# ---- statevector_readout_flat ----
===== config.mk =====
export PLATFORM = sky130hd
export DESIGN_NAME = statevector_readout_flat
export DESIGN_NICKNAME = d
export VERILOG_FILES = /design/src/rtl/statevector_pkg.sv /design/src/rtl/statevector_readout_if.sv /design/src/rtl/sv_beat_fifo.sv /design/src/rtl/statevector_readout.sv /design/src/flat_wrapper.sv
export SDC_FILE = /design/constraint.sdc
export NUM_CORES = 1
export LEC_CHECK = 0
export CORE_ASPECT_RATIO = 0.9
export CORE_UTILIZATION = 54
export CTS_CLUSTER_SIZE = 14
export DETAILED_ROUTE_END_ITERATION = 6
export PLACE_DENSITY = 0.78
export SYNTH_ARGS = -nofsm -noshare
export SYNTH_HDL_FRONTEND = slang
export SYNTH_SLANG_ARGS = --single-unit

===== constraint.sdc =====
create_clock -name clk -period 4.3 [get_ports clk]
set_clock_uncertainty 0.2 [all_clocks]
set_input_delay 1.29 -clock clk [delete_from_list [all_inputs] [get_ports clk]]
set_output_delay 1.29 -clock clk [all_outputs]
set_load 0.02 [all_outputs]

===== src/rtl/statevector_pkg.sv =====
// Shared types and default widths for the statevector memory, controller and readout.
package statevector_pkg;

  localparam int SV_NUM_QUBITS      = 5;
  localparam int SV_AMPLITUDE_WIDTH = 32;
  localparam int SV_NUM_STATES      = 2 ** SV_NUM_QUBITS;
  localparam int SV_ADDR_W          = $clog2(SV_NUM_STATES);

  typedef enum logic [1:0] {
    IDLE  = 2'd0,
    READ  = 2'd1,
    DRAIN = 2'd2,
    DONE  = 2'd3
  } readout_state_t;

  typedef struct packed {
    logic [SV_ADDR_W-1:0]          index;
    logic [SV_AMPLITUDE_WIDTH-1:0] re;
    logic [SV_AMPLITUDE_WIDTH-1:0] im;
    logic                          last;
  } sv_beat_t;

endpackage


===== src/rtl/statevector_readout_if.sv =====
// Indexed amplitude stream (valid/ready); master drives beats, slave returns ready.
interface statevector_readout_if
  import statevector_pkg::*;
#(
  parameter int ADDR_W          = SV_ADDR_W,
  parameter int AMPLITUDE_WIDTH = SV_AMPLITUDE_WIDTH
) ();

  logic                       out_valid;
  logic                       out_ready;
  logic [ADDR_W-1:0]          out_index;
  logic [AMPLITUDE_WIDTH-1:0] out_re;
  logic [AMPLITUDE_WIDTH-1:0] out_im;
  logic                       out_last;

  modport master (
    output out_valid, out_index, out_re, out_im, out_last,
    input  out_ready
  );

  modport slave (
    input  out_valid, out_index, out_re, out_im, out_last,
    output out_ready
  );

endinterface


===== src/rtl/sv_beat_fifo.sv =====
// Synchronous register FIFO of readout beats; head is read straight from storage, zero read latency.
module sv_beat_fifo
  import statevector_pkg::*;
#(
  parameter type T     = sv_beat_t,
  parameter int  DEPTH = 4,
  localparam int PTR_W = $clog2(DEPTH),
  localparam int CNT_W = PTR_W + 1
) (
  input  logic             clk,
  input  logic             rst,
  input  logic             push_i,
  input  T                 wr_dat_i,
  input  logic             pop_i,
  output T                 rd_dat_o,
  output logic             empty_o,
  output logic             full_o,
  output logic [CNT_W-1:0] count_o
);

  T                 mem_q [DEPTH];
  logic [PTR_W-1:0] wr_ptr_q;
  logic [PTR_W-1:0] rd_ptr_q;
  logic [CNT_W-1:0] count_q;

  assign rd_dat_o = mem_q[rd_ptr_q];
  assign empty_o  = (count_q == '0);
  assign full_o   = (count_q == CNT_W'(DEPTH));
  assign count_o  = count_q;

  always_ff @(posedge clk) begin
    if (rst) begin
      wr_ptr_q <= '0;
      rd_ptr_q <= '0;
      count_q  <= '0;
    end else begin
      // Upstream credit accounting must never let a push land on a full buffer.
      assert (!(push_i && full_o));
      if (push_i) begin
        mem_q[wr_ptr_q] <= wr_dat_i;
        wr_ptr_q        <= wr_ptr_q + 1'b1;
      end
      if (pop_i) begin
        rd_ptr_q <= rd_ptr_q + 1'b1;
      end
      count_q <= count_q + CNT_W'(push_i) - CNT_W'(pop_i);
    end
  end

endmodule


===== src/rtl/statevector_readout.sv =====
// Port-B statevector sweeper: first beat 3 cycles after start, credit-limited so out_ready stalls never overflow.
// STATEVECTOR_READOUT_SKIP_ZERO_EN drops all-zero amplitudes except the final element of the range.
module statevector_readout
  import statevector_pkg::*;
#(
  parameter int NUM_QUBITS      = SV_NUM_QUBITS,
  parameter int AMPLITUDE_WIDTH = SV_AMPLITUDE_WIDTH,
  parameter int NUM_STATES      = 2 ** NUM_QUBITS,
  parameter int ADDR_W          = $clog2(NUM_STATES),
  parameter int FIFO_DEPTH      = 4
) (
  input  logic                       clk,
  input  logic                       rst,
  input  logic                       start,
  input  logic [ADDR_W-1:0]          start_addr,
  input  logic [ADDR_W-1:0]          end_addr,
  output logic                       busy,
  output logic                       done,
  output logic                       mem_portb_en,
  output logic [ADDR_W-1:0]          mem_portb_addr,
  input  logic [AMPLITUDE_WIDTH-1:0] mem_portb_dout_re,
  input  logic [AMPLITUDE_WIDTH-1:0] mem_portb_dout_im,
  statevector_readout_if.master      out_if
);

  localparam int CNT_W = $clog2(FIFO_DEPTH) + 1;

  typedef struct packed {
    logic [ADDR_W-1:0]          index;
    logic [AMPLITUDE_WIDTH-1:0] re;
    logic [AMPLITUDE_WIDTH-1:0] im;
    logic                       last;
  } beat_t;

  readout_state_t    state_q;
  logic [ADDR_W-1:0] addr_q;
  logic [ADDR_W:0]   remaining_q;
  logic              inflight_q;
  logic [ADDR_W-1:0] cap_addr_q;
  logic              cap_last_q;

  logic [ADDR_W-1:0] diff_d;
  logic [ADDR_W:0]   len_d;
  logic [CNT_W-1:0]  fifo_count;
  logic              fifo_empty;
  logic              fifo_full;
  logic              issue;
  logic              final_issue;
  logic              push;
  logic              pop;
  beat_t             wr_beat;
  beat_t             head;

  // Modulo-NUM_STATES span falls out of ADDR_W-bit wraparound; +1 needs the extra bit.
  assign diff_d = end_addr - start_addr;
  assign len_d  = {1'b0, diff_d} + (ADDR_W+1)'(1);

  assign issue       = (state_q == READ) &&
                       ((int'(fifo_count) + int'(inflight_q)) < FIFO_DEPTH);
  assign final_issue = issue && (remaining_q == (ADDR_W+1)'(1));

`ifdef STATEVECTOR_READOUT_SKIP_ZERO_EN
  assign push = inflight_q &&
                (cap_last_q || (mem_portb_dout_re != '0) || (mem_portb_dout_im != '0));
`else
  assign push = inflight_q;
`endif

  assign pop     = !fifo_empty && out_if.out_ready;
  assign wr_beat = '{index: cap_addr_q, re: mem_portb_dout_re,
                     im: mem_portb_dout_im, last: cap_last_q};

  sv_beat_fifo #(
    .T     (beat_t),
    .DEPTH (FIFO_DEPTH)
  ) u_fifo (
    .clk      (clk),
    .rst      (rst),
    .push_i   (push),
    .wr_dat_i (wr_beat),
    .pop_i    (pop),
    .rd_dat_o (head),
    .empty_o  (fifo_empty),
    .full_o   (fifo_full),
    .count_o  (fifo_count)
  );

  always_ff @(posedge clk) begin
    if (rst) begin
      state_q     <= IDLE;
      addr_q      <= '0;
      remaining_q <= '0;
      inflight_q  <= 1'b0;
      cap_addr_q  <= '0;
      cap_last_q  <= 1'b0;
    end else begin
      inflight_q <= issue;
      if (issue) begin
        cap_addr_q  <= addr_q;
        cap_last_q  <= final_issue;
        addr_q      <= addr_q + 1'b1;
        remaining_q <= remaining_q - 1'b1;
      end
      case (state_q)
        IDLE: begin
          if (start) begin
            state_q     <= READ;
            addr_q      <= start_addr;
            remaining_q <= len_d;
          end
        end
        READ: begin
          if (final_issue) state_q <= DRAIN;
        end
        // Leave as soon as this cycle's pop empties the buffer so done lands right after out_last.
        DRAIN: begin
          if (!inflight_q && (fifo_count == CNT_W'(pop))) state_q <= DONE;
        end
        DONE: begin
          state_q <= IDLE;
        end
        default: state_q <= IDLE;
      endcase
    end
  end

  assign busy           = (state_q != IDLE);
  assign done           = (state_q == DONE);
  assign mem_portb_en   = issue;
  assign mem_portb_addr = addr_q;

  assign out_if.out_valid = !fifo_empty;
  assign out_if.out_index = fifo_empty ? '0 : head.index;
  assign out_if.out_re    = fifo_empty ? '0 : head.re;
  assign out_if.out_im    = fifo_empty ? '0 : head.im;
  assign out_if.out_last  = fifo_empty ? 1'b0 : head.last;

endmodule


===== src/flat_wrapper.sv =====
// flat-port wrapper written by rule: the top's interface ports become plain ports
module statevector_readout_flat import statevector_pkg::*;
#(
  parameter int NUM_QUBITS      = SV_NUM_QUBITS,
  parameter int AMPLITUDE_WIDTH = SV_AMPLITUDE_WIDTH,
  parameter int NUM_STATES      = 2 ** NUM_QUBITS,
  parameter int ADDR_W          = $clog2(NUM_STATES),
  parameter int FIFO_DEPTH      = 4
)
  (clk, rst, start, start_addr, end_addr, busy, done, mem_portb_en, mem_portb_addr, mem_portb_dout_re, mem_portb_dout_im, out_if_out_valid, out_if_out_index, out_if_out_re, out_if_out_im, out_if_out_last, out_if_out_ready);
  statevector_readout_if #(.ADDR_W(ADDR_W), .AMPLITUDE_WIDTH(AMPLITUDE_WIDTH)) out_if_i ();
  input  logic clk;
  input  logic rst;
  input  logic start;
  input  logic [ADDR_W-1:0] start_addr;
  input  logic [ADDR_W-1:0] end_addr;
  output logic busy;
  output logic done;
  output logic mem_portb_en;
  output logic [ADDR_W-1:0] mem_portb_addr;
  input  logic [AMPLITUDE_WIDTH-1:0] mem_portb_dout_re;
  input  logic [AMPLITUDE_WIDTH-1:0] mem_portb_dout_im;
  output wire logic [$bits(out_if_i.out_valid)-1:0] out_if_out_valid;
  output wire logic [$bits(out_if_i.out_index)-1:0] out_if_out_index;
  output wire logic [$bits(out_if_i.out_re)-1:0] out_if_out_re;
  output wire logic [$bits(out_if_i.out_im)-1:0] out_if_out_im;
  output wire logic [$bits(out_if_i.out_last)-1:0] out_if_out_last;
  input wire logic [$bits(out_if_i.out_ready)-1:0] out_if_out_ready;
  assign out_if_out_valid = out_if_i.out_valid;
  assign out_if_out_index = out_if_i.out_index;
  assign out_if_out_re = out_if_i.out_re;
  assign out_if_out_im = out_if_i.out_im;
  assign out_if_out_last = out_if_i.out_last;
  assign out_if_i.out_ready = out_if_out_ready;
  statevector_readout #(.NUM_QUBITS(NUM_QUBITS), .AMPLITUDE_WIDTH(AMPLITUDE_WIDTH), .NUM_STATES(NUM_STATES), .ADDR_W(ADDR_W), .FIFO_DEPTH(FIFO_DEPTH)) u_core (.clk(clk), .rst(rst), .start(start), .start_addr(start_addr), .end_addr(end_addr), .busy(busy), .done(done), .mem_portb_en(mem_portb_en), .mem_portb_addr(mem_portb_addr), .mem_portb_dout_re(mem_portb_dout_re), .mem_portb_dout_im(mem_portb_dout_im), .out_if(out_if_i));
endmodule

# ---- game_tick_sched ----
--- src/rtl/game_pkg.sv ---
// Shared types and elaboration-time helpers for the game tick scheduler.
`ifndef BOARD_CLK_MHZ
`define BOARD_CLK_MHZ 100
`endif

package game_pkg;

  typedef enum logic [1:0] {
    ST_IDLE   = 2'd0,
    ST_SERVE  = 2'd1,
    ST_RUN    = 2'd2,
    ST_PAUSED = 2'd3
  } sched_state_t;

  // Clock cycles per ball move at a given level, never below one cycle.
  function automatic int period_f(input int clk_hz, input int base_hz, input int level);
    int div;
    int p;
    div = base_hz * (level + 1);
    if (div < 1) div = 1;
    p = clk_hz / div;
    if (p < 1) p = 1;
    return p;
  endfunction

  // Bit width able to index v values, at least one bit.
  function automatic int clog2_min1(input int v);
    return (v > 1) ? $clog2(v) : 1;
  endfunction

endpackage

--- src/rtl/prog_strobe_cnt.sv ---
// Programmable-period cycle counter with a wrap strobe. The >= compare lets a
// shorter period take effect at once when the count is already past it.
module prog_strobe_cnt #(
  parameter int CW = 4
) (
  input  logic          clk_i,
  input  logic          rst_i,
  input  logic [CW:0]   period,
  input  logic          en,
  input  logic          clr,
  output logic [CW-1:0] cnt,
  output logic          wrap
);

  assign wrap = en && ({1'b0, cnt} >= (period - (CW+1)'(1)));

  // Count while enabled, restart on wrap, clear has priority.
  always_ff @(posedge clk_i or posedge rst_i) begin
    if (rst_i)      cnt <= '0;
    else if (clr)   cnt <= '0;
    else if (en)    cnt <= wrap ? '0 : cnt + CW'(1);
  end

endmodule

--- src/rtl/game_tick_sched.sv ---
// Ball-move tick scheduler: serve delay, level-dependent tick rate, pause,
// and miss/stop handling around one shared strobe counter.
module game_tick_sched
  import game_pkg::*;
#(
  parameter int CLK_HZ         = `BOARD_CLK_MHZ * 1_000_000,
  parameter int BASE_TICK_HZ   = 60,
  parameter int MAX_LEVEL      = 7,
  parameter int HITS_PER_LEVEL = 4,
  parameter int SERVE_TICKS    = 60
) (
  input  logic                           clk_i,
  input  logic                           rst_i,
  input  logic                           start_i,
  input  logic                           stop_i,
  input  logic                           pause_i,
  input  logic                           hit_i,
  input  logic                           miss_i,
  output logic                           tick_o,
  output logic                           serve_o,
  output logic [$clog2(MAX_LEVEL+1)-1:0] level_o,
  output sched_state_t                   state_o
);

  localparam int P0 = period_f(CLK_HZ, BASE_TICK_HZ, 0);
  localparam int CW = clog2_min1(P0);
  localparam int LW = $clog2(MAX_LEVEL + 1);
  localparam int HW = clog2_min1(HITS_PER_LEVEL);
  localparam int ST = (SERVE_TICKS < 1) ? 1 : SERVE_TICKS;
  localparam int SW = clog2_min1(ST);

  sched_state_t  state;
  logic [LW-1:0] level;
  logic [HW-1:0] hit_cnt;
  logic [SW-1:0] serve_cnt;
  logic [CW-1:0] cnt;
  logic [CW:0]   period;
  logic          en, clr, wrap;
  logic          is_run, is_serve, is_paused, serve_fire, miss_live;

  // Period per level, constant-folded; no divider survives into hardware.
  logic [CW:0] period_tbl [MAX_LEVEL+1];
  for (genvar g = 0; g <= MAX_LEVEL; g++) begin : g_ptbl
    assign period_tbl[g] = (CW+1)'(period_f(CLK_HZ, BASE_TICK_HZ, g));
  end

  assign is_run     = (state == ST_RUN);
  assign is_serve   = (state == ST_SERVE);
  assign is_paused  = (state == ST_PAUSED);
  assign miss_live  = miss_i && (is_run || is_paused);
  assign serve_fire = is_serve && wrap && (serve_cnt == SW'(ST - 1));

  // Serve always paces at the level-0 rate; run follows the current level.
  assign period = is_run ? period_tbl[level] : period_tbl[0];
  assign en     = is_serve || is_run;
  assign clr    = stop_i || (state == ST_IDLE) || serve_fire || miss_live;

  // Strobes come straight off registered state; stop masks them immediately.
  assign tick_o  = is_run && wrap && !stop_i;
  assign serve_o = serve_fire && !stop_i;
  assign level_o = level;
  assign state_o = state;

  prog_strobe_cnt #(.CW(CW)) u_cnt (
    .clk_i (clk_i),
    .rst_i (rst_i),
    .period(period),
    .en    (en),
    .clr   (clr),
    .cnt   (cnt),
    .wrap  (wrap)
  );

  // Game FSM: stop > miss > pause > hit; hits only count while running.
  always_ff @(posedge clk_i or posedge rst_i) begin
    if (rst_i) begin
      state     <= ST_IDLE;
      level     <= '0;
      hit_cnt   <= '0;
      serve_cnt <= '0;
    end else if (stop_i) begin
      state     <= ST_IDLE;
      level     <= '0;
      hit_cnt   <= '0;
      serve_cnt <= '0;
    end else begin
      case (state)
        ST_IDLE: begin
          if (start_i) begin
            state     <= ST_SERVE;
            level     <= '0;
            hit_cnt   <= '0;
            serve_cnt <= '0;
          end
        end
        ST_SERVE: begin
          if (serve_fire) begin
            serve_cnt <= '0;
            state     <= ST_RUN;
          end else if (wrap) begin
            serve_cnt <= serve_cnt + SW'(1);
          end
        end
        ST_RUN: begin
          if (miss_i) begin
            state     <= ST_SERVE;
            level     <= '0;
            hit_cnt   <= '0;
            serve_cnt <= '0;
          end else if (pause_i) begin
            state <= ST_PAUSED;
          end else if (hit_i) begin
            if (hit_cnt == HW'(HITS_PER_LEVEL - 1)) begin
              hit_cnt <= '0;
              if (level != LW'(MAX_LEVEL)) level <= level + LW'(1);
            end else begin
              hit_cnt <= hit_cnt + HW'(1);
            end
          end
        end
        ST_PAUSED: begin
          if (miss_i) begin
            state     <= ST_SERVE;
            level     <= '0;
            hit_cnt   <= '0;
            serve_cnt <= '0;
          end else if (pause_i) begin
            state <= ST_RUN;
          end
        end
        default: state <= ST_IDLE;
      endcase
    end
  end

endmodule

--- config.mk ---
export PLATFORM = sky130hd
export DESIGN_NAME = game_tick_sched
export DESIGN_NICKNAME = d
export VERILOG_FILES = /design/src/rtl/game_pkg.sv /design/src/rtl/prog_strobe_cnt.sv /design/src/rtl/game_tick_sched.sv
export SDC_FILE = /design/constraint.sdc
export NUM_CORES = 1
export LEC_CHECK = 0
export CAP_MARGIN = 20
export CORE_MARGIN = 8
export CORE_UTILIZATION = 50
export DETAILED_ROUTE_END_ITERATION = 8
export GPL_TIMING_DRIVEN = 1
export PLACE_DENSITY = 0.68
export SLEW_MARGIN = 20
export SYNTH_ARGS = -nofsm -noshare
export SYNTH_HDL_FRONTEND = slang
export SYNTH_SLANG_ARGS = --single-unit
--- constraint.sdc ---
create_clock -name clk_i -period 5.4 [get_ports clk_i]
set_input_delay 0.81 -clock clk_i [delete_from_list [all_inputs] [get_ports clk_i]]
set_output_delay 0.81 -clock clk_i [all_outputs]
set_load 0.03 [all_outputs]
# ---- seg_scan_ctrl ----
[src/rtl/seg_scan_ctrl.sv]
// Multiplexed 4-digit seven-segment scanner with a guard gap between digits,
// frame-aligned double buffering of the displayed value and leading-zero blanking.
module seg_scan_ctrl #(
  parameter int PRESCALE = 50000,
  parameter int GUARD    = 4
) (
  input  logic        clk,
  input  logic        rst,
  input  logic [15:0] value,
  input  logic        load,
  input  logic        lz_blank,
  output logic [3:0]  an,
  output logic [6:0]  seg,
  output logic [1:0]  digit_sel,
  output logic        frame_start,
  output logic        overrun
);

  localparam int CMAX = (PRESCALE > GUARD) ? PRESCALE : GUARD;
  localparam int CW   = (CMAX > 1) ? $clog2(CMAX) : 1;

  typedef enum logic {
    ST_SHOW  = 1'b0,
    ST_GUARD = 1'b1
  } state_t;

  // Active-low hex font, bit order {g,f,e,d,c,b,a}.
  function automatic logic [6:0] hex_font(input logic [3:0] nib);
    logic [6:0] f;
    case (nib)
      4'h0: f = 7'b1000000;
      4'h1: f = 7'b1111001;
      4'h2: f = 7'b0100100;
      4'h3: f = 7'b0110000;
      4'h4: f = 7'b0011001;
      4'h5: f = 7'b0010010;
      4'h6: f = 7'b0000010;
      4'h7: f = 7'b1111000;
      4'h8: f = 7'b0000000;
      4'h9: f = 7'b0010000;
      4'hA: f = 7'b0001000;
      4'hB: f = 7'b0000011;
      4'hC: f = 7'b1000110;
      4'hD: f = 7'b0100001;
      4'hE: f = 7'b0000110;
      4'hF: f = 7'b0001110;
      default: f = 7'b1111111;
    endcase
    return f;
  endfunction

  state_t      state_r, state_s;
  logic [CW-1:0] cnt_r, cnt_s;
  logic [1:0]  ptr_r, ptr_s;
  logic [15:0] active_r, active_s;
  logic [15:0] pending_r, pending_s;
  logic        pend_v_r, pend_v_s;
  logic        wrap_s, consume_s, blank_s, show_s;
  logic        overrun_s;
  logic [3:0]  nib_s;
  logic [3:0]  an_s;
  logic [6:0]  seg_s;

  // Next-state logic: dwell sequencing, pointer advance and buffer hand-over.
  always_comb begin
    state_s   = state_r;
    cnt_s     = cnt_r + CW'(1);
    ptr_s     = ptr_r;
    active_s  = active_r;
    pending_s = pending_r;
    pend_v_s  = pend_v_r;
    overrun_s = 1'b0;
    wrap_s    = 1'b0;
    case (state_r)
      ST_SHOW: begin
        if (cnt_r == CW'(PRESCALE - 1)) begin
          state_s = ST_GUARD;
          cnt_s   = '0;
        end else begin
          state_s = ST_SHOW;
        end
      end
      ST_GUARD: begin
        if (cnt_r == CW'(GUARD - 1)) begin
          state_s = ST_SHOW;
          cnt_s   = '0;
          ptr_s   = ptr_r + 2'd1;
          wrap_s  = (ptr_r == 2'd3);
        end else begin
          state_s = ST_GUARD;
        end
      end
      default: begin
        state_s = ST_GUARD;
        cnt_s   = '0;
      end
    endcase

    consume_s = wrap_s & pend_v_r;
    if (consume_s) begin
      active_s = pending_r;
      pend_v_s = 1'b0;
    end else begin
      active_s = active_r;
    end

    // A load on the wrap edge lands behind the transfer, so it never overruns.
    if (load) begin
      pending_s = value;
      pend_v_s  = 1'b1;
      overrun_s = pend_v_r & ~consume_s;
    end else begin
      overrun_s = 1'b0;
    end
  end

  // Output decode from the upcoming state so outputs leave flops directly.
  always_comb begin
    show_s = (state_s == ST_SHOW);
    nib_s  = active_s[{ptr_s, 2'b00} +: 4];
    case (ptr_s)
      2'd1:    blank_s = lz_blank & (active_s[15:4] == 12'h000);
      2'd2:    blank_s = lz_blank & (active_s[15:8] == 8'h00);
      2'd3:    blank_s = lz_blank & (active_s[15:12] == 4'h0);
      default: blank_s = 1'b0;
    endcase
    if (show_s && !blank_s) begin
      an_s  = ~(4'b0001 << ptr_s);
      seg_s = hex_font(nib_s);
    end else begin
      an_s  = 4'b1111;
      seg_s = 7'b1111111;
    end
  end

  // State and output registers with synchronous reset.
  always_ff @(posedge clk) begin
    if (rst) begin
      state_r     <= ST_GUARD;
      cnt_r       <= '0;
      ptr_r       <= 2'd3;
      active_r    <= 16'h0000;
      pending_r   <= 16'h0000;
      pend_v_r    <= 1'b0;
      an          <= 4'b1111;
      seg         <= 7'b1111111;
      digit_sel   <= 2'd3;
      frame_start <= 1'b0;
      overrun     <= 1'b0;
    end else begin
      state_r     <= state_s;
      cnt_r       <= cnt_s;
      ptr_r       <= ptr_s;
      active_r    <= active_s;
      pending_r   <= pending_s;
      pend_v_r    <= pend_v_s;
      an          <= an_s;
      seg         <= seg_s;
      digit_sel   <= ptr_s;
      frame_start <= wrap_s;
      overrun     <= overrun_s;
    end
  end

endmodule

[config.mk]
export PLATFORM = sky130hd
export DESIGN_NAME = seg_scan_ctrl
export DESIGN_NICKNAME = d
export VERILOG_FILES = /design/src/rtl/seg_scan_ctrl.sv
export SDC_FILE = /design/constraint.sdc
export NUM_CORES = 1
export LEC_CHECK = 0
export ABC_AREA = 1
export CORE_MARGIN = 10
export CORE_UTILIZATION = 60
export CTS_BUF_LIST = sky130_fd_sc_hd__clkbuf_16
export DETAILED_ROUTE_END_ITERATION = 16
export PLACE_DENSITY = 0.84
export SLEW_MARGIN = 5
export SYNTH_ARGS = -nofsm -noshare
export SYNTH_HDL_FRONTEND = slang
export SYNTH_SLANG_ARGS = --single-unit
[constraint.sdc]
create_clock -name clk -period 4.4 [get_ports clk]
set_input_delay 0.66 -clock clk [delete_from_list [all_inputs] [get_ports clk]]
set_output_delay 0.66 -clock clk [all_outputs]
set_load 0.02 [all_outputs]
# ---- count_ones_rr_scheduler ----
===== src/rtl/count_ones_rr_scheduler.sv =====
// count_ones_rr_scheduler: round-robin sharing of one count_ones unit among NUM_REQ requesters.
// Latency: grant to resp_valid takes 3 cycles plus the cycles spent waiting for cu_done in BUSY.
// Backpressure: req_ready pulses only in IDLE; requesters hold valid/data until their grant.
// Optional watchdog: define COUNT_ONES_RR_TIMEOUT_EN to bound BUSY to TIMEOUT_CYC cycles (resp_err).
module count_ones_rr_scheduler #(
  parameter  int NUM_REQ      = 4,
  parameter  int INPUT_WIDTH  = 32,
  parameter  int TIMEOUT_CYC  = 1024,
  localparam int OUTPUT_WIDTH = $clog2(INPUT_WIDTH + 1),
  localparam int ID_WIDTH     = $clog2(NUM_REQ)
) (
  input  logic                           clk,
  input  logic                           rst,
  input  logic [NUM_REQ-1:0]             req_valid,
  input  logic [NUM_REQ*INPUT_WIDTH-1:0] req_data,
  output logic [NUM_REQ-1:0]             req_ready,
  output logic                           resp_valid,
  output logic [ID_WIDTH-1:0]            resp_id,
  output logic [OUTPUT_WIDTH-1:0]        resp_count,
  output logic                           resp_err,
  output logic                           cu_go,
  output logic [INPUT_WIDTH-1:0]         cu_in,
  input  logic [OUTPUT_WIDTH-1:0]        cu_out,
  input  logic                           cu_done
);

  typedef enum logic [2:0] {IDLE, LAUNCH, SETTLE, BUSY, RESP} state_t;

  state_t                  state;
  logic [ID_WIDTH-1:0]     rr_ptr;
  logic [ID_WIDTH-1:0]     id_reg;
  logic [ID_WIDTH-1:0]     grant_idx;
  logic [ID_WIDTH-1:0]     cand;
  logic [ID_WIDTH-1:0]     next_ptr;
  logic                    grant_any;
  logic [INPUT_WIDTH-1:0]  operand;
  logic [INPUT_WIDTH-1:0]  grant_data;

  if (NUM_REQ < 2 || TIMEOUT_CYC < 1) begin : g_cfg_check
    $error("count_ones_rr_scheduler: needs NUM_REQ >= 2 and TIMEOUT_CYC >= 1");
  end

`ifdef COUNT_ONES_RR_TIMEOUT_EN
  localparam int WD_WIDTH = $clog2(TIMEOUT_CYC + 1);
  logic [WD_WIDTH-1:0] wd_cnt;
`else
  assign resp_err = 1'b0;
`endif

  // Round-robin pick: scan offsets high to low so the nearest set bit at/after rr_ptr wins.
  always_comb begin
    grant_any = 1'b0;
    grant_idx = '0;
    cand      = '0;
    for (int k = NUM_REQ - 1; k >= 0; k--) begin
      cand = ID_WIDTH'((int'(rr_ptr) + k) % NUM_REQ);
      if (req_valid[cand]) begin
        grant_any = 1'b1;
        grant_idx = cand;
      end
    end
  end

  // Select the winner's operand slice.
  always_comb begin
    grant_data = '0;
    for (int i = 0; i < NUM_REQ; i++) begin
      if (grant_idx == ID_WIDTH'(i)) grant_data = req_data[i*INPUT_WIDTH +: INPUT_WIDTH];
    end
  end

  // Accept pulse in the grant cycle; forced low while reset is asserted.
  always_comb begin
    req_ready = '0;
    if (rst && state == IDLE && grant_any) req_ready[grant_idx] = 1'b1;
  end

  assign next_ptr = (grant_idx == ID_WIDTH'(NUM_REQ - 1)) ? '0 : grant_idx + 1'b1;
  assign cu_in    = operand;

  // Job sequencer: grant, launch, settle, wait for done, respond; all outputs registered.
  always_ff @(posedge clk or negedge rst) begin
    if (!rst) begin
      state      <= IDLE;
      rr_ptr     <= '0;
      id_reg     <= '0;
      operand    <= '0;
      cu_go      <= 1'b0;
      resp_valid <= 1'b0;
      resp_id    <= '0;
      resp_count <= '0;
`ifdef COUNT_ONES_RR_TIMEOUT_EN
      resp_err   <= 1'b0;
      wd_cnt     <= '0;
`endif
    end else begin
      cu_go      <= 1'b0;
      resp_valid <= 1'b0;
`ifdef COUNT_ONES_RR_TIMEOUT_EN
      resp_err   <= 1'b0;
`endif
      case (state)
        IDLE: begin
          if (grant_any) begin
            operand <= grant_data;
            id_reg  <= grant_idx;
            rr_ptr  <= next_ptr;
            cu_go   <= 1'b1;
            state   <= LAUNCH;
          end
        end
        LAUNCH: state <= SETTLE;
        SETTLE: begin
          // cu_done may still reflect the previous job here, so it is not looked at.
`ifdef COUNT_ONES_RR_TIMEOUT_EN
          wd_cnt <= '0;
`endif
          state <= BUSY;
        end
        BUSY: begin
          if (cu_done) begin
            resp_valid <= 1'b1;
            resp_id    <= id_reg;
            resp_count <= cu_out;
            state      <= RESP;
          end
`ifdef COUNT_ONES_RR_TIMEOUT_EN
          else if (wd_cnt == WD_WIDTH'(TIMEOUT_CYC - 1)) begin
            resp_valid <= 1'b1;
            resp_id    <= id_reg;
            resp_count <= '0;
            resp_err   <= 1'b1;
            state      <= RESP;
          end else begin
            wd_cnt <= wd_cnt + 1'b1;
          end
`endif
        end
        RESP:    state <= IDLE;
        default: state <= IDLE;
      endcase
    end
  end

endmodule


===== config.mk =====
export PLATFORM = sky130hd
export DESIGN_NAME = count_ones_rr_scheduler
export DESIGN_NICKNAME = d
export VERILOG_FILES = /design/src/rtl/count_ones_rr_scheduler.sv
export SDC_FILE = /design/constraint.sdc
export NUM_CORES = 1
export LEC_CHECK = 0
export CAP_MARGIN = 20
export CORE_MARGIN = 5
export CORE_UTILIZATION = 41
export CTS_BUF_LIST = sky130_fd_sc_hd__clkbuf_4 sky130_fd_sc_hd__clkbuf_8 sky130_fd_sc_hd__clkbuf_16
export DETAILED_ROUTE_END_ITERATION = 16
export PLACE_DENSITY_LB_ADDON = 0.3
export SLEW_MARGIN = 20
export SYNTH_ARGS = -nofsm -noshare
export SYNTH_HDL_FRONTEND = slang
export SYNTH_SLANG_ARGS = --single-unit

===== constraint.sdc =====
create_clock -name clk -period 6.35 [get_ports clk]
set_clock_uncertainty 0.15 [all_clocks]
set_input_delay 1.905 -clock clk [delete_from_list [all_inputs] [get_ports clk]]
set_output_delay 1.905 -clock clk [all_outputs]
set_load 0.01 [all_outputs]

==> seg_scan_ctrl/gates.png <==
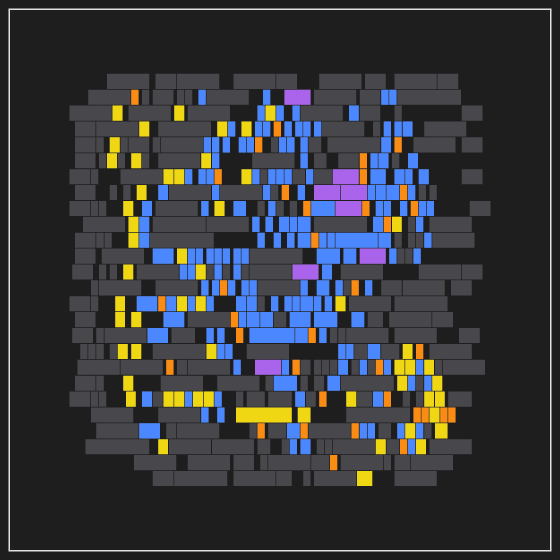
aoi and oai cells -> yellow  # cells 55, most used a21oi_1
fa/ha/maj cells -> purple  # cells 8, most used ha_1
nand cells -> blue  # cells 162, most used nand2_1
inv cells -> orange  # cells 35, most used inv_1

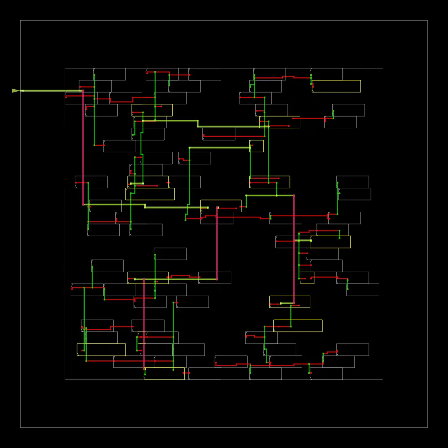
(seg_scan_ctrl/clock_nets.png)
CTS buffer count: 9
flip-flops: 65

==> job_summary.md, seg_scan_ctrl <==
### Metrics collected by this job

| Metric | Value |
|---|---|
| Max Cap Viol | `0` |
| Cell Type Count | `35` |
| VDD IR max | `0.3629 mV` |
| Filler cells | `384` |
| Status | `finished clean` |
| Minimum clock period | `2753 ps` |
| Int Pwr | `1.274 mW` |
| Total gr overflow | `0` |
| Final Setup Violations | `0` |
| Total GRT Usage | `16.99%` |
| Clock share of power | `53.2%` |
| Flop area | `1301 sq um` |
| Sw frac | `22.06%` |
| Pwr/cell area | `420.9 nW/um^2` |
| Root Driver | `clkbuf_16` |
| Max Transition Viols Final | `0` |
| Slowest stage delay, CP | `350 ps` |
| Flip-flops with a built-in enable | `0` |
| XOR-XNOR Cells, Area Fraction | `0.8340%` |
| Share of cells above drive strength 1 | `12.29%` |
| Area Overhead vs Synth | `23.31%` |
| Post-Layout Cell Count | `542` |
| Adders+Majority by Area | `3.177%` |
| Pin count of the biggest net entering global routing | `23` |
| FP Util | `61.69%` |
| Std cell rows | `26` |
| Worst min-delay path category | `reg2reg` |
| Worst-path clk slew | `50 ps` |
| Dpl cell area | `3517 sq um` |
seg_scan_ctrl: layout by cell type, fill, tap and decap left out, types with 2 or more instances in the layout:
cell,n
a21oi_1,25
a31oi_1,2
bufinv_16,4
clkbuf_16,9
clkdlybuf4s50_1,34
clkinv_4,2
dfxtp_1,65
ha_1,8
inv_1,27
inv_2,7
nand2_1,111
nand2_2,10
nand2_4,4
nand3_1,23
nand3_2,6
nand4_1,5
nor2_1,72
nor2_2,6
nor2_4,3
nor2_8,2
nor3_1,5
o21a_1,2
o21ai_0,24
o21ai_1,2
xor2_1,2
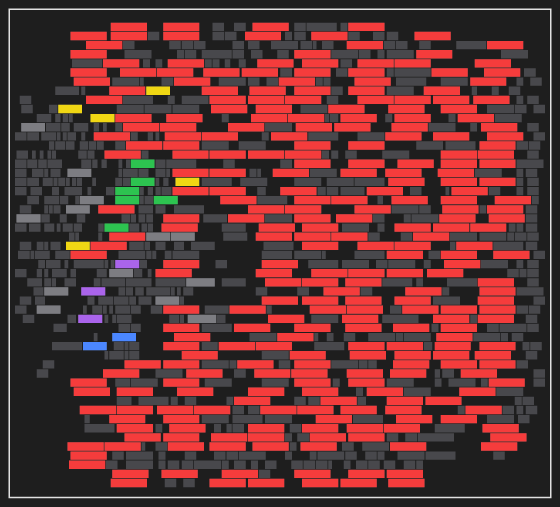
(statevector_readout_flat/ff_map.png)
Other sequential cells in the stronger grey, the rest of the logic in the fainter grey.
u_core.remaining_q -> green  # sequential cells 6
u_core.u_fifo.wr_ptr_q -> blue  # sequential cells 2
u_core.u_fifo.mem_q -> red  # sequential cells 280, where all over the die
u_core.u_fifo.count_o -> purple  # sequential cells 3
u_core.cap_addr_q -> yellow  # sequential cells 5, where upper left
not coloured = 13
Flop area: 8996 sq um
sequential cell area share: 58.84%
seq pwr: 3.60 mW
utilization after layout: 69.65%

==> job_summary.md, statevector_readout_flat <==
### Metrics collected by this job

| Metric | Value |
|---|---|
| Status | `finished clean` |
| Top cells excl fill/tap | `280 x edfxtp_1, 156 x clkdlybuf4s50_1, 73 x and2_1` |
| Slowest stage delay, CP | `730 ps` |
| Achievable Freq | `239.8 MHz` |
| Worst min-delay path category | `reg2reg` |
| Global routing usage on met2 | `33.90%` |
| Std cell rows | `51` |
| Width of the die | `161.0 um` |
| WL/cell | `20.93 um` |
| Startpoint types | `register` |
| Core area | `21950 sq um` |
| Setup TNS | `0 ps` |
| Top Layer Used | `met4` |
| Area Overhead vs Synth | `24.41%` |
| Most numerous logic cell after layout | `edfxtp_1` |
| Minimum clock period | `4170 ps` |
| Global-route wire length before repair | `37.27 mm` |
| Clock group | `2.59 mW` |
| Total number of vias | `6411` |
| Grt met1 use | `28.98%` |
| Initial antenna violation count | `1` |
statevector_readout_flat: layout make-up:
cell class	count	area, sq um
flip-flops and latches	309	8996
fillers	1373	6661
clock inverters	20	180.2
diodes	1	2.502
inverters	19	76.32
repair buffers	172	1769
multi-input cells	282	3089
well taps	291	364.1
clock buffers	38	812.0
statevector_readout_flat: per-stage QoR:
| stage | setup slack, ps | instance area, sq um |
|---|---|---|
| floorplan | 369.3 | 12290 |
| detailed placement | 692.2 | 14300 |
| CTS | 104.4 | 15290 |
| finish | 129.8 | 15290 |
| global route | 21.43 | 15290 |
| global placement | 709.9 | 14300 |
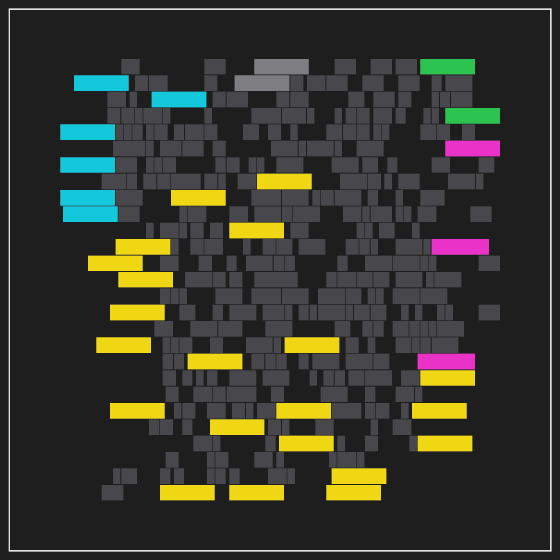
(game_tick_sched/ff_map.png)
Other sequential cells in the stronger grey, the rest of the logic in the fainter grey.
u_cnt.cnt -> yellow  # sequential cells 21
level_o -> magenta  # sequential cells 3
hit_cnt -> green  # sequential cells 2
serve_cnt -> cyan  # sequential cells 6, where upper left

==> job_summary.md, game_tick_sched <==
### Metrics collected by this job

| Metric | Value |
|---|---|
| Non-clock buffers, area share | `5.281%` |
| Minimum clock period | `5039 ps` |
| IO buf count | `13` |
| Endpoint, Worst Hold | `hit_cnt[0]` |
| Startpoint types | `register` |
| CTS buffer count | `5` |
| Leakage power total | `1.346 nW` |
| Max Transition Viols Final | `0` |
| Final WL | `5.874 mm` |
| Status | `finished clean` |
| CLK BUF | `7` |
| I/O pins | `14` |
| Cell Type Count | `51` |
| Width of the die | `89.66 um` |
| Number of antenna diodes | `0` |
| Vias in the first global route | `2226` |
| Fin worst setup slack | `361.3 ps` |
| Clock insertion delay at the later pin of the skew report | `290 ps` |
| Sequential cell area share | `28.14%` |
| Dpl cell area | `2939 sq um` |
| Placer Congestion | `0.8476` |
| Worst EP required | `4590 ps` |
| Clock tree buffer depth | `2` |
game_tick_sched: placed cells by master, fill, tap and decap left out, types with 3 or more instances in the layout:
cell	instances
a21boi_0	5
a21oi_1	15
and2_1	5
and3_1	8
buf_4	4
clkbuf_8	6
clkdlybuf4s50_1	13
dfrtp_1	32
ha_1	38
inv_1	16
mux2i_1	4
nand2_1	31
nand2b_1	6
nand3_1	10
nand4_1	14
nor2_1	30
nor2b_1	4
nor4_1	3
o21a_1	6
o21ai_0	13
or3_1	4
xnor2_1	3
xor2_1	14
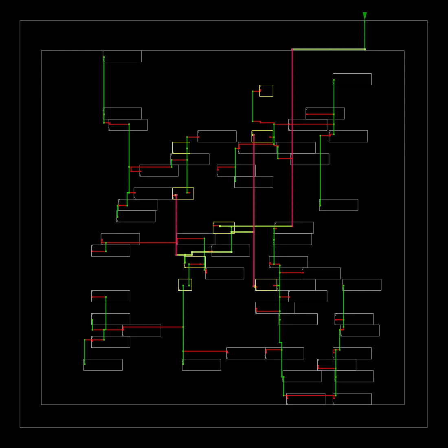
(count_ones_rr_scheduler/clock_nets.png)
# clock sinks: 49
CLK BUF: 5
Clock group: 198 uW
CTS buffer count: 5
clock insertion delay at the later pin of the skew report: 300 ps

==> job_summary.md, count_ones_rr_scheduler <==
### Metrics collected by this job

| Metric | Value |
|---|---|
| Period utilisation layout | `94.40%` |
| WL/cell | `17.29 um` |
| Power Total | `2.001 mW` |
| Total GRT Usage | `22.72%` |
| Number of antenna diodes | `0` |
| Most common reg cell | `dfrtp_1` |
| FF-to-FF End | `cu_in[1]` |
| Final WL | `10.86 mm` |
| Simple share | `16.18%` |
| Crit end category | `primary output` |
| Largest class | `buffers` |
| Clk tree area frac | `1.916%` |
| Most numerous cell in the Yosys netlist | `a21oi_1` |
| Achievable Freq | `166.8 MHz` |
| Die footprint | `9405 sq um` |
| Final hold violation count | `0` |
| Non-clock buffers, area share | `37.77%` |
| Pwr/cell area | `392.7 nW/um^2` |
| Dpl cell area | `4997 sq um` |
| Worst slew margin | `56.96%` |
| Status | `finished clean` |
| Crit path DAT | `3940 ps` |
| Fin worst setup slack | `355.3 ps` |
| Mean post-synth cell area | `8.521 sq um` |
| Synthesized net count | `509` |
| Post-Syn Area | `3102 sq um` |
## count_ones_rr_scheduler: worst max-delay path, stage by stage
cell and delay [ps]:
clkdlybuf4s50_1 460, and2_1 160, o21ai_0 290, and3_1 260
ha_2 190, and3_1 140, clkdlybuf4s50_1 530
## count_ones_rr_scheduler: layer usage
layer	routed length [um]	share of wire, %	up-vias	track usage (%)
met1	4249	39	1647	26.98
li1	-	-	1653	-
met4	272	2.5	0	8.423
met2	5470	50	142	39.23
met5	0	0	-	0
met3	865	8.0	21	6.043

# ---- ospi_host_ctrl ----
<file path="config.mk">
export PLATFORM = sky130hd
export DESIGN_NAME = ospi_host_ctrl
export DESIGN_NICKNAME = d
export VERILOG_FILES = /design/src/rtl/ospi_host_ctrl.sv
export SDC_FILE = /design/constraint.sdc
export NUM_CORES = 1
export LEC_CHECK = 0
export CAP_MARGIN = 10
export CORE_MARGIN = 4
export CORE_UTILIZATION = 50
export DETAILED_ROUTE_END_ITERATION = 7
export GPL_TIMING_DRIVEN = 1
export PLACE_DENSITY_LB_ADDON = 0.3
export RECOVER_POWER = 50
export SLEW_MARGIN = 20
export SYNTH_ARGS = -nofsm -noshare
export SYNTH_HDL_FRONTEND = slang
export SYNTH_SLANG_ARGS = --single-unit
</file>
<file path="constraint.sdc">
create_clock -name clk -period 3.8 [get_ports clk]
set_clock_uncertainty 0.15 [all_clocks]
set_input_delay 0.76 -clock clk [delete_from_list [all_inputs] [get_ports clk]]
set_output_delay 0.76 -clock clk [all_outputs]
set_load 0.1 [all_outputs]
</file>
<file path="src/rtl/ospi_host_ctrl.sv">
// Octal-SPI host: one transaction per start pulse (opcode, address, dummy, data),
// SDR, one byte per OSPI_CLK cycle, all pad-facing outputs registered.
module ospi_host_ctrl #(
    parameter int WIDTH      = 8,
    parameter int ADDR_BYTES = 3,
    parameter int CLK_DIV    = 1,
    parameter int DUMMY_W    = 4,
    parameter int LEN_W      = 8,
    parameter int CSH        = 2
) (
    input  logic                    clk,
    input  logic                    reset_n,
    input  logic                    start,
    input  logic                    rw,
    input  logic [7:0]              cmd,
    input  logic [8*ADDR_BYTES-1:0] addr,
    input  logic                    addr_en,
    input  logic [DUMMY_W-1:0]      dummy,
    input  logic [LEN_W-1:0]        len,
    output logic                    busy,
    output logic                    done,
    input  logic [WIDTH-1:0]        tx_data,
    input  logic                    tx_valid,
    output logic                    tx_ready,
    output logic [WIDTH-1:0]        rx_data,
    output logic                    rx_valid,
    output logic                    OSPI_CLK,
    output logic                    OSPI_CS,
    output logic [WIDTH-1:0]        OSPI_IO_OUT,
    output logic                    OSPI_IO_OE,
    input  logic [WIDTH-1:0]        OSPI_IO_IN,
    output logic [2:0]              dbg_state
);

    localparam int DIV_W = (CLK_DIV > 1) ? $clog2(CLK_DIV) : 1;
    localparam int A_W   = $clog2(ADDR_BYTES + 1);
    localparam int H_W   = $clog2(CSH + 1);
    localparam int M1    = (LEN_W > DUMMY_W) ? LEN_W : DUMMY_W;
    localparam int M2    = (A_W > H_W) ? A_W : H_W;
    localparam int CNT_W = (M1 > M2) ? M1 : M2;

    typedef enum logic [2:0] {
        S_IDLE, S_CMD, S_ADDR, S_DUMMY, S_DATA, S_HOLD, S_CSHI
    } state_t;

    state_t                  state_q, state_n, seq_state;
    logic                    half_q, half_n;
    logic                    stall_q, stall_n;
    logic [DIV_W-1:0]        div_q, div_n;
    logic [CNT_W-1:0]        cnt_q, cnt_n, seq_cnt;
    logic                    rw_q, rw_n, addr_en_q, addr_en_n;
    logic [8*ADDR_BYTES-1:0] addr_q, addr_n;
    logic [DUMMY_W-1:0]      dummy_q, dummy_n;
    logic [LEN_W-1:0]        len_q, len_n;
    logic                    clk_q, clk_n, cs_q, cs_n, oe_q, oe_n;
    logic [WIDTH-1:0]        out_q, out_n, rx_data_q, rx_data_n;
    logic                    done_q, done_n, rx_valid_q, rx_valid_n;
    logic [7:0]              addr_byte;
    logic                    phase_end, in_byte, byte_end;

    assign busy        = (state_q != S_IDLE);
    assign done        = done_q;
    assign rx_data     = rx_data_q;
    assign rx_valid    = rx_valid_q;
    assign OSPI_CLK    = clk_q;
    assign OSPI_CS     = cs_q;
    assign OSPI_IO_OUT = out_q;
    assign OSPI_IO_OE  = oe_q;
    assign dbg_state   = state_q;

    // Write bytes use valid/ready: a byte moves on a clk edge where tx_valid and
    // tx_ready are both high; tx_ready never depends on tx_valid, and once raised
    // it stays high (OSPI_CLK parked low) until the byte is taken.
    always_comb begin
        state_n    = state_q;
        half_n     = half_q;
        stall_n    = stall_q;
        div_n      = div_q;
        cnt_n      = cnt_q;
        rw_n       = rw_q;
        addr_en_n  = addr_en_q;
        addr_n     = addr_q;
        dummy_n    = dummy_q;
        len_n      = len_q;
        clk_n      = clk_q;
        cs_n       = cs_q;
        oe_n       = oe_q;
        out_n      = out_q;
        rx_data_n  = rx_data_q;
        done_n     = 1'b0;
        rx_valid_n = 1'b0;

        // Byte that follows the current one, skipping empty phases.
        seq_state = S_HOLD;
        seq_cnt   = '0;
        if (state_q == S_CMD && addr_en_q) begin
            seq_state = S_ADDR;
            seq_cnt   = CNT_W'(ADDR_BYTES);
        end else if (state_q == S_ADDR && cnt_q > CNT_W'(1)) begin
            seq_state = S_ADDR;
            seq_cnt   = cnt_q - CNT_W'(1);
        end else if ((state_q == S_CMD || state_q == S_ADDR) && dummy_q != '0) begin
            seq_state = S_DUMMY;
            seq_cnt   = CNT_W'(dummy_q);
        end else if (state_q == S_DUMMY && cnt_q > CNT_W'(1)) begin
            seq_state = S_DUMMY;
            seq_cnt   = cnt_q - CNT_W'(1);
        end else if ((state_q == S_CMD || state_q == S_ADDR || state_q == S_DUMMY)
                     && len_q != '0) begin
            seq_state = S_DATA;
            seq_cnt   = CNT_W'(len_q);
        end else if (state_q == S_DATA && cnt_q > CNT_W'(1)) begin
            seq_state = S_DATA;
            seq_cnt   = cnt_q - CNT_W'(1);
        end

        // Remaining-byte count selects the address byte, so MSB goes first.
        addr_byte = '0;
        for (int i = 0; i < ADDR_BYTES; i++) begin
            if (CNT_W'(i + 1) == seq_cnt) addr_byte = addr_q[8*i +: 8];
        end

        phase_end = (div_q == DIV_W'(CLK_DIV - 1));
        in_byte   = (state_q == S_CMD) || (state_q == S_ADDR) ||
                    (state_q == S_DUMMY) || (state_q == S_DATA);
        byte_end  = in_byte && !stall_q && half_q && phase_end;
        tx_ready  = stall_q || (byte_end && seq_state == S_DATA && !rw_q);

        case (state_q)
            S_IDLE: begin
                if (start) begin
                    state_n   = S_CMD;
                    half_n    = 1'b0;
                    stall_n   = 1'b0;
                    div_n     = '0;
                    rw_n      = rw;
                    addr_en_n = addr_en;
                    addr_n    = addr;
                    dummy_n   = dummy;
                    len_n     = len;
                    cs_n      = 1'b0;
                    clk_n     = 1'b0;
                    oe_n      = 1'b1;
                    out_n     = WIDTH'(cmd);
                end
            end
            S_CMD, S_ADDR, S_DUMMY, S_DATA: begin
                if (stall_q) begin
                    if (tx_valid) begin
                        stall_n = 1'b0;
                        div_n   = '0;
                        half_n  = 1'b0;
                        oe_n    = 1'b1;
                        out_n   = tx_data;
                    end
                end else if (!phase_end) begin
                    div_n = div_q + DIV_W'(1);
                end else if (!half_q) begin
                    half_n = 1'b1;
                    clk_n  = 1'b1;
                    div_n  = '0;
                    if (state_q == S_DATA && rw_q) begin
                        rx_data_n  = OSPI_IO_IN;
                        rx_valid_n = 1'b1;
                    end
                end else begin
                    half_n  = 1'b0;
                    clk_n   = 1'b0;
                    div_n   = '0;
                    state_n = seq_state;
                    cnt_n   = seq_cnt;
                    case (seq_state)
                        S_ADDR: begin
                            oe_n  = 1'b1;
                            out_n = WIDTH'(addr_byte);
                        end
                        S_DATA: begin
                            if (rw_q) begin
                                oe_n  = 1'b0;
                                out_n = '0;
                            end else if (tx_valid) begin
                                oe_n  = 1'b1;
                                out_n = tx_data;
                            end else begin
                                stall_n = 1'b1;
                            end
                        end
                        default: begin
                            oe_n  = 1'b0;
                            out_n = '0;
                        end
                    endcase
                end
            end
            S_HOLD: begin
                if (phase_end) begin
                    state_n = S_CSHI;
                    cs_n    = 1'b1;
                    cnt_n   = CNT_W'(CSH);
                    div_n   = '0;
                end else begin
                    div_n = div_q + DIV_W'(1);
                end
            end
            S_CSHI: begin
                if (cnt_q <= CNT_W'(1)) begin
                    state_n = S_IDLE;
                    done_n  = 1'b1;
                end else begin
                    cnt_n = cnt_q - CNT_W'(1);
                end
            end
            default: state_n = S_IDLE;
        endcase
    end

    always_ff @(posedge clk or negedge reset_n) begin
        if (!reset_n) begin
            state_q    <= S_IDLE;
            half_q     <= 1'b0;
            stall_q    <= 1'b0;
            div_q      <= '0;
            cnt_q      <= '0;
            rw_q       <= 1'b0;
            addr_en_q  <= 1'b0;
            addr_q     <= '0;
            dummy_q    <= '0;
            len_q      <= '0;
            clk_q      <= 1'b0;
            cs_q       <= 1'b1;
            oe_q       <= 1'b0;
            out_q      <= '0;
            rx_data_q  <= '0;
            done_q     <= 1'b0;
            rx_valid_q <= 1'b0;
        end else begin
            state_q    <= state_n;
            half_q     <= half_n;
            stall_q    <= stall_n;
            div_q      <= div_n;
            cnt_q      <= cnt_n;
            rw_q       <= rw_n;
            addr_en_q  <= addr_en_n;
            addr_q     <= addr_n;
            dummy_q    <= dummy_n;
            len_q      <= len_n;
            clk_q      <= clk_n;
            cs_q       <= cs_n;
            oe_q       <= oe_n;
            out_q      <= out_n;
            rx_data_q  <= rx_data_n;
            done_q     <= done_n;
            rx_valid_q <= rx_valid_n;
        end
    end

endmodule

</file>
# ---- muldiv_unit_flat ----
$ cat src/rtl/muldiv_unit_pkg.sv
// Shared encodings and widths for the multiply/divide unit.
package muldiv_unit_pkg;

  localparam int unsigned WORD_W  = 32;
  localparam int unsigned DWORD_W = 2 * WORD_W;
  localparam int unsigned OP_W    = 3;
  localparam int unsigned CNT_W   = 6;

  localparam logic [OP_W-1:0] MD_MULT  = 3'd0;
  localparam logic [OP_W-1:0] MD_MULTU = 3'd1;
  localparam logic [OP_W-1:0] MD_DIV   = 3'd2;
  localparam logic [OP_W-1:0] MD_DIVU  = 3'd3;
  localparam logic [OP_W-1:0] MD_MTHI  = 3'd4;
  localparam logic [OP_W-1:0] MD_MTLO  = 3'd5;

  typedef enum logic [1:0] {
    S_IDLE = 2'd0,
    S_MUL  = 2'd1,
    S_DIV  = 2'd2,
    S_FIX  = 2'd3
  } state_t;

  // Ops that run the iterative datapath.
  function automatic logic is_arith_op(input logic [OP_W-1:0] op);
    return op <= MD_DIVU;
  endfunction

  function automatic logic is_signed_op(input logic [OP_W-1:0] op);
    return (op == MD_MULT) || (op == MD_DIV);
  endfunction

  function automatic logic is_div_op(input logic [OP_W-1:0] op);
    return (op == MD_DIV) || (op == MD_DIVU);
  endfunction

endpackage

$ cat src/rtl/muldiv_unit_if.sv
// Execute-stage request / HI-LO result bus of the multiply/divide unit.
interface muldiv_unit_if
  import muldiv_unit_pkg::*;
#(
  parameter int unsigned W = WORD_W
);
  logic              start;
  logic [OP_W-1:0]   op;
  logic [W-1:0]      rs;
  logic [W-1:0]      rt;
  logic [2*W-1:0]    hilo_q;
  logic              busy;
  logic              done;

  modport master (output start, op, rs, rt, input hilo_q, busy, done);
  modport slave  (input start, op, rs, rt, output hilo_q, busy, done);
endinterface

$ cat src/rtl/muldiv_unit_div_step.sv
// One restoring-division step: shift in a dividend bit, subtract divisor if it fits.
module div_step #(
  parameter int unsigned W = 32
) (
  input  logic [W:0]   rem_i,
  input  logic         bit_i,
  input  logic [W-1:0] div_i,
  output logic [W:0]   rem_o,
  output logic         q_o
);
  logic [W+1:0] shifted;

  // Trial subtraction; the remainder is restored when the divisor does not fit.
  always_comb begin
    shifted = {rem_i, bit_i};
    q_o     = shifted >= {2'b00, div_i};
    rem_o   = (W+1)'(q_o ? (shifted - {2'b00, div_i}) : shifted);
  end
endmodule

$ cat src/rtl/muldiv_unit.sv
// Iterative multiply/divide unit owning the HI/LO register pair.
module muldiv_unit
  import muldiv_unit_pkg::*;
#(
  parameter int unsigned W = WORD_W
) (
  input  logic         clk_cpu,
  input  logic         reset,
  muldiv_unit_if.slave md
);
  localparam int unsigned    DW        = 2 * W;
  localparam logic [CNT_W-1:0] LAST_ITER = CNT_W'(W - 1);

  state_t           state_q, state_d;
  logic [CNT_W-1:0] cnt_q, cnt_d;
  logic [DW-1:0]    a_q, a_d;      // mul: shifted multiplicand; div: divisor in low W bits
  logic [W-1:0]     b_q, b_d;      // mul: multiplier; div: dividend out / quotient in
  logic [DW-1:0]    acc_q, acc_d;  // mul: product; div: partial remainder in low W+1 bits
  logic             is_div_q, is_div_d;
  logic             neg_q, neg_d;          // product / quotient sign
  logic             neg_rem_q, neg_rem_d;  // remainder sign
  logic [DW-1:0]    hilo_q, hilo_d;
  logic             busy_q, busy_d;
  logic             done_q, done_d;

  logic             load;
  logic             rs_neg, rt_neg;
  logic [W-1:0]     rs_mag, rt_mag;
  logic [W:0]       rem_next;
  logic             qbit;

  // Operand magnitudes and signs for a request on the bus.
  always_comb begin
    rs_neg = is_signed_op(md.op) & md.rs[W-1];
    rt_neg = is_signed_op(md.op) & md.rt[W-1];
    rs_mag = rs_neg ? W'(-md.rs) : md.rs;
    rt_mag = rt_neg ? W'(-md.rt) : md.rt;
  end

  div_step #(.W(W)) u_div_step (
    .rem_i (acc_q[W:0]),
    .bit_i (b_q[W-1]),
    .div_i (a_q[W-1:0]),
    .rem_o (rem_next),
    .q_o   (qbit)
  );

  // Next-state, datapath and HI/LO update.
  always_comb begin
    state_d   = state_q;
    cnt_d     = cnt_q;
    a_d       = a_q;
    b_d       = b_q;
    acc_d     = acc_q;
    is_div_d  = is_div_q;
    neg_d     = neg_q;
    neg_rem_d = neg_rem_q;
    hilo_d    = hilo_q;
    busy_d    = busy_q;
    done_d    = 1'b0;
    load      = 1'b0;

    case (state_q)
      S_IDLE: begin
        if (md.start) begin
          if (md.op == MD_MTHI) begin
            hilo_d = {md.rs, hilo_q[W-1:0]};
          end else if (md.op == MD_MTLO) begin
            hilo_d = {hilo_q[DW-1:W], md.rs};
          end else if (is_arith_op(md.op)) begin
            load = 1'b1;
          end
        end
      end
      S_MUL: begin
        acc_d = b_q[0] ? (acc_q + a_q) : acc_q;
        a_d   = {a_q[DW-2:0], 1'b0};
        b_d   = {1'b0, b_q[W-1:1]};
        cnt_d = cnt_q + CNT_W'(1);
        if (cnt_q == LAST_ITER) state_d = S_FIX;
      end
      S_DIV: begin
        acc_d = {{(W-1){1'b0}}, rem_next};
        b_d   = {b_q[W-2:0], qbit};
        cnt_d = cnt_q + CNT_W'(1);
        if (cnt_q == LAST_ITER) state_d = S_FIX;
      end
      S_FIX: begin
        if (is_div_q) begin
          hilo_d = {neg_rem_q ? W'(-acc_q[W-1:0]) : acc_q[W-1:0],
                    neg_q     ? W'(-b_q)         : b_q};
        end else begin
          hilo_d = neg_q ? DW'(-acc_q) : acc_q;
        end
        done_d  = 1'b1;
        busy_d  = 1'b0;
        state_d = S_IDLE;
        // Back-to-back accept; HI/LO moves are held off until busy falls.
        if (md.start && is_arith_op(md.op)) load = 1'b1;
      end
      default: state_d = S_IDLE;
    endcase

    if (load) begin
      is_div_d  = is_div_op(md.op);
      // Divide by zero keeps the all-ones quotient unsigned-looking in the signed case.
      neg_d     = (rs_neg ^ rt_neg) & ~(is_div_op(md.op) && (md.rt == '0));
      neg_rem_d = rs_neg;
      a_d       = {{W{1'b0}}, is_div_op(md.op) ? rt_mag : rs_mag};
      b_d       = is_div_op(md.op) ? rs_mag : rt_mag;
      acc_d     = '0;
      cnt_d     = '0;
      busy_d    = 1'b1;
      state_d   = is_div_op(md.op) ? S_DIV : S_MUL;
    end
  end

  // State and datapath registers.
  always_ff @(posedge clk_cpu or posedge reset) begin
    if (reset) begin
      state_q   <= S_IDLE;
      cnt_q     <= '0;
      a_q       <= '0;
      b_q       <= '0;
      acc_q     <= '0;
      is_div_q  <= 1'b0;
      neg_q     <= 1'b0;
      neg_rem_q <= 1'b0;
      hilo_q    <= '0;
      busy_q    <= 1'b0;
      done_q    <= 1'b0;
    end else begin
      state_q   <= state_d;
      cnt_q     <= cnt_d;
      a_q       <= a_d;
      b_q       <= b_d;
      acc_q     <= acc_d;
      is_div_q  <= is_div_d;
      neg_q     <= neg_d;
      neg_rem_q <= neg_rem_d;
      hilo_q    <= hilo_d;
      busy_q    <= busy_d;
      done_q    <= done_d;
    end
  end

  assign md.hilo_q = hilo_q;
  assign md.busy   = busy_q;
  assign md.done   = done_q;

endmodule

$ cat src/flat_wrapper.sv
// flat-port wrapper written by rule: the top's interface ports become plain ports
module muldiv_unit_flat import muldiv_unit_pkg::*;
#(
  parameter int unsigned W = WORD_W
)
  (clk_cpu, reset, md_start, md_op, md_rs, md_rt, md_hilo_q, md_busy, md_done);
  muldiv_unit_if #(.W(W)) md_i ();
  input  logic clk_cpu;
  input  logic reset;
  input wire logic [$bits(md_i.start)-1:0] md_start;
  input wire logic [$bits(md_i.op)-1:0] md_op;
  input wire logic [$bits(md_i.rs)-1:0] md_rs;
  input wire logic [$bits(md_i.rt)-1:0] md_rt;
  output wire logic [$bits(md_i.hilo_q)-1:0] md_hilo_q;
  output wire logic [$bits(md_i.busy)-1:0] md_busy;
  output wire logic [$bits(md_i.done)-1:0] md_done;
  assign md_i.start = md_start;
  assign md_i.op = md_op;
  assign md_i.rs = md_rs;
  assign md_i.rt = md_rt;
  assign md_hilo_q = md_i.hilo_q;
  assign md_busy = md_i.busy;
  assign md_done = md_i.done;
  muldiv_unit #(.W(W)) u_core (.clk_cpu(clk_cpu), .reset(reset), .md(md_i));
endmodule
$ cat config.mk
export PLATFORM = sky130hd
export DESIGN_NAME = muldiv_unit_flat
export DESIGN_NICKNAME = d
export VERILOG_FILES = /design/src/rtl/muldiv_unit_pkg.sv /design/src/rtl/muldiv_unit_if.sv /design/src/rtl/muldiv_unit_div_step.sv /design/src/rtl/muldiv_unit.sv /design/src/flat_wrapper.sv
export SDC_FILE = /design/constraint.sdc
export NUM_CORES = 1
export LEC_CHECK = 0
export ABC_AREA = 1
export CAP_MARGIN = 15
export CORE_MARGIN = 8
export CORE_UTILIZATION = 40
export DETAILED_ROUTE_END_ITERATION = 10
export PLACE_DENSITY = 0.58
export SETUP_SLACK_MARGIN = 0.2
export SYNTH_ARGS = -nofsm -noshare
export SYNTH_HDL_FRONTEND = slang
export SYNTH_SLANG_ARGS = --single-unit
$ cat constraint.sdc
create_clock -name clk_cpu -period 19.6 [get_ports clk_cpu]
set_clock_uncertainty 0.1 [all_clocks]
set_input_delay 3.92 -clock clk_cpu [delete_from_list [all_inputs] [get_ports clk_cpu]]
set_output_delay 3.92 -clock clk_cpu [all_outputs]
set_load 0.05 [all_outputs]

## Gallery

Where the registers sit.
Other sequential cells in the stronger grey, the rest of the logic in the fainter grey.
picture 1
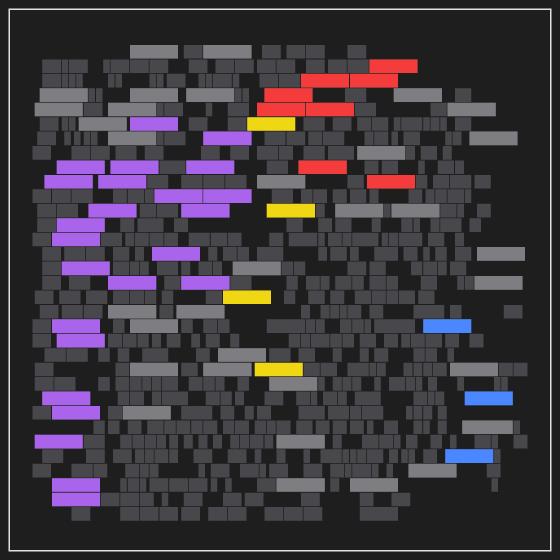
picture 2
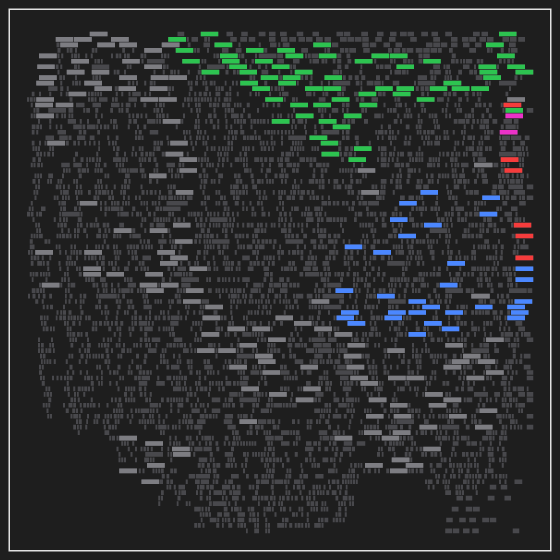
For ospi_host_ctrl, see picture 1.
For muldiv_unit_flat, see picture 2.

Key to picture 1:
dummy_q -> yellow  # sequential cells 4, where centre
dbg_state -> blue  # sequential cells 3
len_q -> red  # sequential cells 8, where top centre
addr_q -> purple  # sequential cells 24
not coloured = 33

==> muldiv_unit_flat/clock_nets.png <==
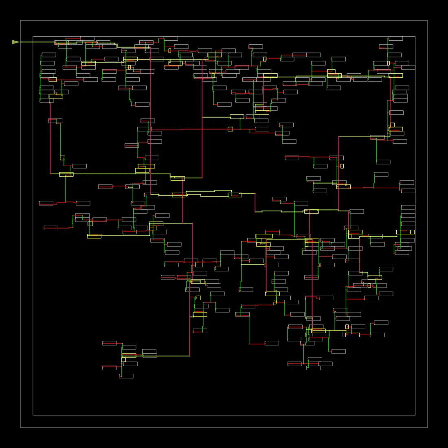
flip-flops: 237
CTS buffer count: 30

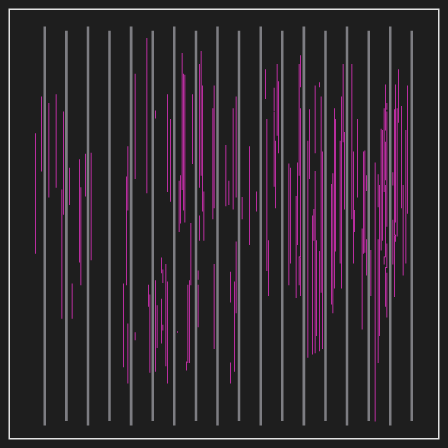
(muldiv_unit_flat/m4.png)
Supply wires on this layer in grey.
longest straight run = 163 um
nets with wire on the layer = 113
main direction = vertical
share of all routed wire = 6.0%
final WL: 118.7 mm
total number of vias: 29740

==> job_summary.md, muldiv_unit_flat <==
### Metrics collected by this job

| Metric | Value |
|---|---|
| Status | `finished clean` |
| Post-Syn Area | `25600 sq um` |
| Well Taps | `846` |
| Met3 usage | `4.003%` |
| DR WL met2 | `54.08 mm` |
| WHS Path Cells | `2` |
| Placed cells | `5269` |
| Std cell rows | `92` |
| Wl on met1 | `48.27 mm` |
| Post-DRT Antenna Nets | `0` |
| Grt met1 use | `40.85%` |
| DRC | `0` |
| Total GRT Usage | `31.79%` |
| Via density | `5.583` |
| Warnings, synthesis | `0` |
| FF-to-FF End | `u_core.acc_q[36]` |
| Total gr overflow | `0` |
| Reg2Reg Launch Point | `u_core.state_q[0]` |
| XOR-XNOR Cells, Area Fraction | `2.771%` |
| Final Setup Violations | `0` |
| Startpoint types | `input port` |
| Slowest CP cell | `nor2_4` |
| Register share after synthesis | `23.17%` |
==> muldiv_unit_flat: per-stage QoR <==
stage | hold slack [ps] | area (sq um) | util (%) | setup WS (ps)
after floorplan | 369.4 | 25600 | - | 9077
after global placement | 374.3 | 27570 | 43.63 | 12110
after detailed placement | 375.7 | 27570 | 43.63 | 12010
after CTS | 392.3 | 28590 | 45.23 | 12640
after global routing | 412.8 | 28600 | 45.25 | 12270
final | 392.0 | 28600 | 45.25 | 12580
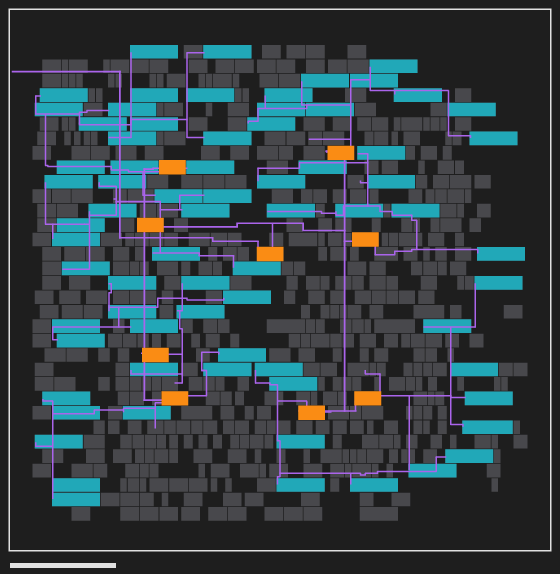
(ospi_host_ctrl/clock_wires.png)
Bar = 20 um.
clock wires -> purple  # length 979 um
clock-net drivers -> orange  # count 9
flip-flops -> cyan  # count 72
flops lie = all over the die
routed clock nets = 10
clock insertion delay at the later pin of the skew report: 360 ps

==> job_summary.md, ospi_host_ctrl <==
### Metrics collected by this job

| Metric | Value |
|---|---|
| Yosys reg bits | `72` |
| Htree depth | `3` |
| Register share after synthesis | `41.07%` |
| Number of antenna diodes | `0` |
| Max Transition Viols Final | `45` |
| CTS buffer count | `9` |
| Combinational Area | `2427 sq um` |
| Max Cap Viol | `1` |
| Violated checks | `capacitance limit, slew limit` |
| DP Worst Slack | `511.5 ps` |
| Area reported by Yosys stat | `4390 sq um` |
| Status | `finished, violations left` |
| Cell Type Count | `64` |
| Worst EP required | `2890 ps` |
| Most numerous cell in the Yosys netlist | `dfrtp_1` |
| Root Driver | `clkbuf_8` |
-- ospi_host_ctrl: cells by family after synthesis --
| family | synth area share, % |
|---|---|
| AND/OR/NAND/NOR | 17.33 |
| multiplexers | 10.26 |
| buffers and inverters | 3.819 |
| XOR/XNOR | 1.596 |
| flip-flops | 41.07 |
| AND-OR/OR-AND | 25.36 |
| adder cells (fa/ha/maj) | 0.5699 |
-- ospi_host_ctrl: worst max-delay path: stages (launching register included) --
cell and delay, ps:
dfrtp_1 470, or4_4 650, o31ai_4 420, nand3_2 180, nor3_1 200, nand2_1 70, nand2_1 140, buf_12 190

# ---- hash_writer ----
==> config.mk <==
export PLATFORM = sky130hd
export DESIGN_NAME = hash_writer
export DESIGN_NICKNAME = d
export VERILOG_FILES = /design/src/rtl/hash_writer.sv
export SDC_FILE = /design/constraint.sdc
export NUM_CORES = 1
export LEC_CHECK = 0
export CORE_ASPECT_RATIO = 0.8
export CORE_UTILIZATION = 41
export CTS_BUF_LIST = sky130_fd_sc_hd__clkbuf_16
export DETAILED_ROUTE_END_ITERATION = 16
export GPL_TIMING_DRIVEN = 0
export HOLD_SLACK_MARGIN = 0.02
export PLACE_DENSITY_LB_ADDON = 0.08
export RECOVER_POWER = 50
export REMOVE_ABC_BUFFERS = 1
export SYNTH_ARGS = -nofsm -noshare
export SYNTH_HDL_FRONTEND = slang
export SYNTH_SLANG_ARGS = --single-unit
==> constraint.sdc <==
create_clock -name clock -period 2.7 [get_ports clock]
set_clock_uncertainty 0.2 [all_clocks]
set_input_delay 0.27 -clock clock [delete_from_list [all_inputs] [get_ports clock]]
set_output_delay 0.27 -clock clock [all_outputs]
set_load 0.005 [all_outputs]
==> src/rtl/hash_writer.sv <==
`default_nettype none
// hash_writer: captures a completed digest and writes it out one 32-bit word per grant,
// word k at BASE_ADDR+k (wrapping), then pulses hash_write_complete for one cycle.
module hash_writer #(
  parameter int HASH_LENGTH = 8,
  parameter int ADDR_WIDTH  = 3,
  parameter int BASE_ADDR   = 0
) (
  input  logic                      clock,
  input  logic                      reset,
  input  logic                      digest_valid,
  output logic                      digest_ready,
  input  logic [HASH_LENGTH*32-1:0] digest_vector,
  input  logic                      write_grant,
  output logic                      hash_write,
  output logic [ADDR_WIDTH-1:0]     hash_write_address,
  output logic [31:0]               hash_write_data,
  output logic                      hash_write_complete,
  output logic                      busy
);

  localparam int INDEX_WIDTH = $clog2(HASH_LENGTH);
  localparam logic [INDEX_WIDTH-1:0] LAST_INDEX = INDEX_WIDTH'(HASH_LENGTH - 1);
  localparam logic [ADDR_WIDTH-1:0]  BASE       = ADDR_WIDTH'(BASE_ADDR);

  localparam logic [1:0] IDLE  = 2'd0;
  localparam logic [1:0] WRITE = 2'd1;
  localparam logic [1:0] DONE  = 2'd2;

  logic [1:0]                state;
  logic [INDEX_WIDTH-1:0]    index;
  logic [INDEX_WIDTH-1:0]    next_index;
  logic [HASH_LENGTH*32-1:0] shadow;
  logic                      armed;
  logic                      accept;

  // armed keeps digest_ready low while reset is held, even though state is already IDLE.
  assign digest_ready = armed && (state == IDLE);
  assign busy         = (state == WRITE) || (state == DONE);
  assign accept       = digest_valid && digest_ready;
  assign next_index   = index + 1'b1;

  always_ff @(posedge clock) begin
    if (reset) begin
      state               <= IDLE;
      index               <= '0;
      shadow              <= '0;
      armed               <= 1'b0;
      hash_write          <= 1'b0;
      hash_write_address  <= '0;
      hash_write_data     <= '0;
      hash_write_complete <= 1'b0;
    end else begin
      armed <= 1'b1;
      case (state)
        IDLE: begin
          if (accept) begin
            state              <= WRITE;
            index              <= '0;
            shadow             <= digest_vector;
            hash_write         <= 1'b1;
            hash_write_address <= BASE;
            hash_write_data    <= digest_vector[31:0];
          end
        end
        WRITE: begin
          // Without a grant every output register simply holds (stall).
          if (write_grant) begin
            if (index == LAST_INDEX) begin
              state               <= DONE;
              hash_write          <= 1'b0;
              hash_write_complete <= 1'b1;
            end else begin
              index              <= next_index;
              hash_write_address <= hash_write_address + 1'b1;
              hash_write_data    <= shadow[{next_index, 5'b00000} +: 32];
            end
          end
        end
        DONE: begin
          hash_write_complete <= 1'b0;
          state               <= IDLE;
        end
        default: begin
          state <= IDLE;
        end
      endcase
    end
  end

endmodule
`default_nettype wire
# ---- bin_to_bcd4 ----
--- src/rtl/bin_to_bcd4_pkg.sv ---
// rtl/bin_to_bcd4_pkg.sv - shared display constants, FSM encoding and clamp helper
package bin_to_bcd4_pkg;

  typedef enum logic [1:0] {
    ST_IDLE  = 2'd0,
    ST_SHIFT = 2'd1,
    ST_DONE  = 2'd2
  } state_t;

  localparam int BCD_DIGITS  = 4;
  localparam int DIGIT_W     = 4;
  localparam int BCD_W       = BCD_DIGITS * DIGIT_W;
  localparam int BIN_W       = 16;
  localparam int MAX_VALUE   = 9999;
  localparam int SHIFT_COUNT = 16;
  localparam int CNT_W       = $clog2(SHIFT_COUNT);

  // Saturating at the display limit keeps every digit within 0..9 through the loop.
  function automatic logic [BIN_W-1:0] clamp_bin(input logic [BIN_W-1:0] v);
    return (v > BIN_W'(MAX_VALUE)) ? BIN_W'(MAX_VALUE) : v;
  endfunction

endpackage

--- src/rtl/bin_to_bcd4_bcd_digit_adj.sv ---
// rtl/bin_to_bcd4_bcd_digit_adj.sv - double-dabble add-3-if-at-least-5 digit correction
module bcd_digit_adj
  import bin_to_bcd4_pkg::*;
(
  input  logic [DIGIT_W-1:0] i_digit,
  output logic [DIGIT_W-1:0] o_digit
);

  assign o_digit = (i_digit >= DIGIT_W'(5)) ? i_digit + DIGIT_W'(3) : i_digit;

endmodule

--- src/rtl/bin_to_bcd4.sv ---
// rtl/bin_to_bcd4.sv - sequential 16-bit binary to 4-digit packed BCD converter
module bin_to_bcd4
  import bin_to_bcd4_pkg::*;
(
  input  logic             i_clk,
  input  logic             i_rst_n,
  input  logic             i_in_valid,
  output logic             o_in_ready,
  input  logic [BIN_W-1:0] i_in_bin,
  output logic [BCD_W-1:0] o_bcd,
  output logic             o_ovf,
  output logic             o_out_valid
);

  state_t                r_state;
  state_t                w_next;
  logic [BIN_W-1:0]      r_shift;
  logic [BCD_W-1:0]      r_work;
  logic [BCD_W-1:0]      w_adj;
  logic [BCD_W+BIN_W-1:0] w_shifted;
  logic [CNT_W-1:0]      r_cnt;
  logic                  r_ovf_next;
  logic [BCD_W-1:0]      r_bcd;
  logic                  r_ovf;
  logic                  r_out_valid;
  logic                  w_accept;
  logic                  w_last_shift;

  for (genvar g = 0; g < BCD_DIGITS; g++) begin : g_adj
    bcd_digit_adj u_adj (
      .i_digit (r_work[g*DIGIT_W +: DIGIT_W]),
      .o_digit (w_adj[g*DIGIT_W +: DIGIT_W])
    );
  end

  assign w_shifted    = {w_adj, r_shift} << 1;
  assign w_last_shift = (r_cnt == CNT_W'(SHIFT_COUNT - 1));

  always_ff @(posedge i_clk or negedge i_rst_n) begin
    if (!i_rst_n) r_state <= ST_IDLE;
    else          r_state <= w_next;
  end

  always_comb begin
    w_next = r_state;
    case (r_state)
      ST_IDLE:  if (i_in_valid) w_next = ST_SHIFT;
      ST_SHIFT: if (w_last_shift) w_next = ST_DONE;
      ST_DONE:  w_next = ST_IDLE;
      default:  w_next = ST_IDLE;
    endcase
  end

  always_comb begin
    o_in_ready = (r_state == ST_IDLE);
    w_accept   = o_in_ready & i_in_valid;
  end

  always_ff @(posedge i_clk or negedge i_rst_n) begin
    if (!i_rst_n) begin
      r_shift     <= '0;
      r_work      <= '0;
      r_cnt       <= '0;
      r_ovf_next  <= 1'b0;
      r_bcd       <= '0;
      r_ovf       <= 1'b0;
      r_out_valid <= 1'b0;
    end else begin
      r_out_valid <= 1'b0;
      if (w_accept) begin
        r_shift    <= clamp_bin(i_in_bin);
        r_work     <= '0;
        r_ovf_next <= (i_in_bin > BIN_W'(MAX_VALUE));
        r_cnt      <= '0;
      end else if (r_state == ST_SHIFT) begin
        {r_work, r_shift} <= w_shifted;
        r_cnt             <= r_cnt + CNT_W'(1);
      end else if (r_state == ST_DONE) begin
        // Outputs only move here so the display never sees a half-built value.
        r_bcd       <= r_work;
        r_ovf       <= r_ovf_next;
        r_out_valid <= 1'b1;
      end
    end
  end

  assign o_bcd       = r_bcd;
  assign o_ovf       = r_ovf;
  assign o_out_valid = r_out_valid;

endmodule

--- config.mk ---
export PLATFORM = sky130hd
export DESIGN_NAME = bin_to_bcd4
export DESIGN_NICKNAME = d
export VERILOG_FILES = /design/src/rtl/bin_to_bcd4_pkg.sv /design/src/rtl/bin_to_bcd4_bcd_digit_adj.sv /design/src/rtl/bin_to_bcd4.sv
export SDC_FILE = /design/constraint.sdc
export NUM_CORES = 1
export LEC_CHECK = 0
export ABC_CLOCK_PERIOD_IN_PS = 1940
export CAP_MARGIN = 15
export CORE_UTILIZATION = 45
export CTS_CLUSTER_SIZE = 12
export DETAILED_ROUTE_END_ITERATION = 16
export GPL_TIMING_DRIVEN = 1
export PLACE_DENSITY = 0.68
export REMOVE_ABC_BUFFERS = 1
export SYNTH_ARGS = -nofsm -noshare
export SYNTH_HDL_FRONTEND = slang
export SYNTH_SLANG_ARGS = --single-unit
--- constraint.sdc ---
create_clock -name i_clk -period 1.94 [get_ports i_clk]
set_input_delay 0.291 -clock i_clk [delete_from_list [all_inputs] [get_ports i_clk]]
set_output_delay 0.291 -clock i_clk [all_outputs]
set_load 0.005 [all_outputs]
# ---- rule_match_engine ----
==> config.mk <==
export PLATFORM = sky130hd
export DESIGN_NAME = rule_match_engine
export DESIGN_NICKNAME = d
export VERILOG_FILES = /design/src/rtl/rule_match_engine.sv
export SDC_FILE = /design/constraint.sdc
export NUM_CORES = 2
export LEC_CHECK = 0
export ABC_CLOCK_PERIOD_IN_PS = 59800
export CORE_ASPECT_RATIO = 0.6
export CORE_MARGIN = 2
export CORE_UTILIZATION = 30
export DETAILED_ROUTE_END_ITERATION = 10
export MAX_ROUTING_LAYER = met4
export PLACE_DENSITY = 0.54
export SYNTH_ARGS = -nofsm -noshare
export SYNTH_HDL_FRONTEND = slang
export SYNTH_SLANG_ARGS = --single-unit
==> constraint.sdc <==
create_clock -name clk_in -period 59.8 [get_ports clk_in]
set_clock_uncertainty 0.2 [all_clocks]
set_input_delay 14.95 -clock clk_in [delete_from_list [all_inputs] [get_ports clk_in]]
set_output_delay 14.95 -clock clk_in [all_outputs]
set_load 0.02 [all_outputs]
==> src/rtl/rule_match_engine.sv <==
// rule_match_engine: rule table with a LANES-wide range-match scan, reporting the lowest matching rule.
// Defining RULE_HIT_COUNT_EN adds per-slot 32-bit saturating hit counters readable through count_rd_idx.
module rule_match_engine #(
    parameter int IP_W      = 32,
    parameter int PORT_W    = 16,
    parameter int PROTO_W   = 8,
    parameter int NUM_RULES = 16,
    parameter int LANES     = 4,
    localparam int PKT_W    = 2*IP_W + 2*PORT_W + PROTO_W,
    localparam int IDX_W    = $clog2(NUM_RULES)
) (
    input  logic             clk_in,
    input  logic             rst_in,
    input  logic             rule_wr_en,
    input  logic [IDX_W-1:0] rule_wr_idx,
    input  logic [PKT_W-1:0] rule_wr_start,
    input  logic [PKT_W-1:0] rule_wr_last,
    input  logic             rule_clr,
    input  logic             pkt_valid_in,
    output logic             pkt_ready_out,
    input  logic [PKT_W-1:0] pkt_in,
    output logic             match_valid_out,
    input  logic             match_ready_in,
    output logic             match_hit_out,
    output logic [IDX_W-1:0] match_idx_out,
    input  logic [IDX_W-1:0] count_rd_idx,
    output logic [31:0]      count_rd_data_out
);
    localparam int BEATS = NUM_RULES / LANES;
    localparam int BW    = BEATS > 1 ? $clog2(BEATS) : 1;
    localparam int LW    = LANES > 1 ? $clog2(LANES) : 1;
    localparam int O_DP  = PROTO_W;
    localparam int O_DI  = O_DP + PORT_W;
    localparam int O_SP  = O_DI + IP_W;
    localparam int O_SI  = O_SP + PORT_W;

    typedef enum logic [1:0] {IDLE, SCAN, DONE} state_t;
    state_t state, nxt;

    logic [PKT_W-1:0]     rs [NUM_RULES];
    logic [PKT_W-1:0]     rl [NUM_RULES];
    logic [NUM_RULES-1:0] vld;
    logic [PKT_W-1:0]     pkt_q;
    logic [BW-1:0]        beat, lb_q;
    logic [LANES-1:0]     lane_hit, lh_q;
    logic                 lv_q, hit_q;
    logic [IDX_W-1:0]     idx_q, idx_calc;
    logic [LW-1:0]        lane;
    logic                 accept, found, miss_all;

    function automatic logic rule_hit(input logic [PKT_W-1:0] s, input logic [PKT_W-1:0] l,
                                      input logic [PKT_W-1:0] p);
        return s[O_SI +: IP_W]    <= p[O_SI +: IP_W]    && p[O_SI +: IP_W]    <= l[O_SI +: IP_W]
            && s[O_SP +: PORT_W]  <= p[O_SP +: PORT_W]  && p[O_SP +: PORT_W]  <= l[O_SP +: PORT_W]
            && s[O_DI +: IP_W]    <= p[O_DI +: IP_W]    && p[O_DI +: IP_W]    <= l[O_DI +: IP_W]
            && s[O_DP +: PORT_W]  <= p[O_DP +: PORT_W]  && p[O_DP +: PORT_W]  <= l[O_DP +: PORT_W]
            && s[0 +: PROTO_W]    <= p[0 +: PROTO_W]    && p[0 +: PROTO_W]    <= l[0 +: PROTO_W];
    endfunction

    // Lane compares are registered before the decision so wide (IPv6) compares get a full cycle.
    for (genvar k = 0; k < LANES; k++) begin : g_lane
        logic [IDX_W-1:0] slot;
        assign slot        = IDX_W'(beat) * IDX_W'(LANES) + IDX_W'(k);
        assign lane_hit[k] = vld[slot] && rule_hit(rs[slot], rl[slot], pkt_q);
    end

    always_comb begin
        lane = '0;
        for (int i = LANES - 1; i >= 0; i--) if (lh_q[i]) lane = LW'(i);
    end

    assign idx_calc = IDX_W'(lb_q) * IDX_W'(LANES) + IDX_W'(lane);
    assign accept   = state == IDLE && pkt_valid_in;
    assign found    = state == SCAN && lv_q && |lh_q;
    assign miss_all = state == SCAN && lv_q && !(|lh_q) && lb_q == BW'(BEATS - 1);

    always_ff @(posedge clk_in) begin
        if (rst_in) state <= IDLE;
        else state <= nxt;
    end

    always_comb begin
        nxt = state;
        nxt = accept ? SCAN
            : (found || miss_all) ? DONE
            : (state == DONE && match_ready_in) ? IDLE : state;
    end

    always_ff @(posedge clk_in) begin
        if (rst_in) begin
            vld   <= '0;
            beat  <= '0;
            lv_q  <= 1'b0;
            hit_q <= 1'b0;
            idx_q <= '0;
        end else begin
            if (rule_clr) vld <= '0;
            if (rule_wr_en) vld[rule_wr_idx] <= 1'b1;
            if (accept) beat <= '0;
            else if (state == SCAN && beat != BW'(BEATS - 1)) beat <= beat + 1'b1;
            lv_q <= state == SCAN;
            if (found) begin
                hit_q <= 1'b1;
                idx_q <= idx_calc;
            end else if (miss_all) begin
                hit_q <= 1'b0;
                idx_q <= '0;
            end
        end
    end

    always_ff @(posedge clk_in) begin
        if (rule_wr_en) begin
            rs[rule_wr_idx] <= rule_wr_start;
            rl[rule_wr_idx] <= rule_wr_last;
        end
        if (accept) pkt_q <= pkt_in;
        lh_q <= lane_hit;
        lb_q <= beat;
    end

    assign pkt_ready_out   = state == IDLE && !rst_in;
    assign match_valid_out = state == DONE && !rst_in;
    assign match_hit_out   = hit_q && !rst_in;
    assign match_idx_out   = rst_in ? '0 : idx_q;

`ifdef RULE_HIT_COUNT_EN
    logic [31:0] cnt [NUM_RULES];
    logic [31:0] rd_q;

    always_ff @(posedge clk_in) begin
        for (int i = 0; i < NUM_RULES; i++) begin
            if (rst_in || rule_clr || (rule_wr_en && rule_wr_idx == IDX_W'(i))) cnt[i] <= '0;
            else if (found && idx_calc == IDX_W'(i) && cnt[i] != '1) cnt[i] <= cnt[i] + 32'd1;
        end
        rd_q <= rst_in ? '0 : cnt[count_rd_idx];
    end

    assign count_rd_data_out = rd_q;
`else
    logic unused_rd;
    assign unused_rd         = ^count_rd_idx;
    assign count_rd_data_out = '0;
`endif
endmodule

==> bin_to_bcd4/sizing.png <==
Bar = 20 um.
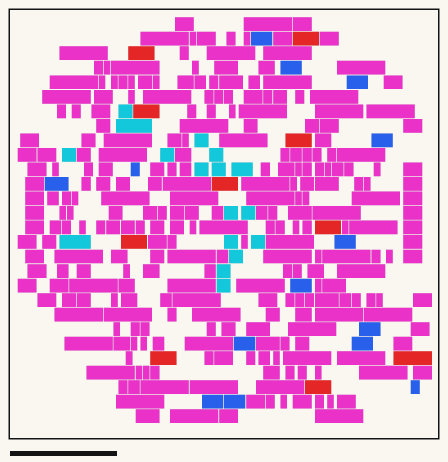
x1 and smaller -> magenta  # cells 269, share 87%
x6 and larger -> red  # cells 10, share 3.2%
x2 -> blue  # cells 14, share 4.5%
x3 and x4 -> cyan  # cells 17, share 5.5%

==> job_summary.md, bin_to_bcd4 <==
### Metrics collected by this job

| Metric | Value |
|---|---|
| Startpoint types | `register` |
| WHS Path Cells | `2` |
| Worst Hold Margin | `473.9 ps` |
| Yosys reg bits | `57` |
| Status | `finished clean` |
| Yosys top cell area share | `51.87%` |
| Pwr/cell area | `1450 nW/um^2` |
| Adders+Majority by Area | `4.095%` |
| Busiest metal layer after global routing | `met2` |
| I/O pins | `38` |
| Mean post-synth cell area | `10.70 sq um` |
| Met3 usage | `5.909%` |
| Pin count of the biggest net entering global routing | `58` |
| Top cells excl fill/tap | `57 x dfrtp_1, 36 x clkdlybuf4s50_1, 25 x o21ai_0` |
| Worst path bufs/invs | `1` |
| Combinational Area | `1199 sq um` |
| Placer Congestion | `0.7334` |
| Fin worst setup slack | `204.1 ps` |
-- bin_to_bcd4: what timing repair did --
item | in CTS | in global routing
endpoints found under the hold margin | 57 | 0
hold buffers | 1 | 0
buffers inserted | 0 | 0
-- bin_to_bcd4: flip-flops by register name, indices dropped and copies added (netlist names) --
register	flops
o_ovf	1
r_ovf_next	1
r_state	2
r_cnt	4
r_work	16
o_bcd	16
r_shift	16
o_out_valid	1
-- bin_to_bcd4: report_power, final --
group	internal, mW	switching, mW	total, mW
Sequential	1.67	0.336	2.01
Combinational	1.05	0.994	2.04
Clock	0.448	0.432	0.880
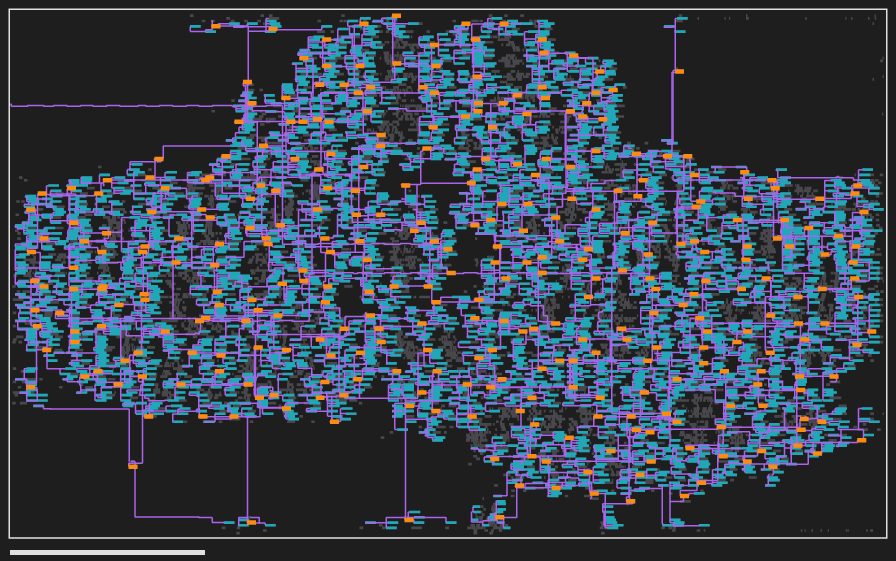
(rule_match_engine/clock_wires.png)
Bar = 200 um.
clock-net drivers -> orange  # count 339
clock wires -> purple  # length 44.6 mm
flip-flops -> cyan  # count 3466
routed clock nets = 340
clock insertion delay at the later pin of the skew report: 1000 ps
Clock group: 2.18 mW

==> job_summary.md, rule_match_engine <==
### Metrics collected by this job

| Metric | Value |
|---|---|
| Status | `finished clean` |
| Crit path DAT | `16440 ps` |
| DP HPWL | `268.2 mm` |
| DR pass1 iterations | `5` |
| Adders+Majority by Area | `7.247%` |
| Post-Layout Cell Count | `14500` |
| Total GRT Usage | `17.47%` |
| Most numerous logic cell after layout | `edfxtp_1` |
| Most common reg cell | `edfxtp_1` |
| FFs w/ async S/R, synth | `0%` |
| Worst slew margin | `16.75%` |
| Fin worst setup slack | `28210 ps` |
| VDD IR max | `0.02226 mV` |
| Top cells excl fill/tap | `3432 x edfxtp_1, 836 x mux4_2, 833 x ha_1` |
| FP Util | `30.20%` |
| Chip height | `540.3 um` |
| Top Registers | `rl x1664, rs x1664, pkt_q x104` |
| WHS Path Cells | `2` |
| Utilization after layout | `35.04%` |
-- rule_match_engine: routing by layer --
metal	routed length [um]	vias up	global-route usage, %	share of wire, %
li1	-	30970	-	-
met1	195000	39870	25.70	46
met2	187100	2855	25.80	44
met3	32710	582	2.932	7.7
met4	8926	0	3.183	2.1
met5	0	-	-	0
-- rule_match_engine: worst max-delay path, delay by kind of cell --
kind	cells	cell delay, ps
buffers and inverters	3	1280
and+or+nand+nor	1	210
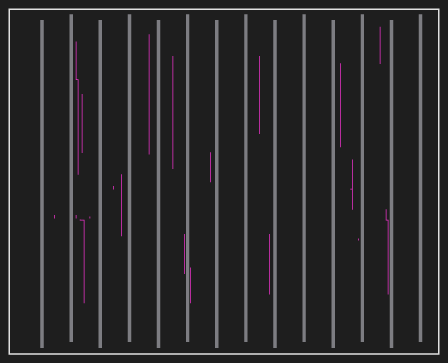
(hash_writer/m4.png)
Supply wires on this layer in grey.
wire length on this layer = 505 um
share of all routed wire = 1.4%
main direction = vertical
total number of vias: 10880
final WL: 35.18 mm

==> job_summary.md, hash_writer <==
### Metrics collected by this job

| Metric | Value |
|---|---|
| WL/cell | `16.40 um` |
| Comb area share | `35.92%` |
| Slowest stage delay, CP | `570 ps` |
| Combinational Area | `6210 sq um` |
| Status | `finished clean` |
| Final hold violation count | `0` |
| Main logic family | `simple AND/OR/NAND/NOR gates` |
| Sequential cell area share | `34.64%` |
| Crit path max fanout | `4` |
| DRC | `0` |
| Placed cells | `2068` |
| Post-CTS Setup Bufs | `3` |
| Synthesized instance count | `1467` |
| Clock insertion delay at the later pin of the skew report | `570 ps` |
| DR pass1 iterations | `6` |
| DP HPWL | `21.73 mm` |
| Startpoint types | `register` |
| Total stage count of the critical path | `4` |
[hash_writer: layer usage]
| metal | share of wire (%) | routed length, um | track usage (%) | vias to the layer above |
|---|---|---|---|---|
| li1 | - | - | - | 5450 |
| met1 | 46 | 16080 | 29.70 | 5120 |
| met3 | 7.0 | 2471 | 5.597 | 48 |
| met2 | 46 | 16080 | 35.43 | 257 |
| met5 | 0.14 | 48 | 0 | - |
| met4 | 1.4 | 505 | 4.060 | 8 |
[hash_writer: state kept, by name (all words and copies together) (netlist names)]
name / flops
armed: 1
hash_write_address: 3
hash_write_complete: 1
hash_write: 1
hash_write_data: 32
shadow: 256
index: 3
state: 2

==> gallery <==
Where the registers sit.
Other sequential cells in the stronger grey, the rest of the logic in the fainter grey.
(a)
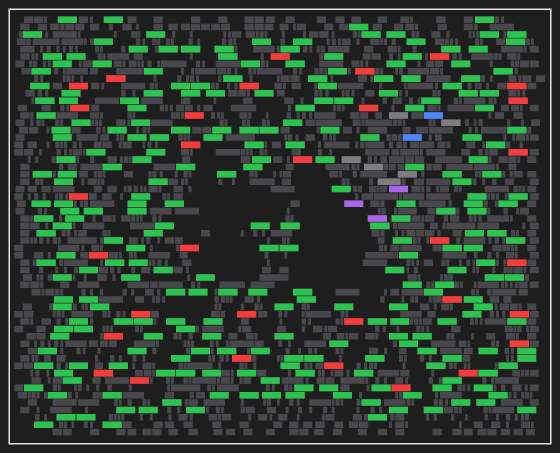
(b)
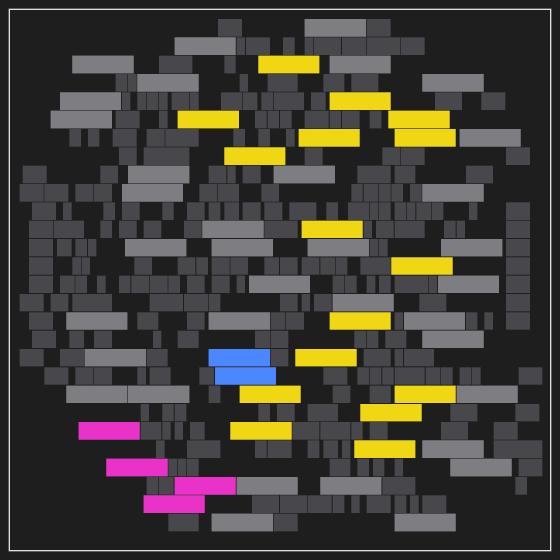
(c)
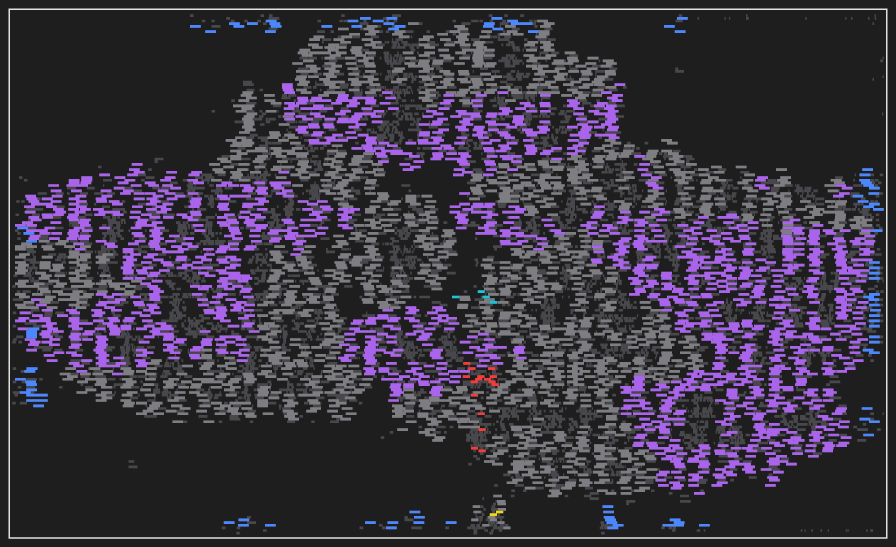
| picture | from |
|---|---|
| (c) | rule_match_engine |
| (b) | bin_to_bcd4 |
| (a) | hash_writer |

Key to (b):
r_state -> blue  # sequential cells 2
r_work -> yellow  # sequential cells 16
r_cnt -> magenta  # sequential cells 4, where lower left


# ---- hb_burst_ctrl ----
==> hb_burst_ctrl/ff_map.png <==
Other sequential cells in the stronger grey, the rest of the logic in the fainter grey.
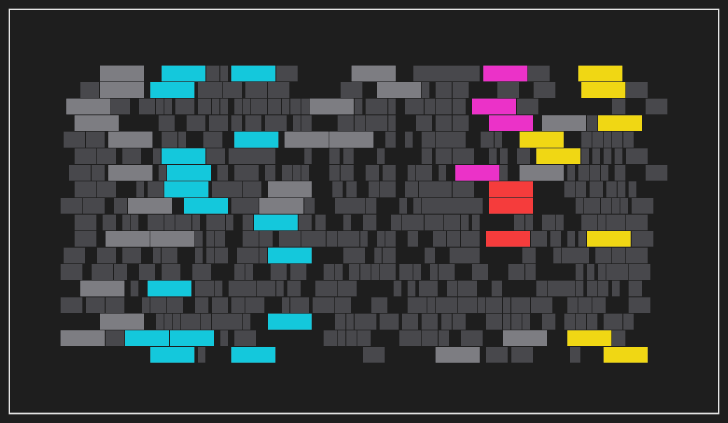

`config.mk`:
```
export PLATFORM = sky130hd
export DESIGN_NAME = hb_burst_ctrl
export DESIGN_NICKNAME = d
export VERILOG_FILES = /design/src/rtl/dvl_pkg.sv /design/src/rtl/hb_timer.sv /design/src/rtl/hb_burst_ctrl.sv
export SDC_FILE = /design/constraint.sdc
export NUM_CORES = 1
export LEC_CHECK = 0
export CAP_MARGIN = 20
export CORE_ASPECT_RATIO = 0.5
export CORE_MARGIN = 8
export CORE_UTILIZATION = 59
export CTS_CLUSTER_DIAMETER = 80
export DETAILED_ROUTE_END_ITERATION = 8
export HOLD_SLACK_MARGIN = 0.02
export PLACE_DENSITY_LB_ADDON = 0.2
export REMOVE_ABC_BUFFERS = 1
export SLEW_MARGIN = 10
export SYNTH_ARGS = -nofsm -noshare
export SYNTH_HDL_FRONTEND = slang
export SYNTH_SLANG_ARGS = --single-unit
```
`constraint.sdc`:
```
create_clock -name clk -period 4 [get_ports clk]
set_input_delay 0.8 -clock clk [delete_from_list [all_inputs] [get_ports clk]]
set_output_delay 0.8 -clock clk [all_outputs]
set_load 0.005 [all_outputs]
```
`src/rtl/dvl_pkg.sv`:
```
// Shared DVL front-end definitions: H-bridge burst states and gate patterns.
// Gate patterns are packed {lh, ll, rh, rl}.
package dvl_pkg;

    typedef enum logic [2:0] {
        IDLE,
        GUARD,
        PH_A,
        DEAD_AB,
        PH_B,
        DEAD_BA,
        BRAKE
    } hb_state_t;

    localparam logic [3:0] HB_OFF   = 4'b0000;
    localparam logic [3:0] HB_PH_A  = 4'b1001;
    localparam logic [3:0] HB_PH_B  = 4'b0110;
    localparam logic [3:0] HB_BRAKE = 4'b0101;

    function automatic logic [3:0] hb_pattern(input hb_state_t s);
        case (s)
            PH_A:    return HB_PH_A;
            PH_B:    return HB_PH_B;
            BRAKE:   return HB_BRAKE;
            default: return HB_OFF;
        endcase
    endfunction

    // Inverting a channel swaps its left and right half-bridges, which turns
    // PH_A into PH_B and back while leaving OFF and BRAKE unchanged.
    function automatic logic [3:0] hb_swap_sides(input logic [3:0] p);
        return {p[1:0], p[3:2]};
    endfunction

endpackage

```
`src/rtl/hb_timer.sv`:
```
// Loadable down-counter shared by the guard, phase, dead-time and brake intervals.
// After a load of L, expire is high in the L-th cycle; it never wraps below 1.
module hb_timer #(
    parameter int W = 16
) (
    input  logic         clk,
    input  logic         rst,
    input  logic         load,
    input  logic [W-1:0] value,
    output logic         expire
);

    logic [W-1:0] cnt;

    // NOTE: sequential state is written only with non-blocking assignments so
    // every register samples the pre-edge values of its neighbours.
    always_ff @(posedge clk) begin
        if (rst) begin
            cnt <= '0;
        end else if (load) begin
            cnt <= value;
        end else if (cnt > W'(1)) begin
            cnt <= cnt - 1'b1;
        end
    end

    assign expire = (cnt <= W'(1));

endmodule

```
`src/rtl/hb_burst_ctrl.sv`:
```
// Multi-channel H-bridge transmit burst controller: guard, N full-bridge cycles
// with dead time, optional terminal brake, abort, all outputs registered.
module hb_burst_ctrl
    import dvl_pkg::*;
#(
    parameter int NUM_CH       = 1,
    parameter int PERIOD_W     = 16,
    parameter int COUNT_W      = 8,
    parameter int DEADTIME     = 2,
    parameter int GUARD_CYCLES = 4,
    parameter int BRAKE_CYCLES = 8
) (
    input  logic                clk,
    input  logic                rst,
    input  logic                start,
    input  logic                abort,
    input  logic [PERIOD_W-1:0] half_period,
    input  logic [COUNT_W-1:0]  num_cycles,
    input  logic [NUM_CH-1:0]   ch_en,
    input  logic [NUM_CH-1:0]   ch_inv,
    input  logic                brake_en,
    output logic                busy,
    output logic                done,
    output logic                aborted,
    output logic                txrx,
    output logic [NUM_CH-1:0]   hlh,
    output logic [NUM_CH-1:0]   hll,
    output logic [NUM_CH-1:0]   hrh,
    output logic [NUM_CH-1:0]   hrl
);

    hb_state_t state, state_nx;

    logic [PERIOD_W-1:0] hp_q;
    logic [COUNT_W-1:0]  cyc_q, cyc_nx;
    logic [NUM_CH-1:0]   ch_en_q, ch_inv_q;
    logic                brake_q;
    logic                abort_pend, abort_pend_nx;
    logic                aborted_q, aborted_nx;
    logic                busy_q, done_q, done_nx;
    logic                latch;

    logic                tmr_load, tmr_expire;
    logic [PERIOD_W-1:0] tmr_value;

    logic [3:0]                   pattern_nx;
    logic [NUM_CH-1:0][3:0]       gate_nx, gate_q;

    hb_timer #(.W(PERIOD_W)) u_timer (
        .clk    (clk),
        .rst    (rst),
        .load   (tmr_load),
        .value  (tmr_value),
        .expire (tmr_expire)
    );

    // NOTE: every signal assigned below gets a default first, so no path can
    // leave it unassigned and infer a latch.
    always_comb begin
        state_nx      = state;
        abort_pend_nx = abort_pend;
        aborted_nx    = aborted_q;
        cyc_nx        = cyc_q;
        tmr_load      = 1'b0;
        tmr_value     = hp_q;
        done_nx       = 1'b0;
        latch         = 1'b0;

        if (state != IDLE && abort) begin
            abort_pend_nx = 1'b1;
            aborted_nx    = 1'b1;
        end

        case (state)
            IDLE: begin
                abort_pend_nx = 1'b0;
                if (start) begin
                    latch      = 1'b1;
                    aborted_nx = 1'b0;
                    if (num_cycles == '0) begin
                        done_nx = 1'b1;
                    end else begin
                        state_nx  = GUARD;
                        cyc_nx    = num_cycles;
                        tmr_load  = 1'b1;
                        tmr_value = PERIOD_W'(GUARD_CYCLES);
                    end
                end
            end

            GUARD, PH_A, PH_B, BRAKE: begin
                if (abort) begin
                    // Drop straight into dead time; the pending flag sends it home.
                    state_nx  = (state == PH_A) ? DEAD_AB : DEAD_BA;
                    tmr_load  = 1'b1;
                    tmr_value = PERIOD_W'(DEADTIME);
                end else if (tmr_expire) begin
                    tmr_load = 1'b1;
                    case (state)
                        GUARD: state_nx = PH_A;
                        PH_A: begin
                            state_nx  = DEAD_AB;
                            tmr_value = PERIOD_W'(DEADTIME);
                        end
                        PH_B: begin
                            state_nx  = DEAD_BA;
                            tmr_value = PERIOD_W'(DEADTIME);
                        end
                        default: begin
                            state_nx = IDLE;
                            tmr_load = 1'b0;
                            done_nx  = 1'b1;
                        end
                    endcase
                end
            end

            DEAD_AB: begin
                if (tmr_expire) begin
                    if (abort_pend_nx) begin
                        state_nx = IDLE;
                        done_nx  = 1'b1;
                    end else begin
                        state_nx = PH_B;
                        tmr_load = 1'b1;
                    end
                end
            end

            DEAD_BA: begin
                if (tmr_expire) begin
                    if (abort_pend_nx) begin
                        state_nx = IDLE;
                        done_nx  = 1'b1;
                    end else if (cyc_q == COUNT_W'(1)) begin
                        if (brake_q) begin
                            state_nx  = BRAKE;
                            tmr_load  = 1'b1;
                            tmr_value = PERIOD_W'(BRAKE_CYCLES);
                        end else begin
                            state_nx = IDLE;
                            done_nx  = 1'b1;
                        end
                    end else begin
                        cyc_nx   = cyc_q - 1'b1;
                        state_nx = PH_A;
                        tmr_load = 1'b1;
                    end
                end
            end

            default: state_nx = IDLE;
        endcase
    end

    // Gates are decoded from the next state so the registered outputs line up
    // exactly with the state register.
    assign pattern_nx = hb_pattern(state_nx);

    for (genvar i = 0; i < NUM_CH; i++) begin : g_ch
        assign gate_nx[i] = !ch_en_q[i] ? HB_OFF :
                            ch_inv_q[i] ? hb_swap_sides(pattern_nx) : pattern_nx;
        assign hlh[i] = gate_q[i][3];
        assign hll[i] = gate_q[i][2];
        assign hrh[i] = gate_q[i][1];
        assign hrl[i] = gate_q[i][0];
    end

    always_ff @(posedge clk) begin
        if (rst) begin
            state      <= IDLE;
            abort_pend <= 1'b0;
            aborted_q  <= 1'b0;
            cyc_q      <= '0;
            hp_q       <= '0;
            ch_en_q    <= '0;
            ch_inv_q   <= '0;
            brake_q    <= 1'b0;
            busy_q     <= 1'b0;
            done_q     <= 1'b0;
            gate_q     <= '0;
        end else begin
            state      <= state_nx;
            abort_pend <= abort_pend_nx;
            aborted_q  <= aborted_nx;
            cyc_q      <= cyc_nx;
            busy_q     <= (state_nx != IDLE);
            done_q     <= done_nx;
            gate_q     <= gate_nx;
            if (latch) begin
                hp_q     <= (half_period == '0) ? PERIOD_W'(1) : half_period;
                ch_en_q  <= ch_en;
                ch_inv_q <= ch_inv;
                brake_q  <= brake_en;
            end
        end
    end

    assign busy    = busy_q;
    assign txrx    = busy_q;
    assign done    = done_q;
    assign aborted = aborted_q;

endmodule
```
# ---- approx_err_monitor ----
[src/rtl/approx_err_monitor.sv]
// Scores an approximate adder against the exact sum; stats retire 2 edges after accept.
// in_ready is held low outside RUN and once the programmed number of samples has been taken.
module approx_err_monitor #(
  parameter int WIDTH = 16,
  parameter int CNT_W = 32
) (
  input  logic                      clk,
  input  logic                      rst_n,
  input  logic                      start,
  input  logic [CNT_W-1:0]          num_samples,
  input  logic                      in_valid,
  output logic                      in_ready,
  input  logic [WIDTH-1:0]          in_a,
  input  logic [WIDTH-1:0]          in_b,
  input  logic [WIDTH:0]            in_approx,
  output logic                      busy,
  output logic                      done,
  output logic [CNT_W-1:0]          sample_cnt,
  output logic [CNT_W-1:0]          err_cnt,
  output logic [WIDTH:0]            max_abs_err,
  output logic [CNT_W+WIDTH:0]      sum_abs_err,
  output logic [CNT_W+2*WIDTH+1:0]  sum_sq_err
);

  typedef enum logic [1:0] {IDLE, RUN, DRAIN, DONE} state_t;

  localparam logic [CNT_W-1:0] CNT_ONE = {{(CNT_W-1){1'b0}}, 1'b1};

  state_t state, state_nx;

  logic [CNT_W-1:0]        target;
  logic                    start_take;
  logic                    accept;

  logic [WIDTH:0]          exact_c;
  logic signed [WIDTH+1:0] err_c;
  logic [WIDTH:0]          abs_c;

  logic                    s1_vld;
  logic signed [WIDTH+1:0] s1_err;
  logic [WIDTH:0]          s1_abs;
  logic [2*WIDTH+1:0]      abs_ext;

  logic                    s2_vld;
  logic                    s2_flag;
  logic [WIDTH:0]          s2_abs;
  logic [2*WIDTH+1:0]      s2_sq;

  assign start_take = start && ((state == IDLE) || (state == DONE));
  assign in_ready   = (state == RUN) && (sample_cnt < target);
  assign accept     = in_valid && in_ready;

  assign exact_c = {1'b0, in_a} + {1'b0, in_b};
  assign err_c   = $signed({1'b0, in_approx}) - $signed({1'b0, exact_c});
  // Magnitude taken from an unsigned compare so it never needs the extra sign bit.
  assign abs_c   = (in_approx < exact_c) ? (exact_c - in_approx) : (in_approx - exact_c);
  assign abs_ext = {{(WIDTH+1){1'b0}}, s1_abs};

  always_ff @(posedge clk) begin
    if (!rst_n) begin
      state <= IDLE;
    end else begin
      state <= state_nx;
    end
  end

  always_comb begin
    state_nx = state;
    busy     = 1'b0;
    done     = 1'b0;
    case (state)
      IDLE: begin
        if (start) state_nx = (num_samples == '0) ? DONE : RUN;
      end
      RUN: begin
        busy = 1'b1;
        if (accept && (sample_cnt == target - CNT_ONE)) state_nx = DRAIN;
      end
      DRAIN: begin
        busy = 1'b1;
        // S2 retires on this edge, so the pipeline is empty once S1 is.
        if (!s1_vld) state_nx = DONE;
      end
      DONE: begin
        done = 1'b1;
        if (start) state_nx = (num_samples == '0) ? DONE : RUN;
      end
      default: state_nx = IDLE;
    endcase
  end

  always_ff @(posedge clk) begin
    if (!rst_n) begin
      target      <= '0;
      s1_vld      <= 1'b0;
      s1_err      <= '0;
      s1_abs      <= '0;
      s2_vld      <= 1'b0;
      s2_flag     <= 1'b0;
      s2_abs      <= '0;
      s2_sq       <= '0;
      sample_cnt  <= '0;
      err_cnt     <= '0;
      max_abs_err <= '0;
      sum_abs_err <= '0;
      sum_sq_err  <= '0;
    end else begin
      s1_vld <= accept;
      if (accept) begin
        s1_err <= err_c;
        s1_abs <= abs_c;
      end

      s2_vld <= s1_vld;
      if (s1_vld) begin
        s2_flag <= (s1_err != '0);
        s2_abs  <= s1_abs;
        s2_sq   <= abs_ext * abs_ext;
      end

      if (start_take) begin
        target      <= num_samples;
        sample_cnt  <= '0;
        err_cnt     <= '0;
        max_abs_err <= '0;
        sum_abs_err <= '0;
        sum_sq_err  <= '0;
      end else begin
        if (accept) sample_cnt <= sample_cnt + CNT_ONE;
        if (s2_vld) begin
          err_cnt     <= err_cnt + {{(CNT_W-1){1'b0}}, s2_flag};
          sum_abs_err <= sum_abs_err + {{CNT_W{1'b0}}, s2_abs};
          sum_sq_err  <= sum_sq_err + {{CNT_W{1'b0}}, s2_sq};
          if (s2_abs > max_abs_err) max_abs_err <= s2_abs;
        end
      end
    end
  end

endmodule

[config.mk]
export PLATFORM = sky130hd
export DESIGN_NAME = approx_err_monitor
export DESIGN_NICKNAME = d
export VERILOG_FILES = /design/src/rtl/approx_err_monitor.sv
export SDC_FILE = /design/constraint.sdc
export NUM_CORES = 1
export LEC_CHECK = 0
export ABC_AREA = 1
export CORE_MARGIN = 4
export CORE_UTILIZATION = 40
export CTS_BUF_LIST = sky130_fd_sc_hd__clkbuf_8
export CTS_CLUSTER_DIAMETER = 60
export CTS_CLUSTER_SIZE = 12
export DETAILED_ROUTE_END_ITERATION = 6
export GPL_ROUTABILITY_DRIVEN = 0
export MAX_ROUTING_LAYER = met4
export PLACE_DENSITY = 0.57
export SLEW_MARGIN = 20
export SYNTH_ARGS = -nofsm -noshare
export SYNTH_HDL_FRONTEND = slang
export SYNTH_SLANG_ARGS = --single-unit
[constraint.sdc]
create_clock -name clk -period 5.4 [get_ports clk]
set_input_delay 0.54 -clock clk [delete_from_list [all_inputs] [get_ports clk]]
set_output_delay 0.54 -clock clk [all_outputs]
set_load 0.02 [all_outputs]
# ---- shift_rows_seq ----
### config.mk
export PLATFORM = sky130hd
export DESIGN_NAME = shift_rows_seq
export DESIGN_NICKNAME = d
export VERILOG_FILES = /design/src/rtl/shift_rows_seq.sv
export SDC_FILE = /design/constraint.sdc
export NUM_CORES = 1
export LEC_CHECK = 0
export CAP_MARGIN = 20
export CORE_MARGIN = 2
export CORE_UTILIZATION = 55
export CTS_CLUSTER_DIAMETER = 80
export DETAILED_ROUTE_END_ITERATION = 10
export PLACE_DENSITY_LB_ADDON = 0.2
export SYNTH_ARGS = -nofsm -noshare
export SYNTH_HDL_FRONTEND = slang
export SYNTH_SLANG_ARGS = --single-unit
### constraint.sdc
create_clock -name clk -period 4.95 [get_ports clk]
set_input_delay 0.99 -clock clk [delete_from_list [all_inputs] [get_ports clk]]
set_output_delay 0.99 -clock clk [all_outputs]
set_load 0.01 [all_outputs]
### src/rtl/shift_rows_seq.sv
// shift_rows_seq: sequential AES ShiftRows / InvShiftRows over a full
// Rijndael state of NB columns (NB = 4, 6 or 8). The engine rotates one row
// per clock in a working register, then publishes the finished state.
//
// Handshake: start is sampled only in IDLE or DONE; sampling it captures
// state_in and inv. busy is high while rows are being rotated. done is a
// single-cycle pulse that coincides with the update of state_out. start
// while busy is ignored. Holding start through DONE chains transforms
// back-to-back, one every 5 cycles.
module shift_rows_seq #(
  parameter int NB = 4,
  localparam int W = 32 * NB
) (
  input  logic         clk,
  input  logic         rst,
  input  logic         start,
  input  logic         inv,
  input  logic [W-1:0] state_in,
  output logic [W-1:0] state_out,
  output logic         busy,
  output logic         done,
  output logic [1:0]   state_dbg
);

  if (!(NB == 4 || NB == 6 || NB == 8)) begin : g_bad_nb
    $fatal(1, "shift_rows_seq: NB must be 4, 6 or 8");
  end

  typedef enum logic [1:0] {
    S_IDLE = 2'd0,
    S_BUSY = 2'd1,
    S_DONE = 2'd2
  } fsm_t;

  fsm_t         state;
  logic [W-1:0] work;
  logic [W-1:0] next_work;
  logic [1:0]   row_cnt;
  logic         inv_q;

  // Rijndael row offsets: wide (NB=8) states skip offset 2.
  function automatic int row_off(input int r);
    if (NB == 8 && r >= 2) return r + 1;
    return r;
  endfunction

  assign state_dbg = state;

  // Working state with row row_cnt rotated; all other rows pass through.
  always_comb begin
    next_work = work;
    for (int r = 0; r < 4; r++) begin
      if (row_cnt == 2'(r)) begin
        for (int c = 0; c < NB; c++) begin
          if (inv_q)
            next_work[W-1-8*(4*c+r) -: 8] =
              work[W-1-8*(4*((c+NB-row_off(r))%NB)+r) -: 8];
          else
            next_work[W-1-8*(4*c+r) -: 8] =
              work[W-1-8*(4*((c+row_off(r))%NB)+r) -: 8];
        end
      end
    end
  end

  // Control FSM and datapath registers; reset wins over any transform.
  always_ff @(posedge clk) begin
    if (rst) begin
      state     <= S_IDLE;
      work      <= '0;
      row_cnt   <= 2'd0;
      inv_q     <= 1'b0;
      state_out <= '0;
      busy      <= 1'b0;
      done      <= 1'b0;
    end else begin
      done <= 1'b0;
      case (state)
        S_IDLE, S_DONE: begin
          if (start) begin
            work    <= state_in;
            inv_q   <= inv;
            row_cnt <= 2'd0;
            busy    <= 1'b1;
            state   <= S_BUSY;
          end else begin
            state <= S_IDLE;
          end
        end
        S_BUSY: begin
          work    <= next_work;
          row_cnt <= row_cnt + 2'd1;
          if (row_cnt == 2'd3) begin
            state_out <= next_work;
            busy      <= 1'b0;
            done      <= 1'b1;
            state     <= S_DONE;
          end
        end
        default: begin
          state <= S_IDLE;
          busy  <= 1'b0;
        end
      endcase
    end
  end

endmodule

==> notes/layouts.md <==
Pictures saved along the way, in no particular order.

Drive-strength map.
image #1
Bar = 50 um.
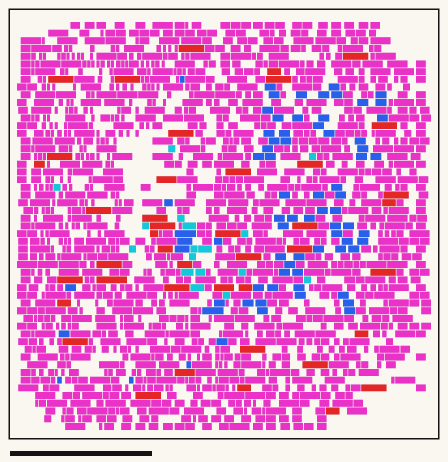
image #2
Bar = 100 um.
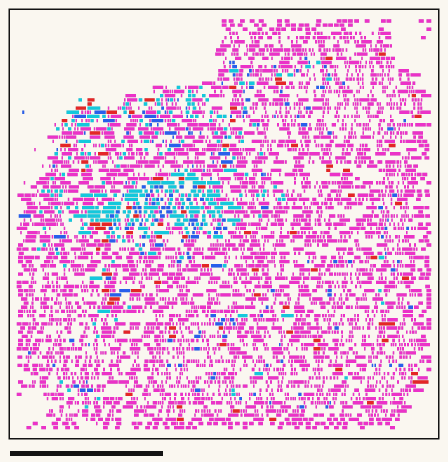
image #3
Bar = 20 um.
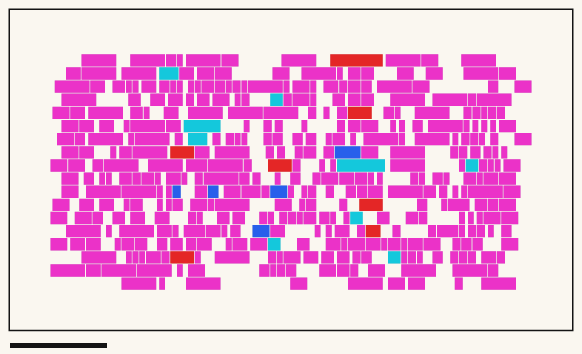
shift_rows_seq -> image #1
approx_err_monitor -> image #2
hb_burst_ctrl -> image #3
The one with the fewest cells is image #3.
The one with the smallest die is image #3.

Key to image #1:
x1 and smaller -> magenta  # cells 1338, share 91%
x2 -> blue  # cells 75, share 5.1%
x3 and x4 -> cyan  # cells 17, share 1.2%
x6 and larger -> red  # cells 42, share 2.9%

==> approx_err_monitor/m4.png <==
Supply wires on this layer in grey.
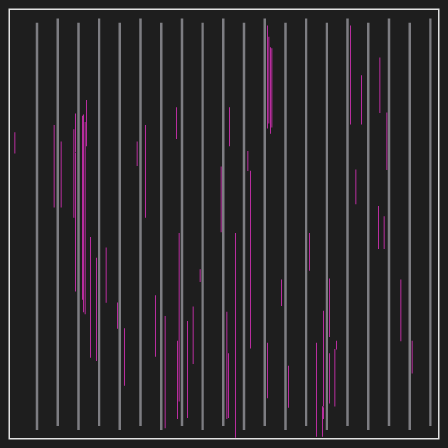
main direction = vertical
share of all routed wire = 3.0%
wire length on this layer = 2750 um
nets with wire on the layer = 40

==> job_summary.md, approx_err_monitor <==
### Metrics collected by this job

| Metric | Value |
|---|---|
| Final instance area | `36550 sq um` |
| Fin worst setup slack | `-110.7 ps` |
| Crit end category | `register` |
| Grt met1 use | `30.65%` |
| Non-clk invs | `769` |
| Initial DRC count | `1522` |
| Placed cells | `5500` |
| Cell Type Count | `66` |
| Area reported by Yosys stat | `29710 sq um` |
| Synth top cells by count | `755 x inv_1, 715 x nand2_1, 453 x nor2_1` |
| DP Worst Slack | `-469.5 ps` |
| Combinational share of power | `47.7%` |
| Dpl cell area | `34770 sq um` |
| Seq pwr | `2.84 mW` |
| Status | `finished, violations left` |
| Startpoint of the most critical hold path | `s1_err[15]` |
| Htree depth | `2` |
| R2r setup slk | `-110 ps` |
| Worst min-delay path category | `reg2reg` |
| Final Setup Violations | `8` |
| Number of antenna diodes | `1` |
| Violated checks | `setup timing` |
| Final WL | `92.49 mm` |
| Clock share of power | `21.1%` |
| DRC | `0` |
| Main logic family | `adder cells` |
| Seq pwr share | `31.2%` |
| Synthesized net count | `4765` |
| Std cell rows | `99` |
| Total gr overflow | `0` |
==> approx_err_monitor: worst max-delay path, stage by stage, from the launching register on <==
cell and delay, ps:
dfxtp_4 450, buf_12 160, nand2_2 60, fa_2 560, inv_2 40, fa_1 490
inv_1 50, fa_2 520, inv_2 40, fa_2 410, fa_1 490, inv_1 50
fa_1 510, inv_2 50, ha_4 270, nand2_4 70, nor4_4 290, nand4_1 120
o211ai_1 90, buf_4 150, a21o_1 150, and2_4 150, o21ai_2 40, o211ai_1 110
inv_1 50
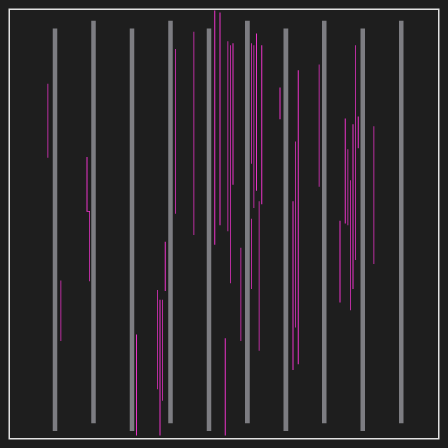
(shift_rows_seq/m4.png)
Supply wires on this layer in grey.
nets with wire on the layer = 29
wire length on this layer = 1710 um
share of all routed wire = 4.9%
final WL: 35.19 mm
total number of vias: 10540

==> job_summary.md, shift_rows_seq <==
### Metrics collected by this job

| Metric | Value |
|---|---|
| Minimum clock period | `3356 ps` |
| Yosys reg bits | `263` |
| CP Cell Sequence | `buf_4 > clkdlybuf4s50_1` |
| Utilization after layout | `72.11%` |
| Final setup skew | `11.89 ps` |
| # clock sinks | `263` |
| Power Total | `4.882 mW` |
| Post-DRT Antenna Nets | `0` |
| Clock insertion delay at the later pin of the skew report | `530 ps` |
| DR WL met2 | `16.59 mm` |
| Top Layer Used | `met4` |
| Root Driver | `clkbuf_16` |
| DRC | `0` |
| Pwr/cell area | `321.1 nW/um^2` |
| Crit path DAT | `2370 ps` |
| Non-clock buffers | `278` |
| Slowest stage delay, CP | `700 ps` |
| Flop area | `5268 sq um` |
| Combinational Area | `5906 sq um` |
| Setup crit start | `state_dbg[0]` |
| Area reported by Yosys stat | `11880 sq um` |
| Status | `finished clean` |
| Vias in the first global route | `10030` |
| Clk tree area frac | `5.653%` |
| Warnings, synthesis | `0` |
| Main area contributors | `dfxtp_1 44%, mux2i_1 8.1%, mux2_2 5.8%` |
| Synthesized net count | `1417` |
| Synth top cells by count | `263 x dfxtp_1, 160 x nand2_1, 96 x mux2i_1` |
| Post-Layout Cell Count | `1749` |
==> shift_rows_seq: report_power, final <==
group	total [mW]	internal [mW]	switching, mW
registers	2.29	2.20	0.0879
clock network	1.99	1.15	0.839
logic	0.601	0.298	0.303
total	4.88	3.65	1.23
==> shift_rows_seq: worst max path at each step <==
| stage | end |
|---|---|
| floorplan | work[53] |
| global placement | work[12] |
| detailed placement | work[12] |
| CTS | state_dbg[0] |
| global route | state_dbg[0] |
| finish | state_dbg[0] |
==> shift_rows_seq: flip-flops by register name (all words and copies together) (netlist names) <==
register   flops
busy           1
row_cnt        2
state_out    128
inv_q          1
state_dbg      2
done           1
work         128
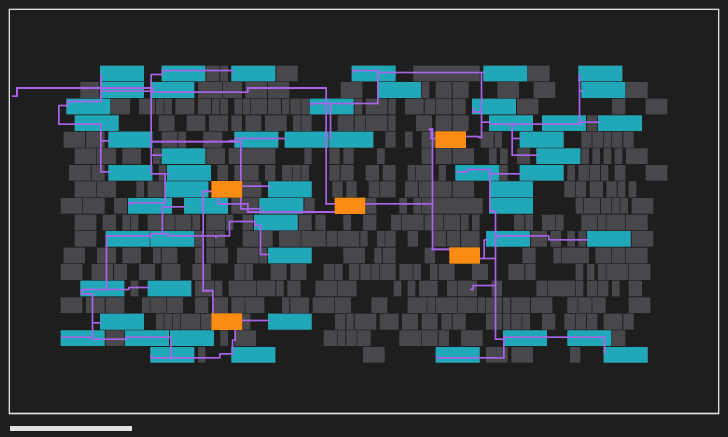
(hb_burst_ctrl/clock_wires.png)
Bar = 20 um.
flip-flops -> cyan  # count 54
clock wires -> purple  # length 629 um
clock-net drivers -> orange  # count 5
flops lie = all over the die
routed clock nets = 6

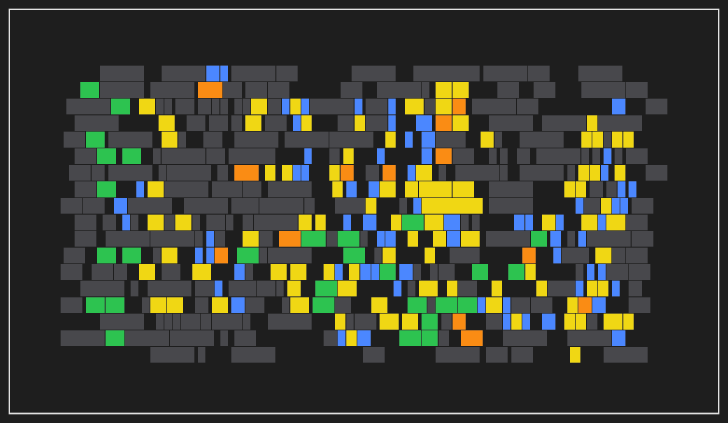
(hb_burst_ctrl/gates.png)
and/or cells -> orange  # cells 13, most used and2_1
nand cells -> blue  # cells 68, most used nand2_1
aoi and oai cells -> yellow  # cells 88, most used a21oi_1
non-inverting ao/oa cells -> green  # cells 28, most used a22o_1
most numerous logic cell after layout: dfxtp_1
Post-Layout Cell Count: 469
Comb area share: 50.70%

About hb_burst_ctrl/ff_map.png:
state -> red  # sequential cells 3
u_timer.cnt -> cyan  # sequential cells 16
cyc_q -> yellow  # sequential cells 8
gate_q -> magenta  # sequential cells 4
utilization after layout: 71.61%
seq pwr: 860 uW

==> job_summary.md, hb_burst_ctrl <==
### Metrics collected by this job

| Metric | Value |
|---|---|
| DRC | `0` |
| FP Util | `60.83%` |
| Leakage power total | `1.307 nW` |
| Slowest CP cell | `clkdlybuf4s50_1` |
| Top Layer Used | `met4` |
| Final WL | `7.916 mm` |
| Yosys top cell area share | `36.36%` |
| Setup crit start | `abort` |
| Reg2Reg Depth | `6` |
| Cell count in the Yosys report | `371` |
| Met3 routed WL | `671 um` |
| Grt met1 use | `26.29%` |
| Clk tree area frac | `3.218%` |
| Status | `finished clean` |
| Mux frac, synth | `0.3367%` |
| Via density | `6.217` |
| Total gr overflow | `0` |
| Die footprint | `7704 sq um` |
hb_burst_ctrl: stage by stage:
stage	utilization [%]	cell area, sq um
4_1_cts	71.61	3500
5_1_grt	71.61	3500
6_report	71.61	3500
3_3_place_gp	69.30	3387
2_1_floorplan	-	2882
3_5_place_dp	69.30	3387
hb_burst_ctrl: flip-flops by register name, summed over array words and instances, names as in the netlist:
name	cells
ch_inv_q	1
aborted	1
brake_q	1
cyc_q	8
hp_q	16
gate_q	4
u_timer.cnt	16
done	1
abort_pend	1
ch_en_q	1
state	3
busy	1


==> notes/layouts.md <==
Pictures saved along the way, in no particular order.

Clock wiring as the flow saved it.
Plate I
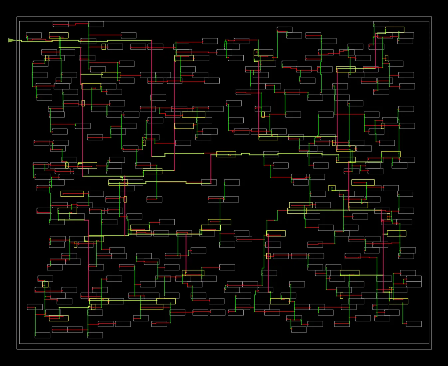
Plate II
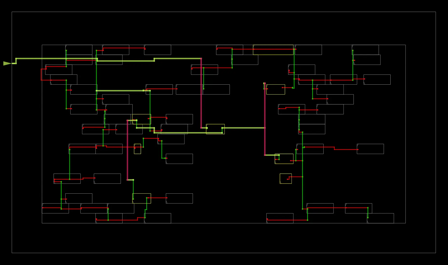
Plate III
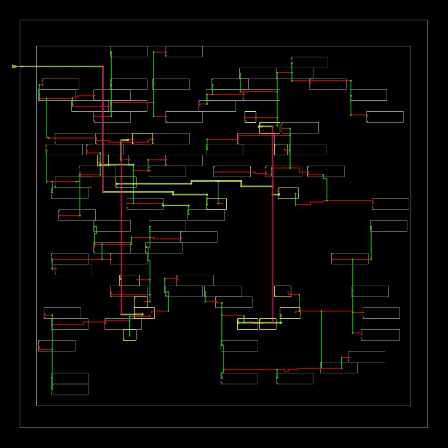
Plate IV
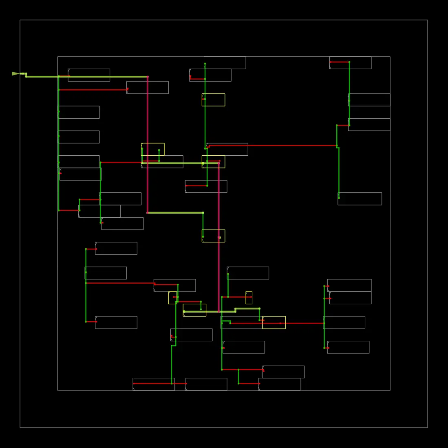
Plate V
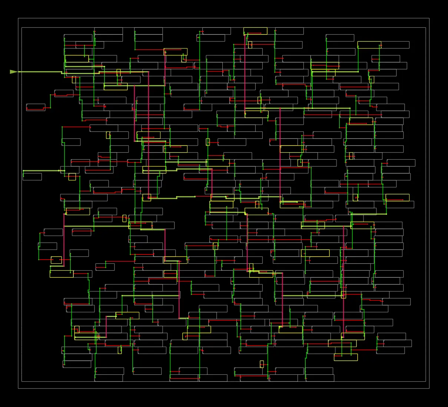
Plate VI
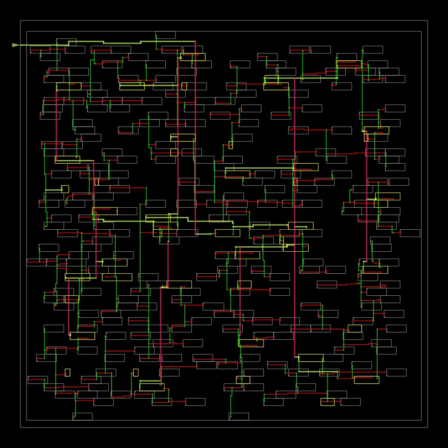
| from | picture |
|---|---|
| statevector_readout_flat | Plate V |
| game_tick_sched | Plate IV |
| ospi_host_ctrl | Plate III |
| hb_burst_ctrl | Plate II |
| shift_rows_seq | Plate VI |
| hash_writer | Plate I |
The one with the fewest sequential cells is Plate IV.


==> screenshots <==
M4 wires.
Supply wires on this layer in grey.
panel A
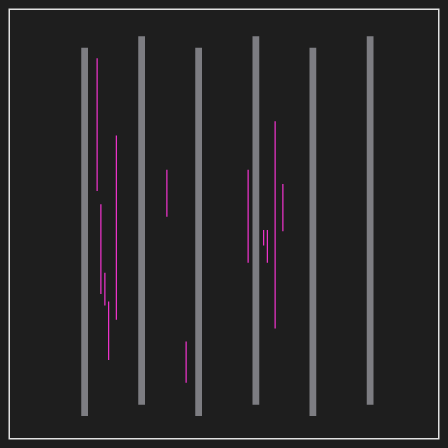
panel B
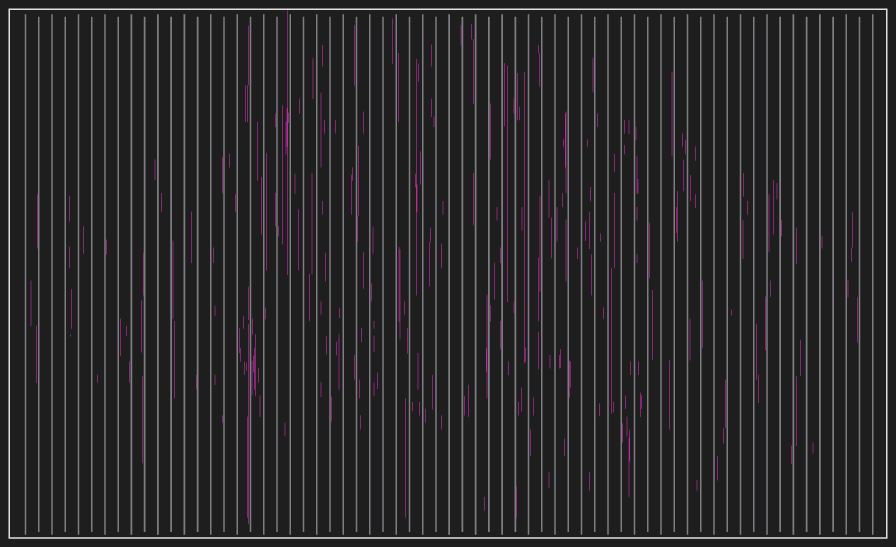
panel C
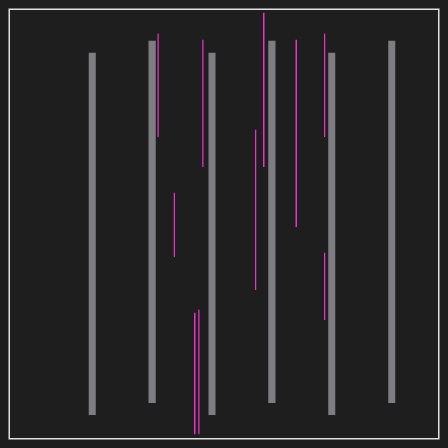
panel D
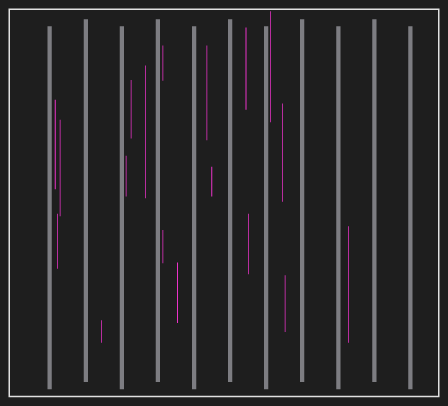
- statevector_readout_flat = panel D
- ospi_host_ctrl = panel A
- count_ones_rr_scheduler = panel C
- rule_match_engine = panel B

Power is estimated from default activity; no workload was simulated.
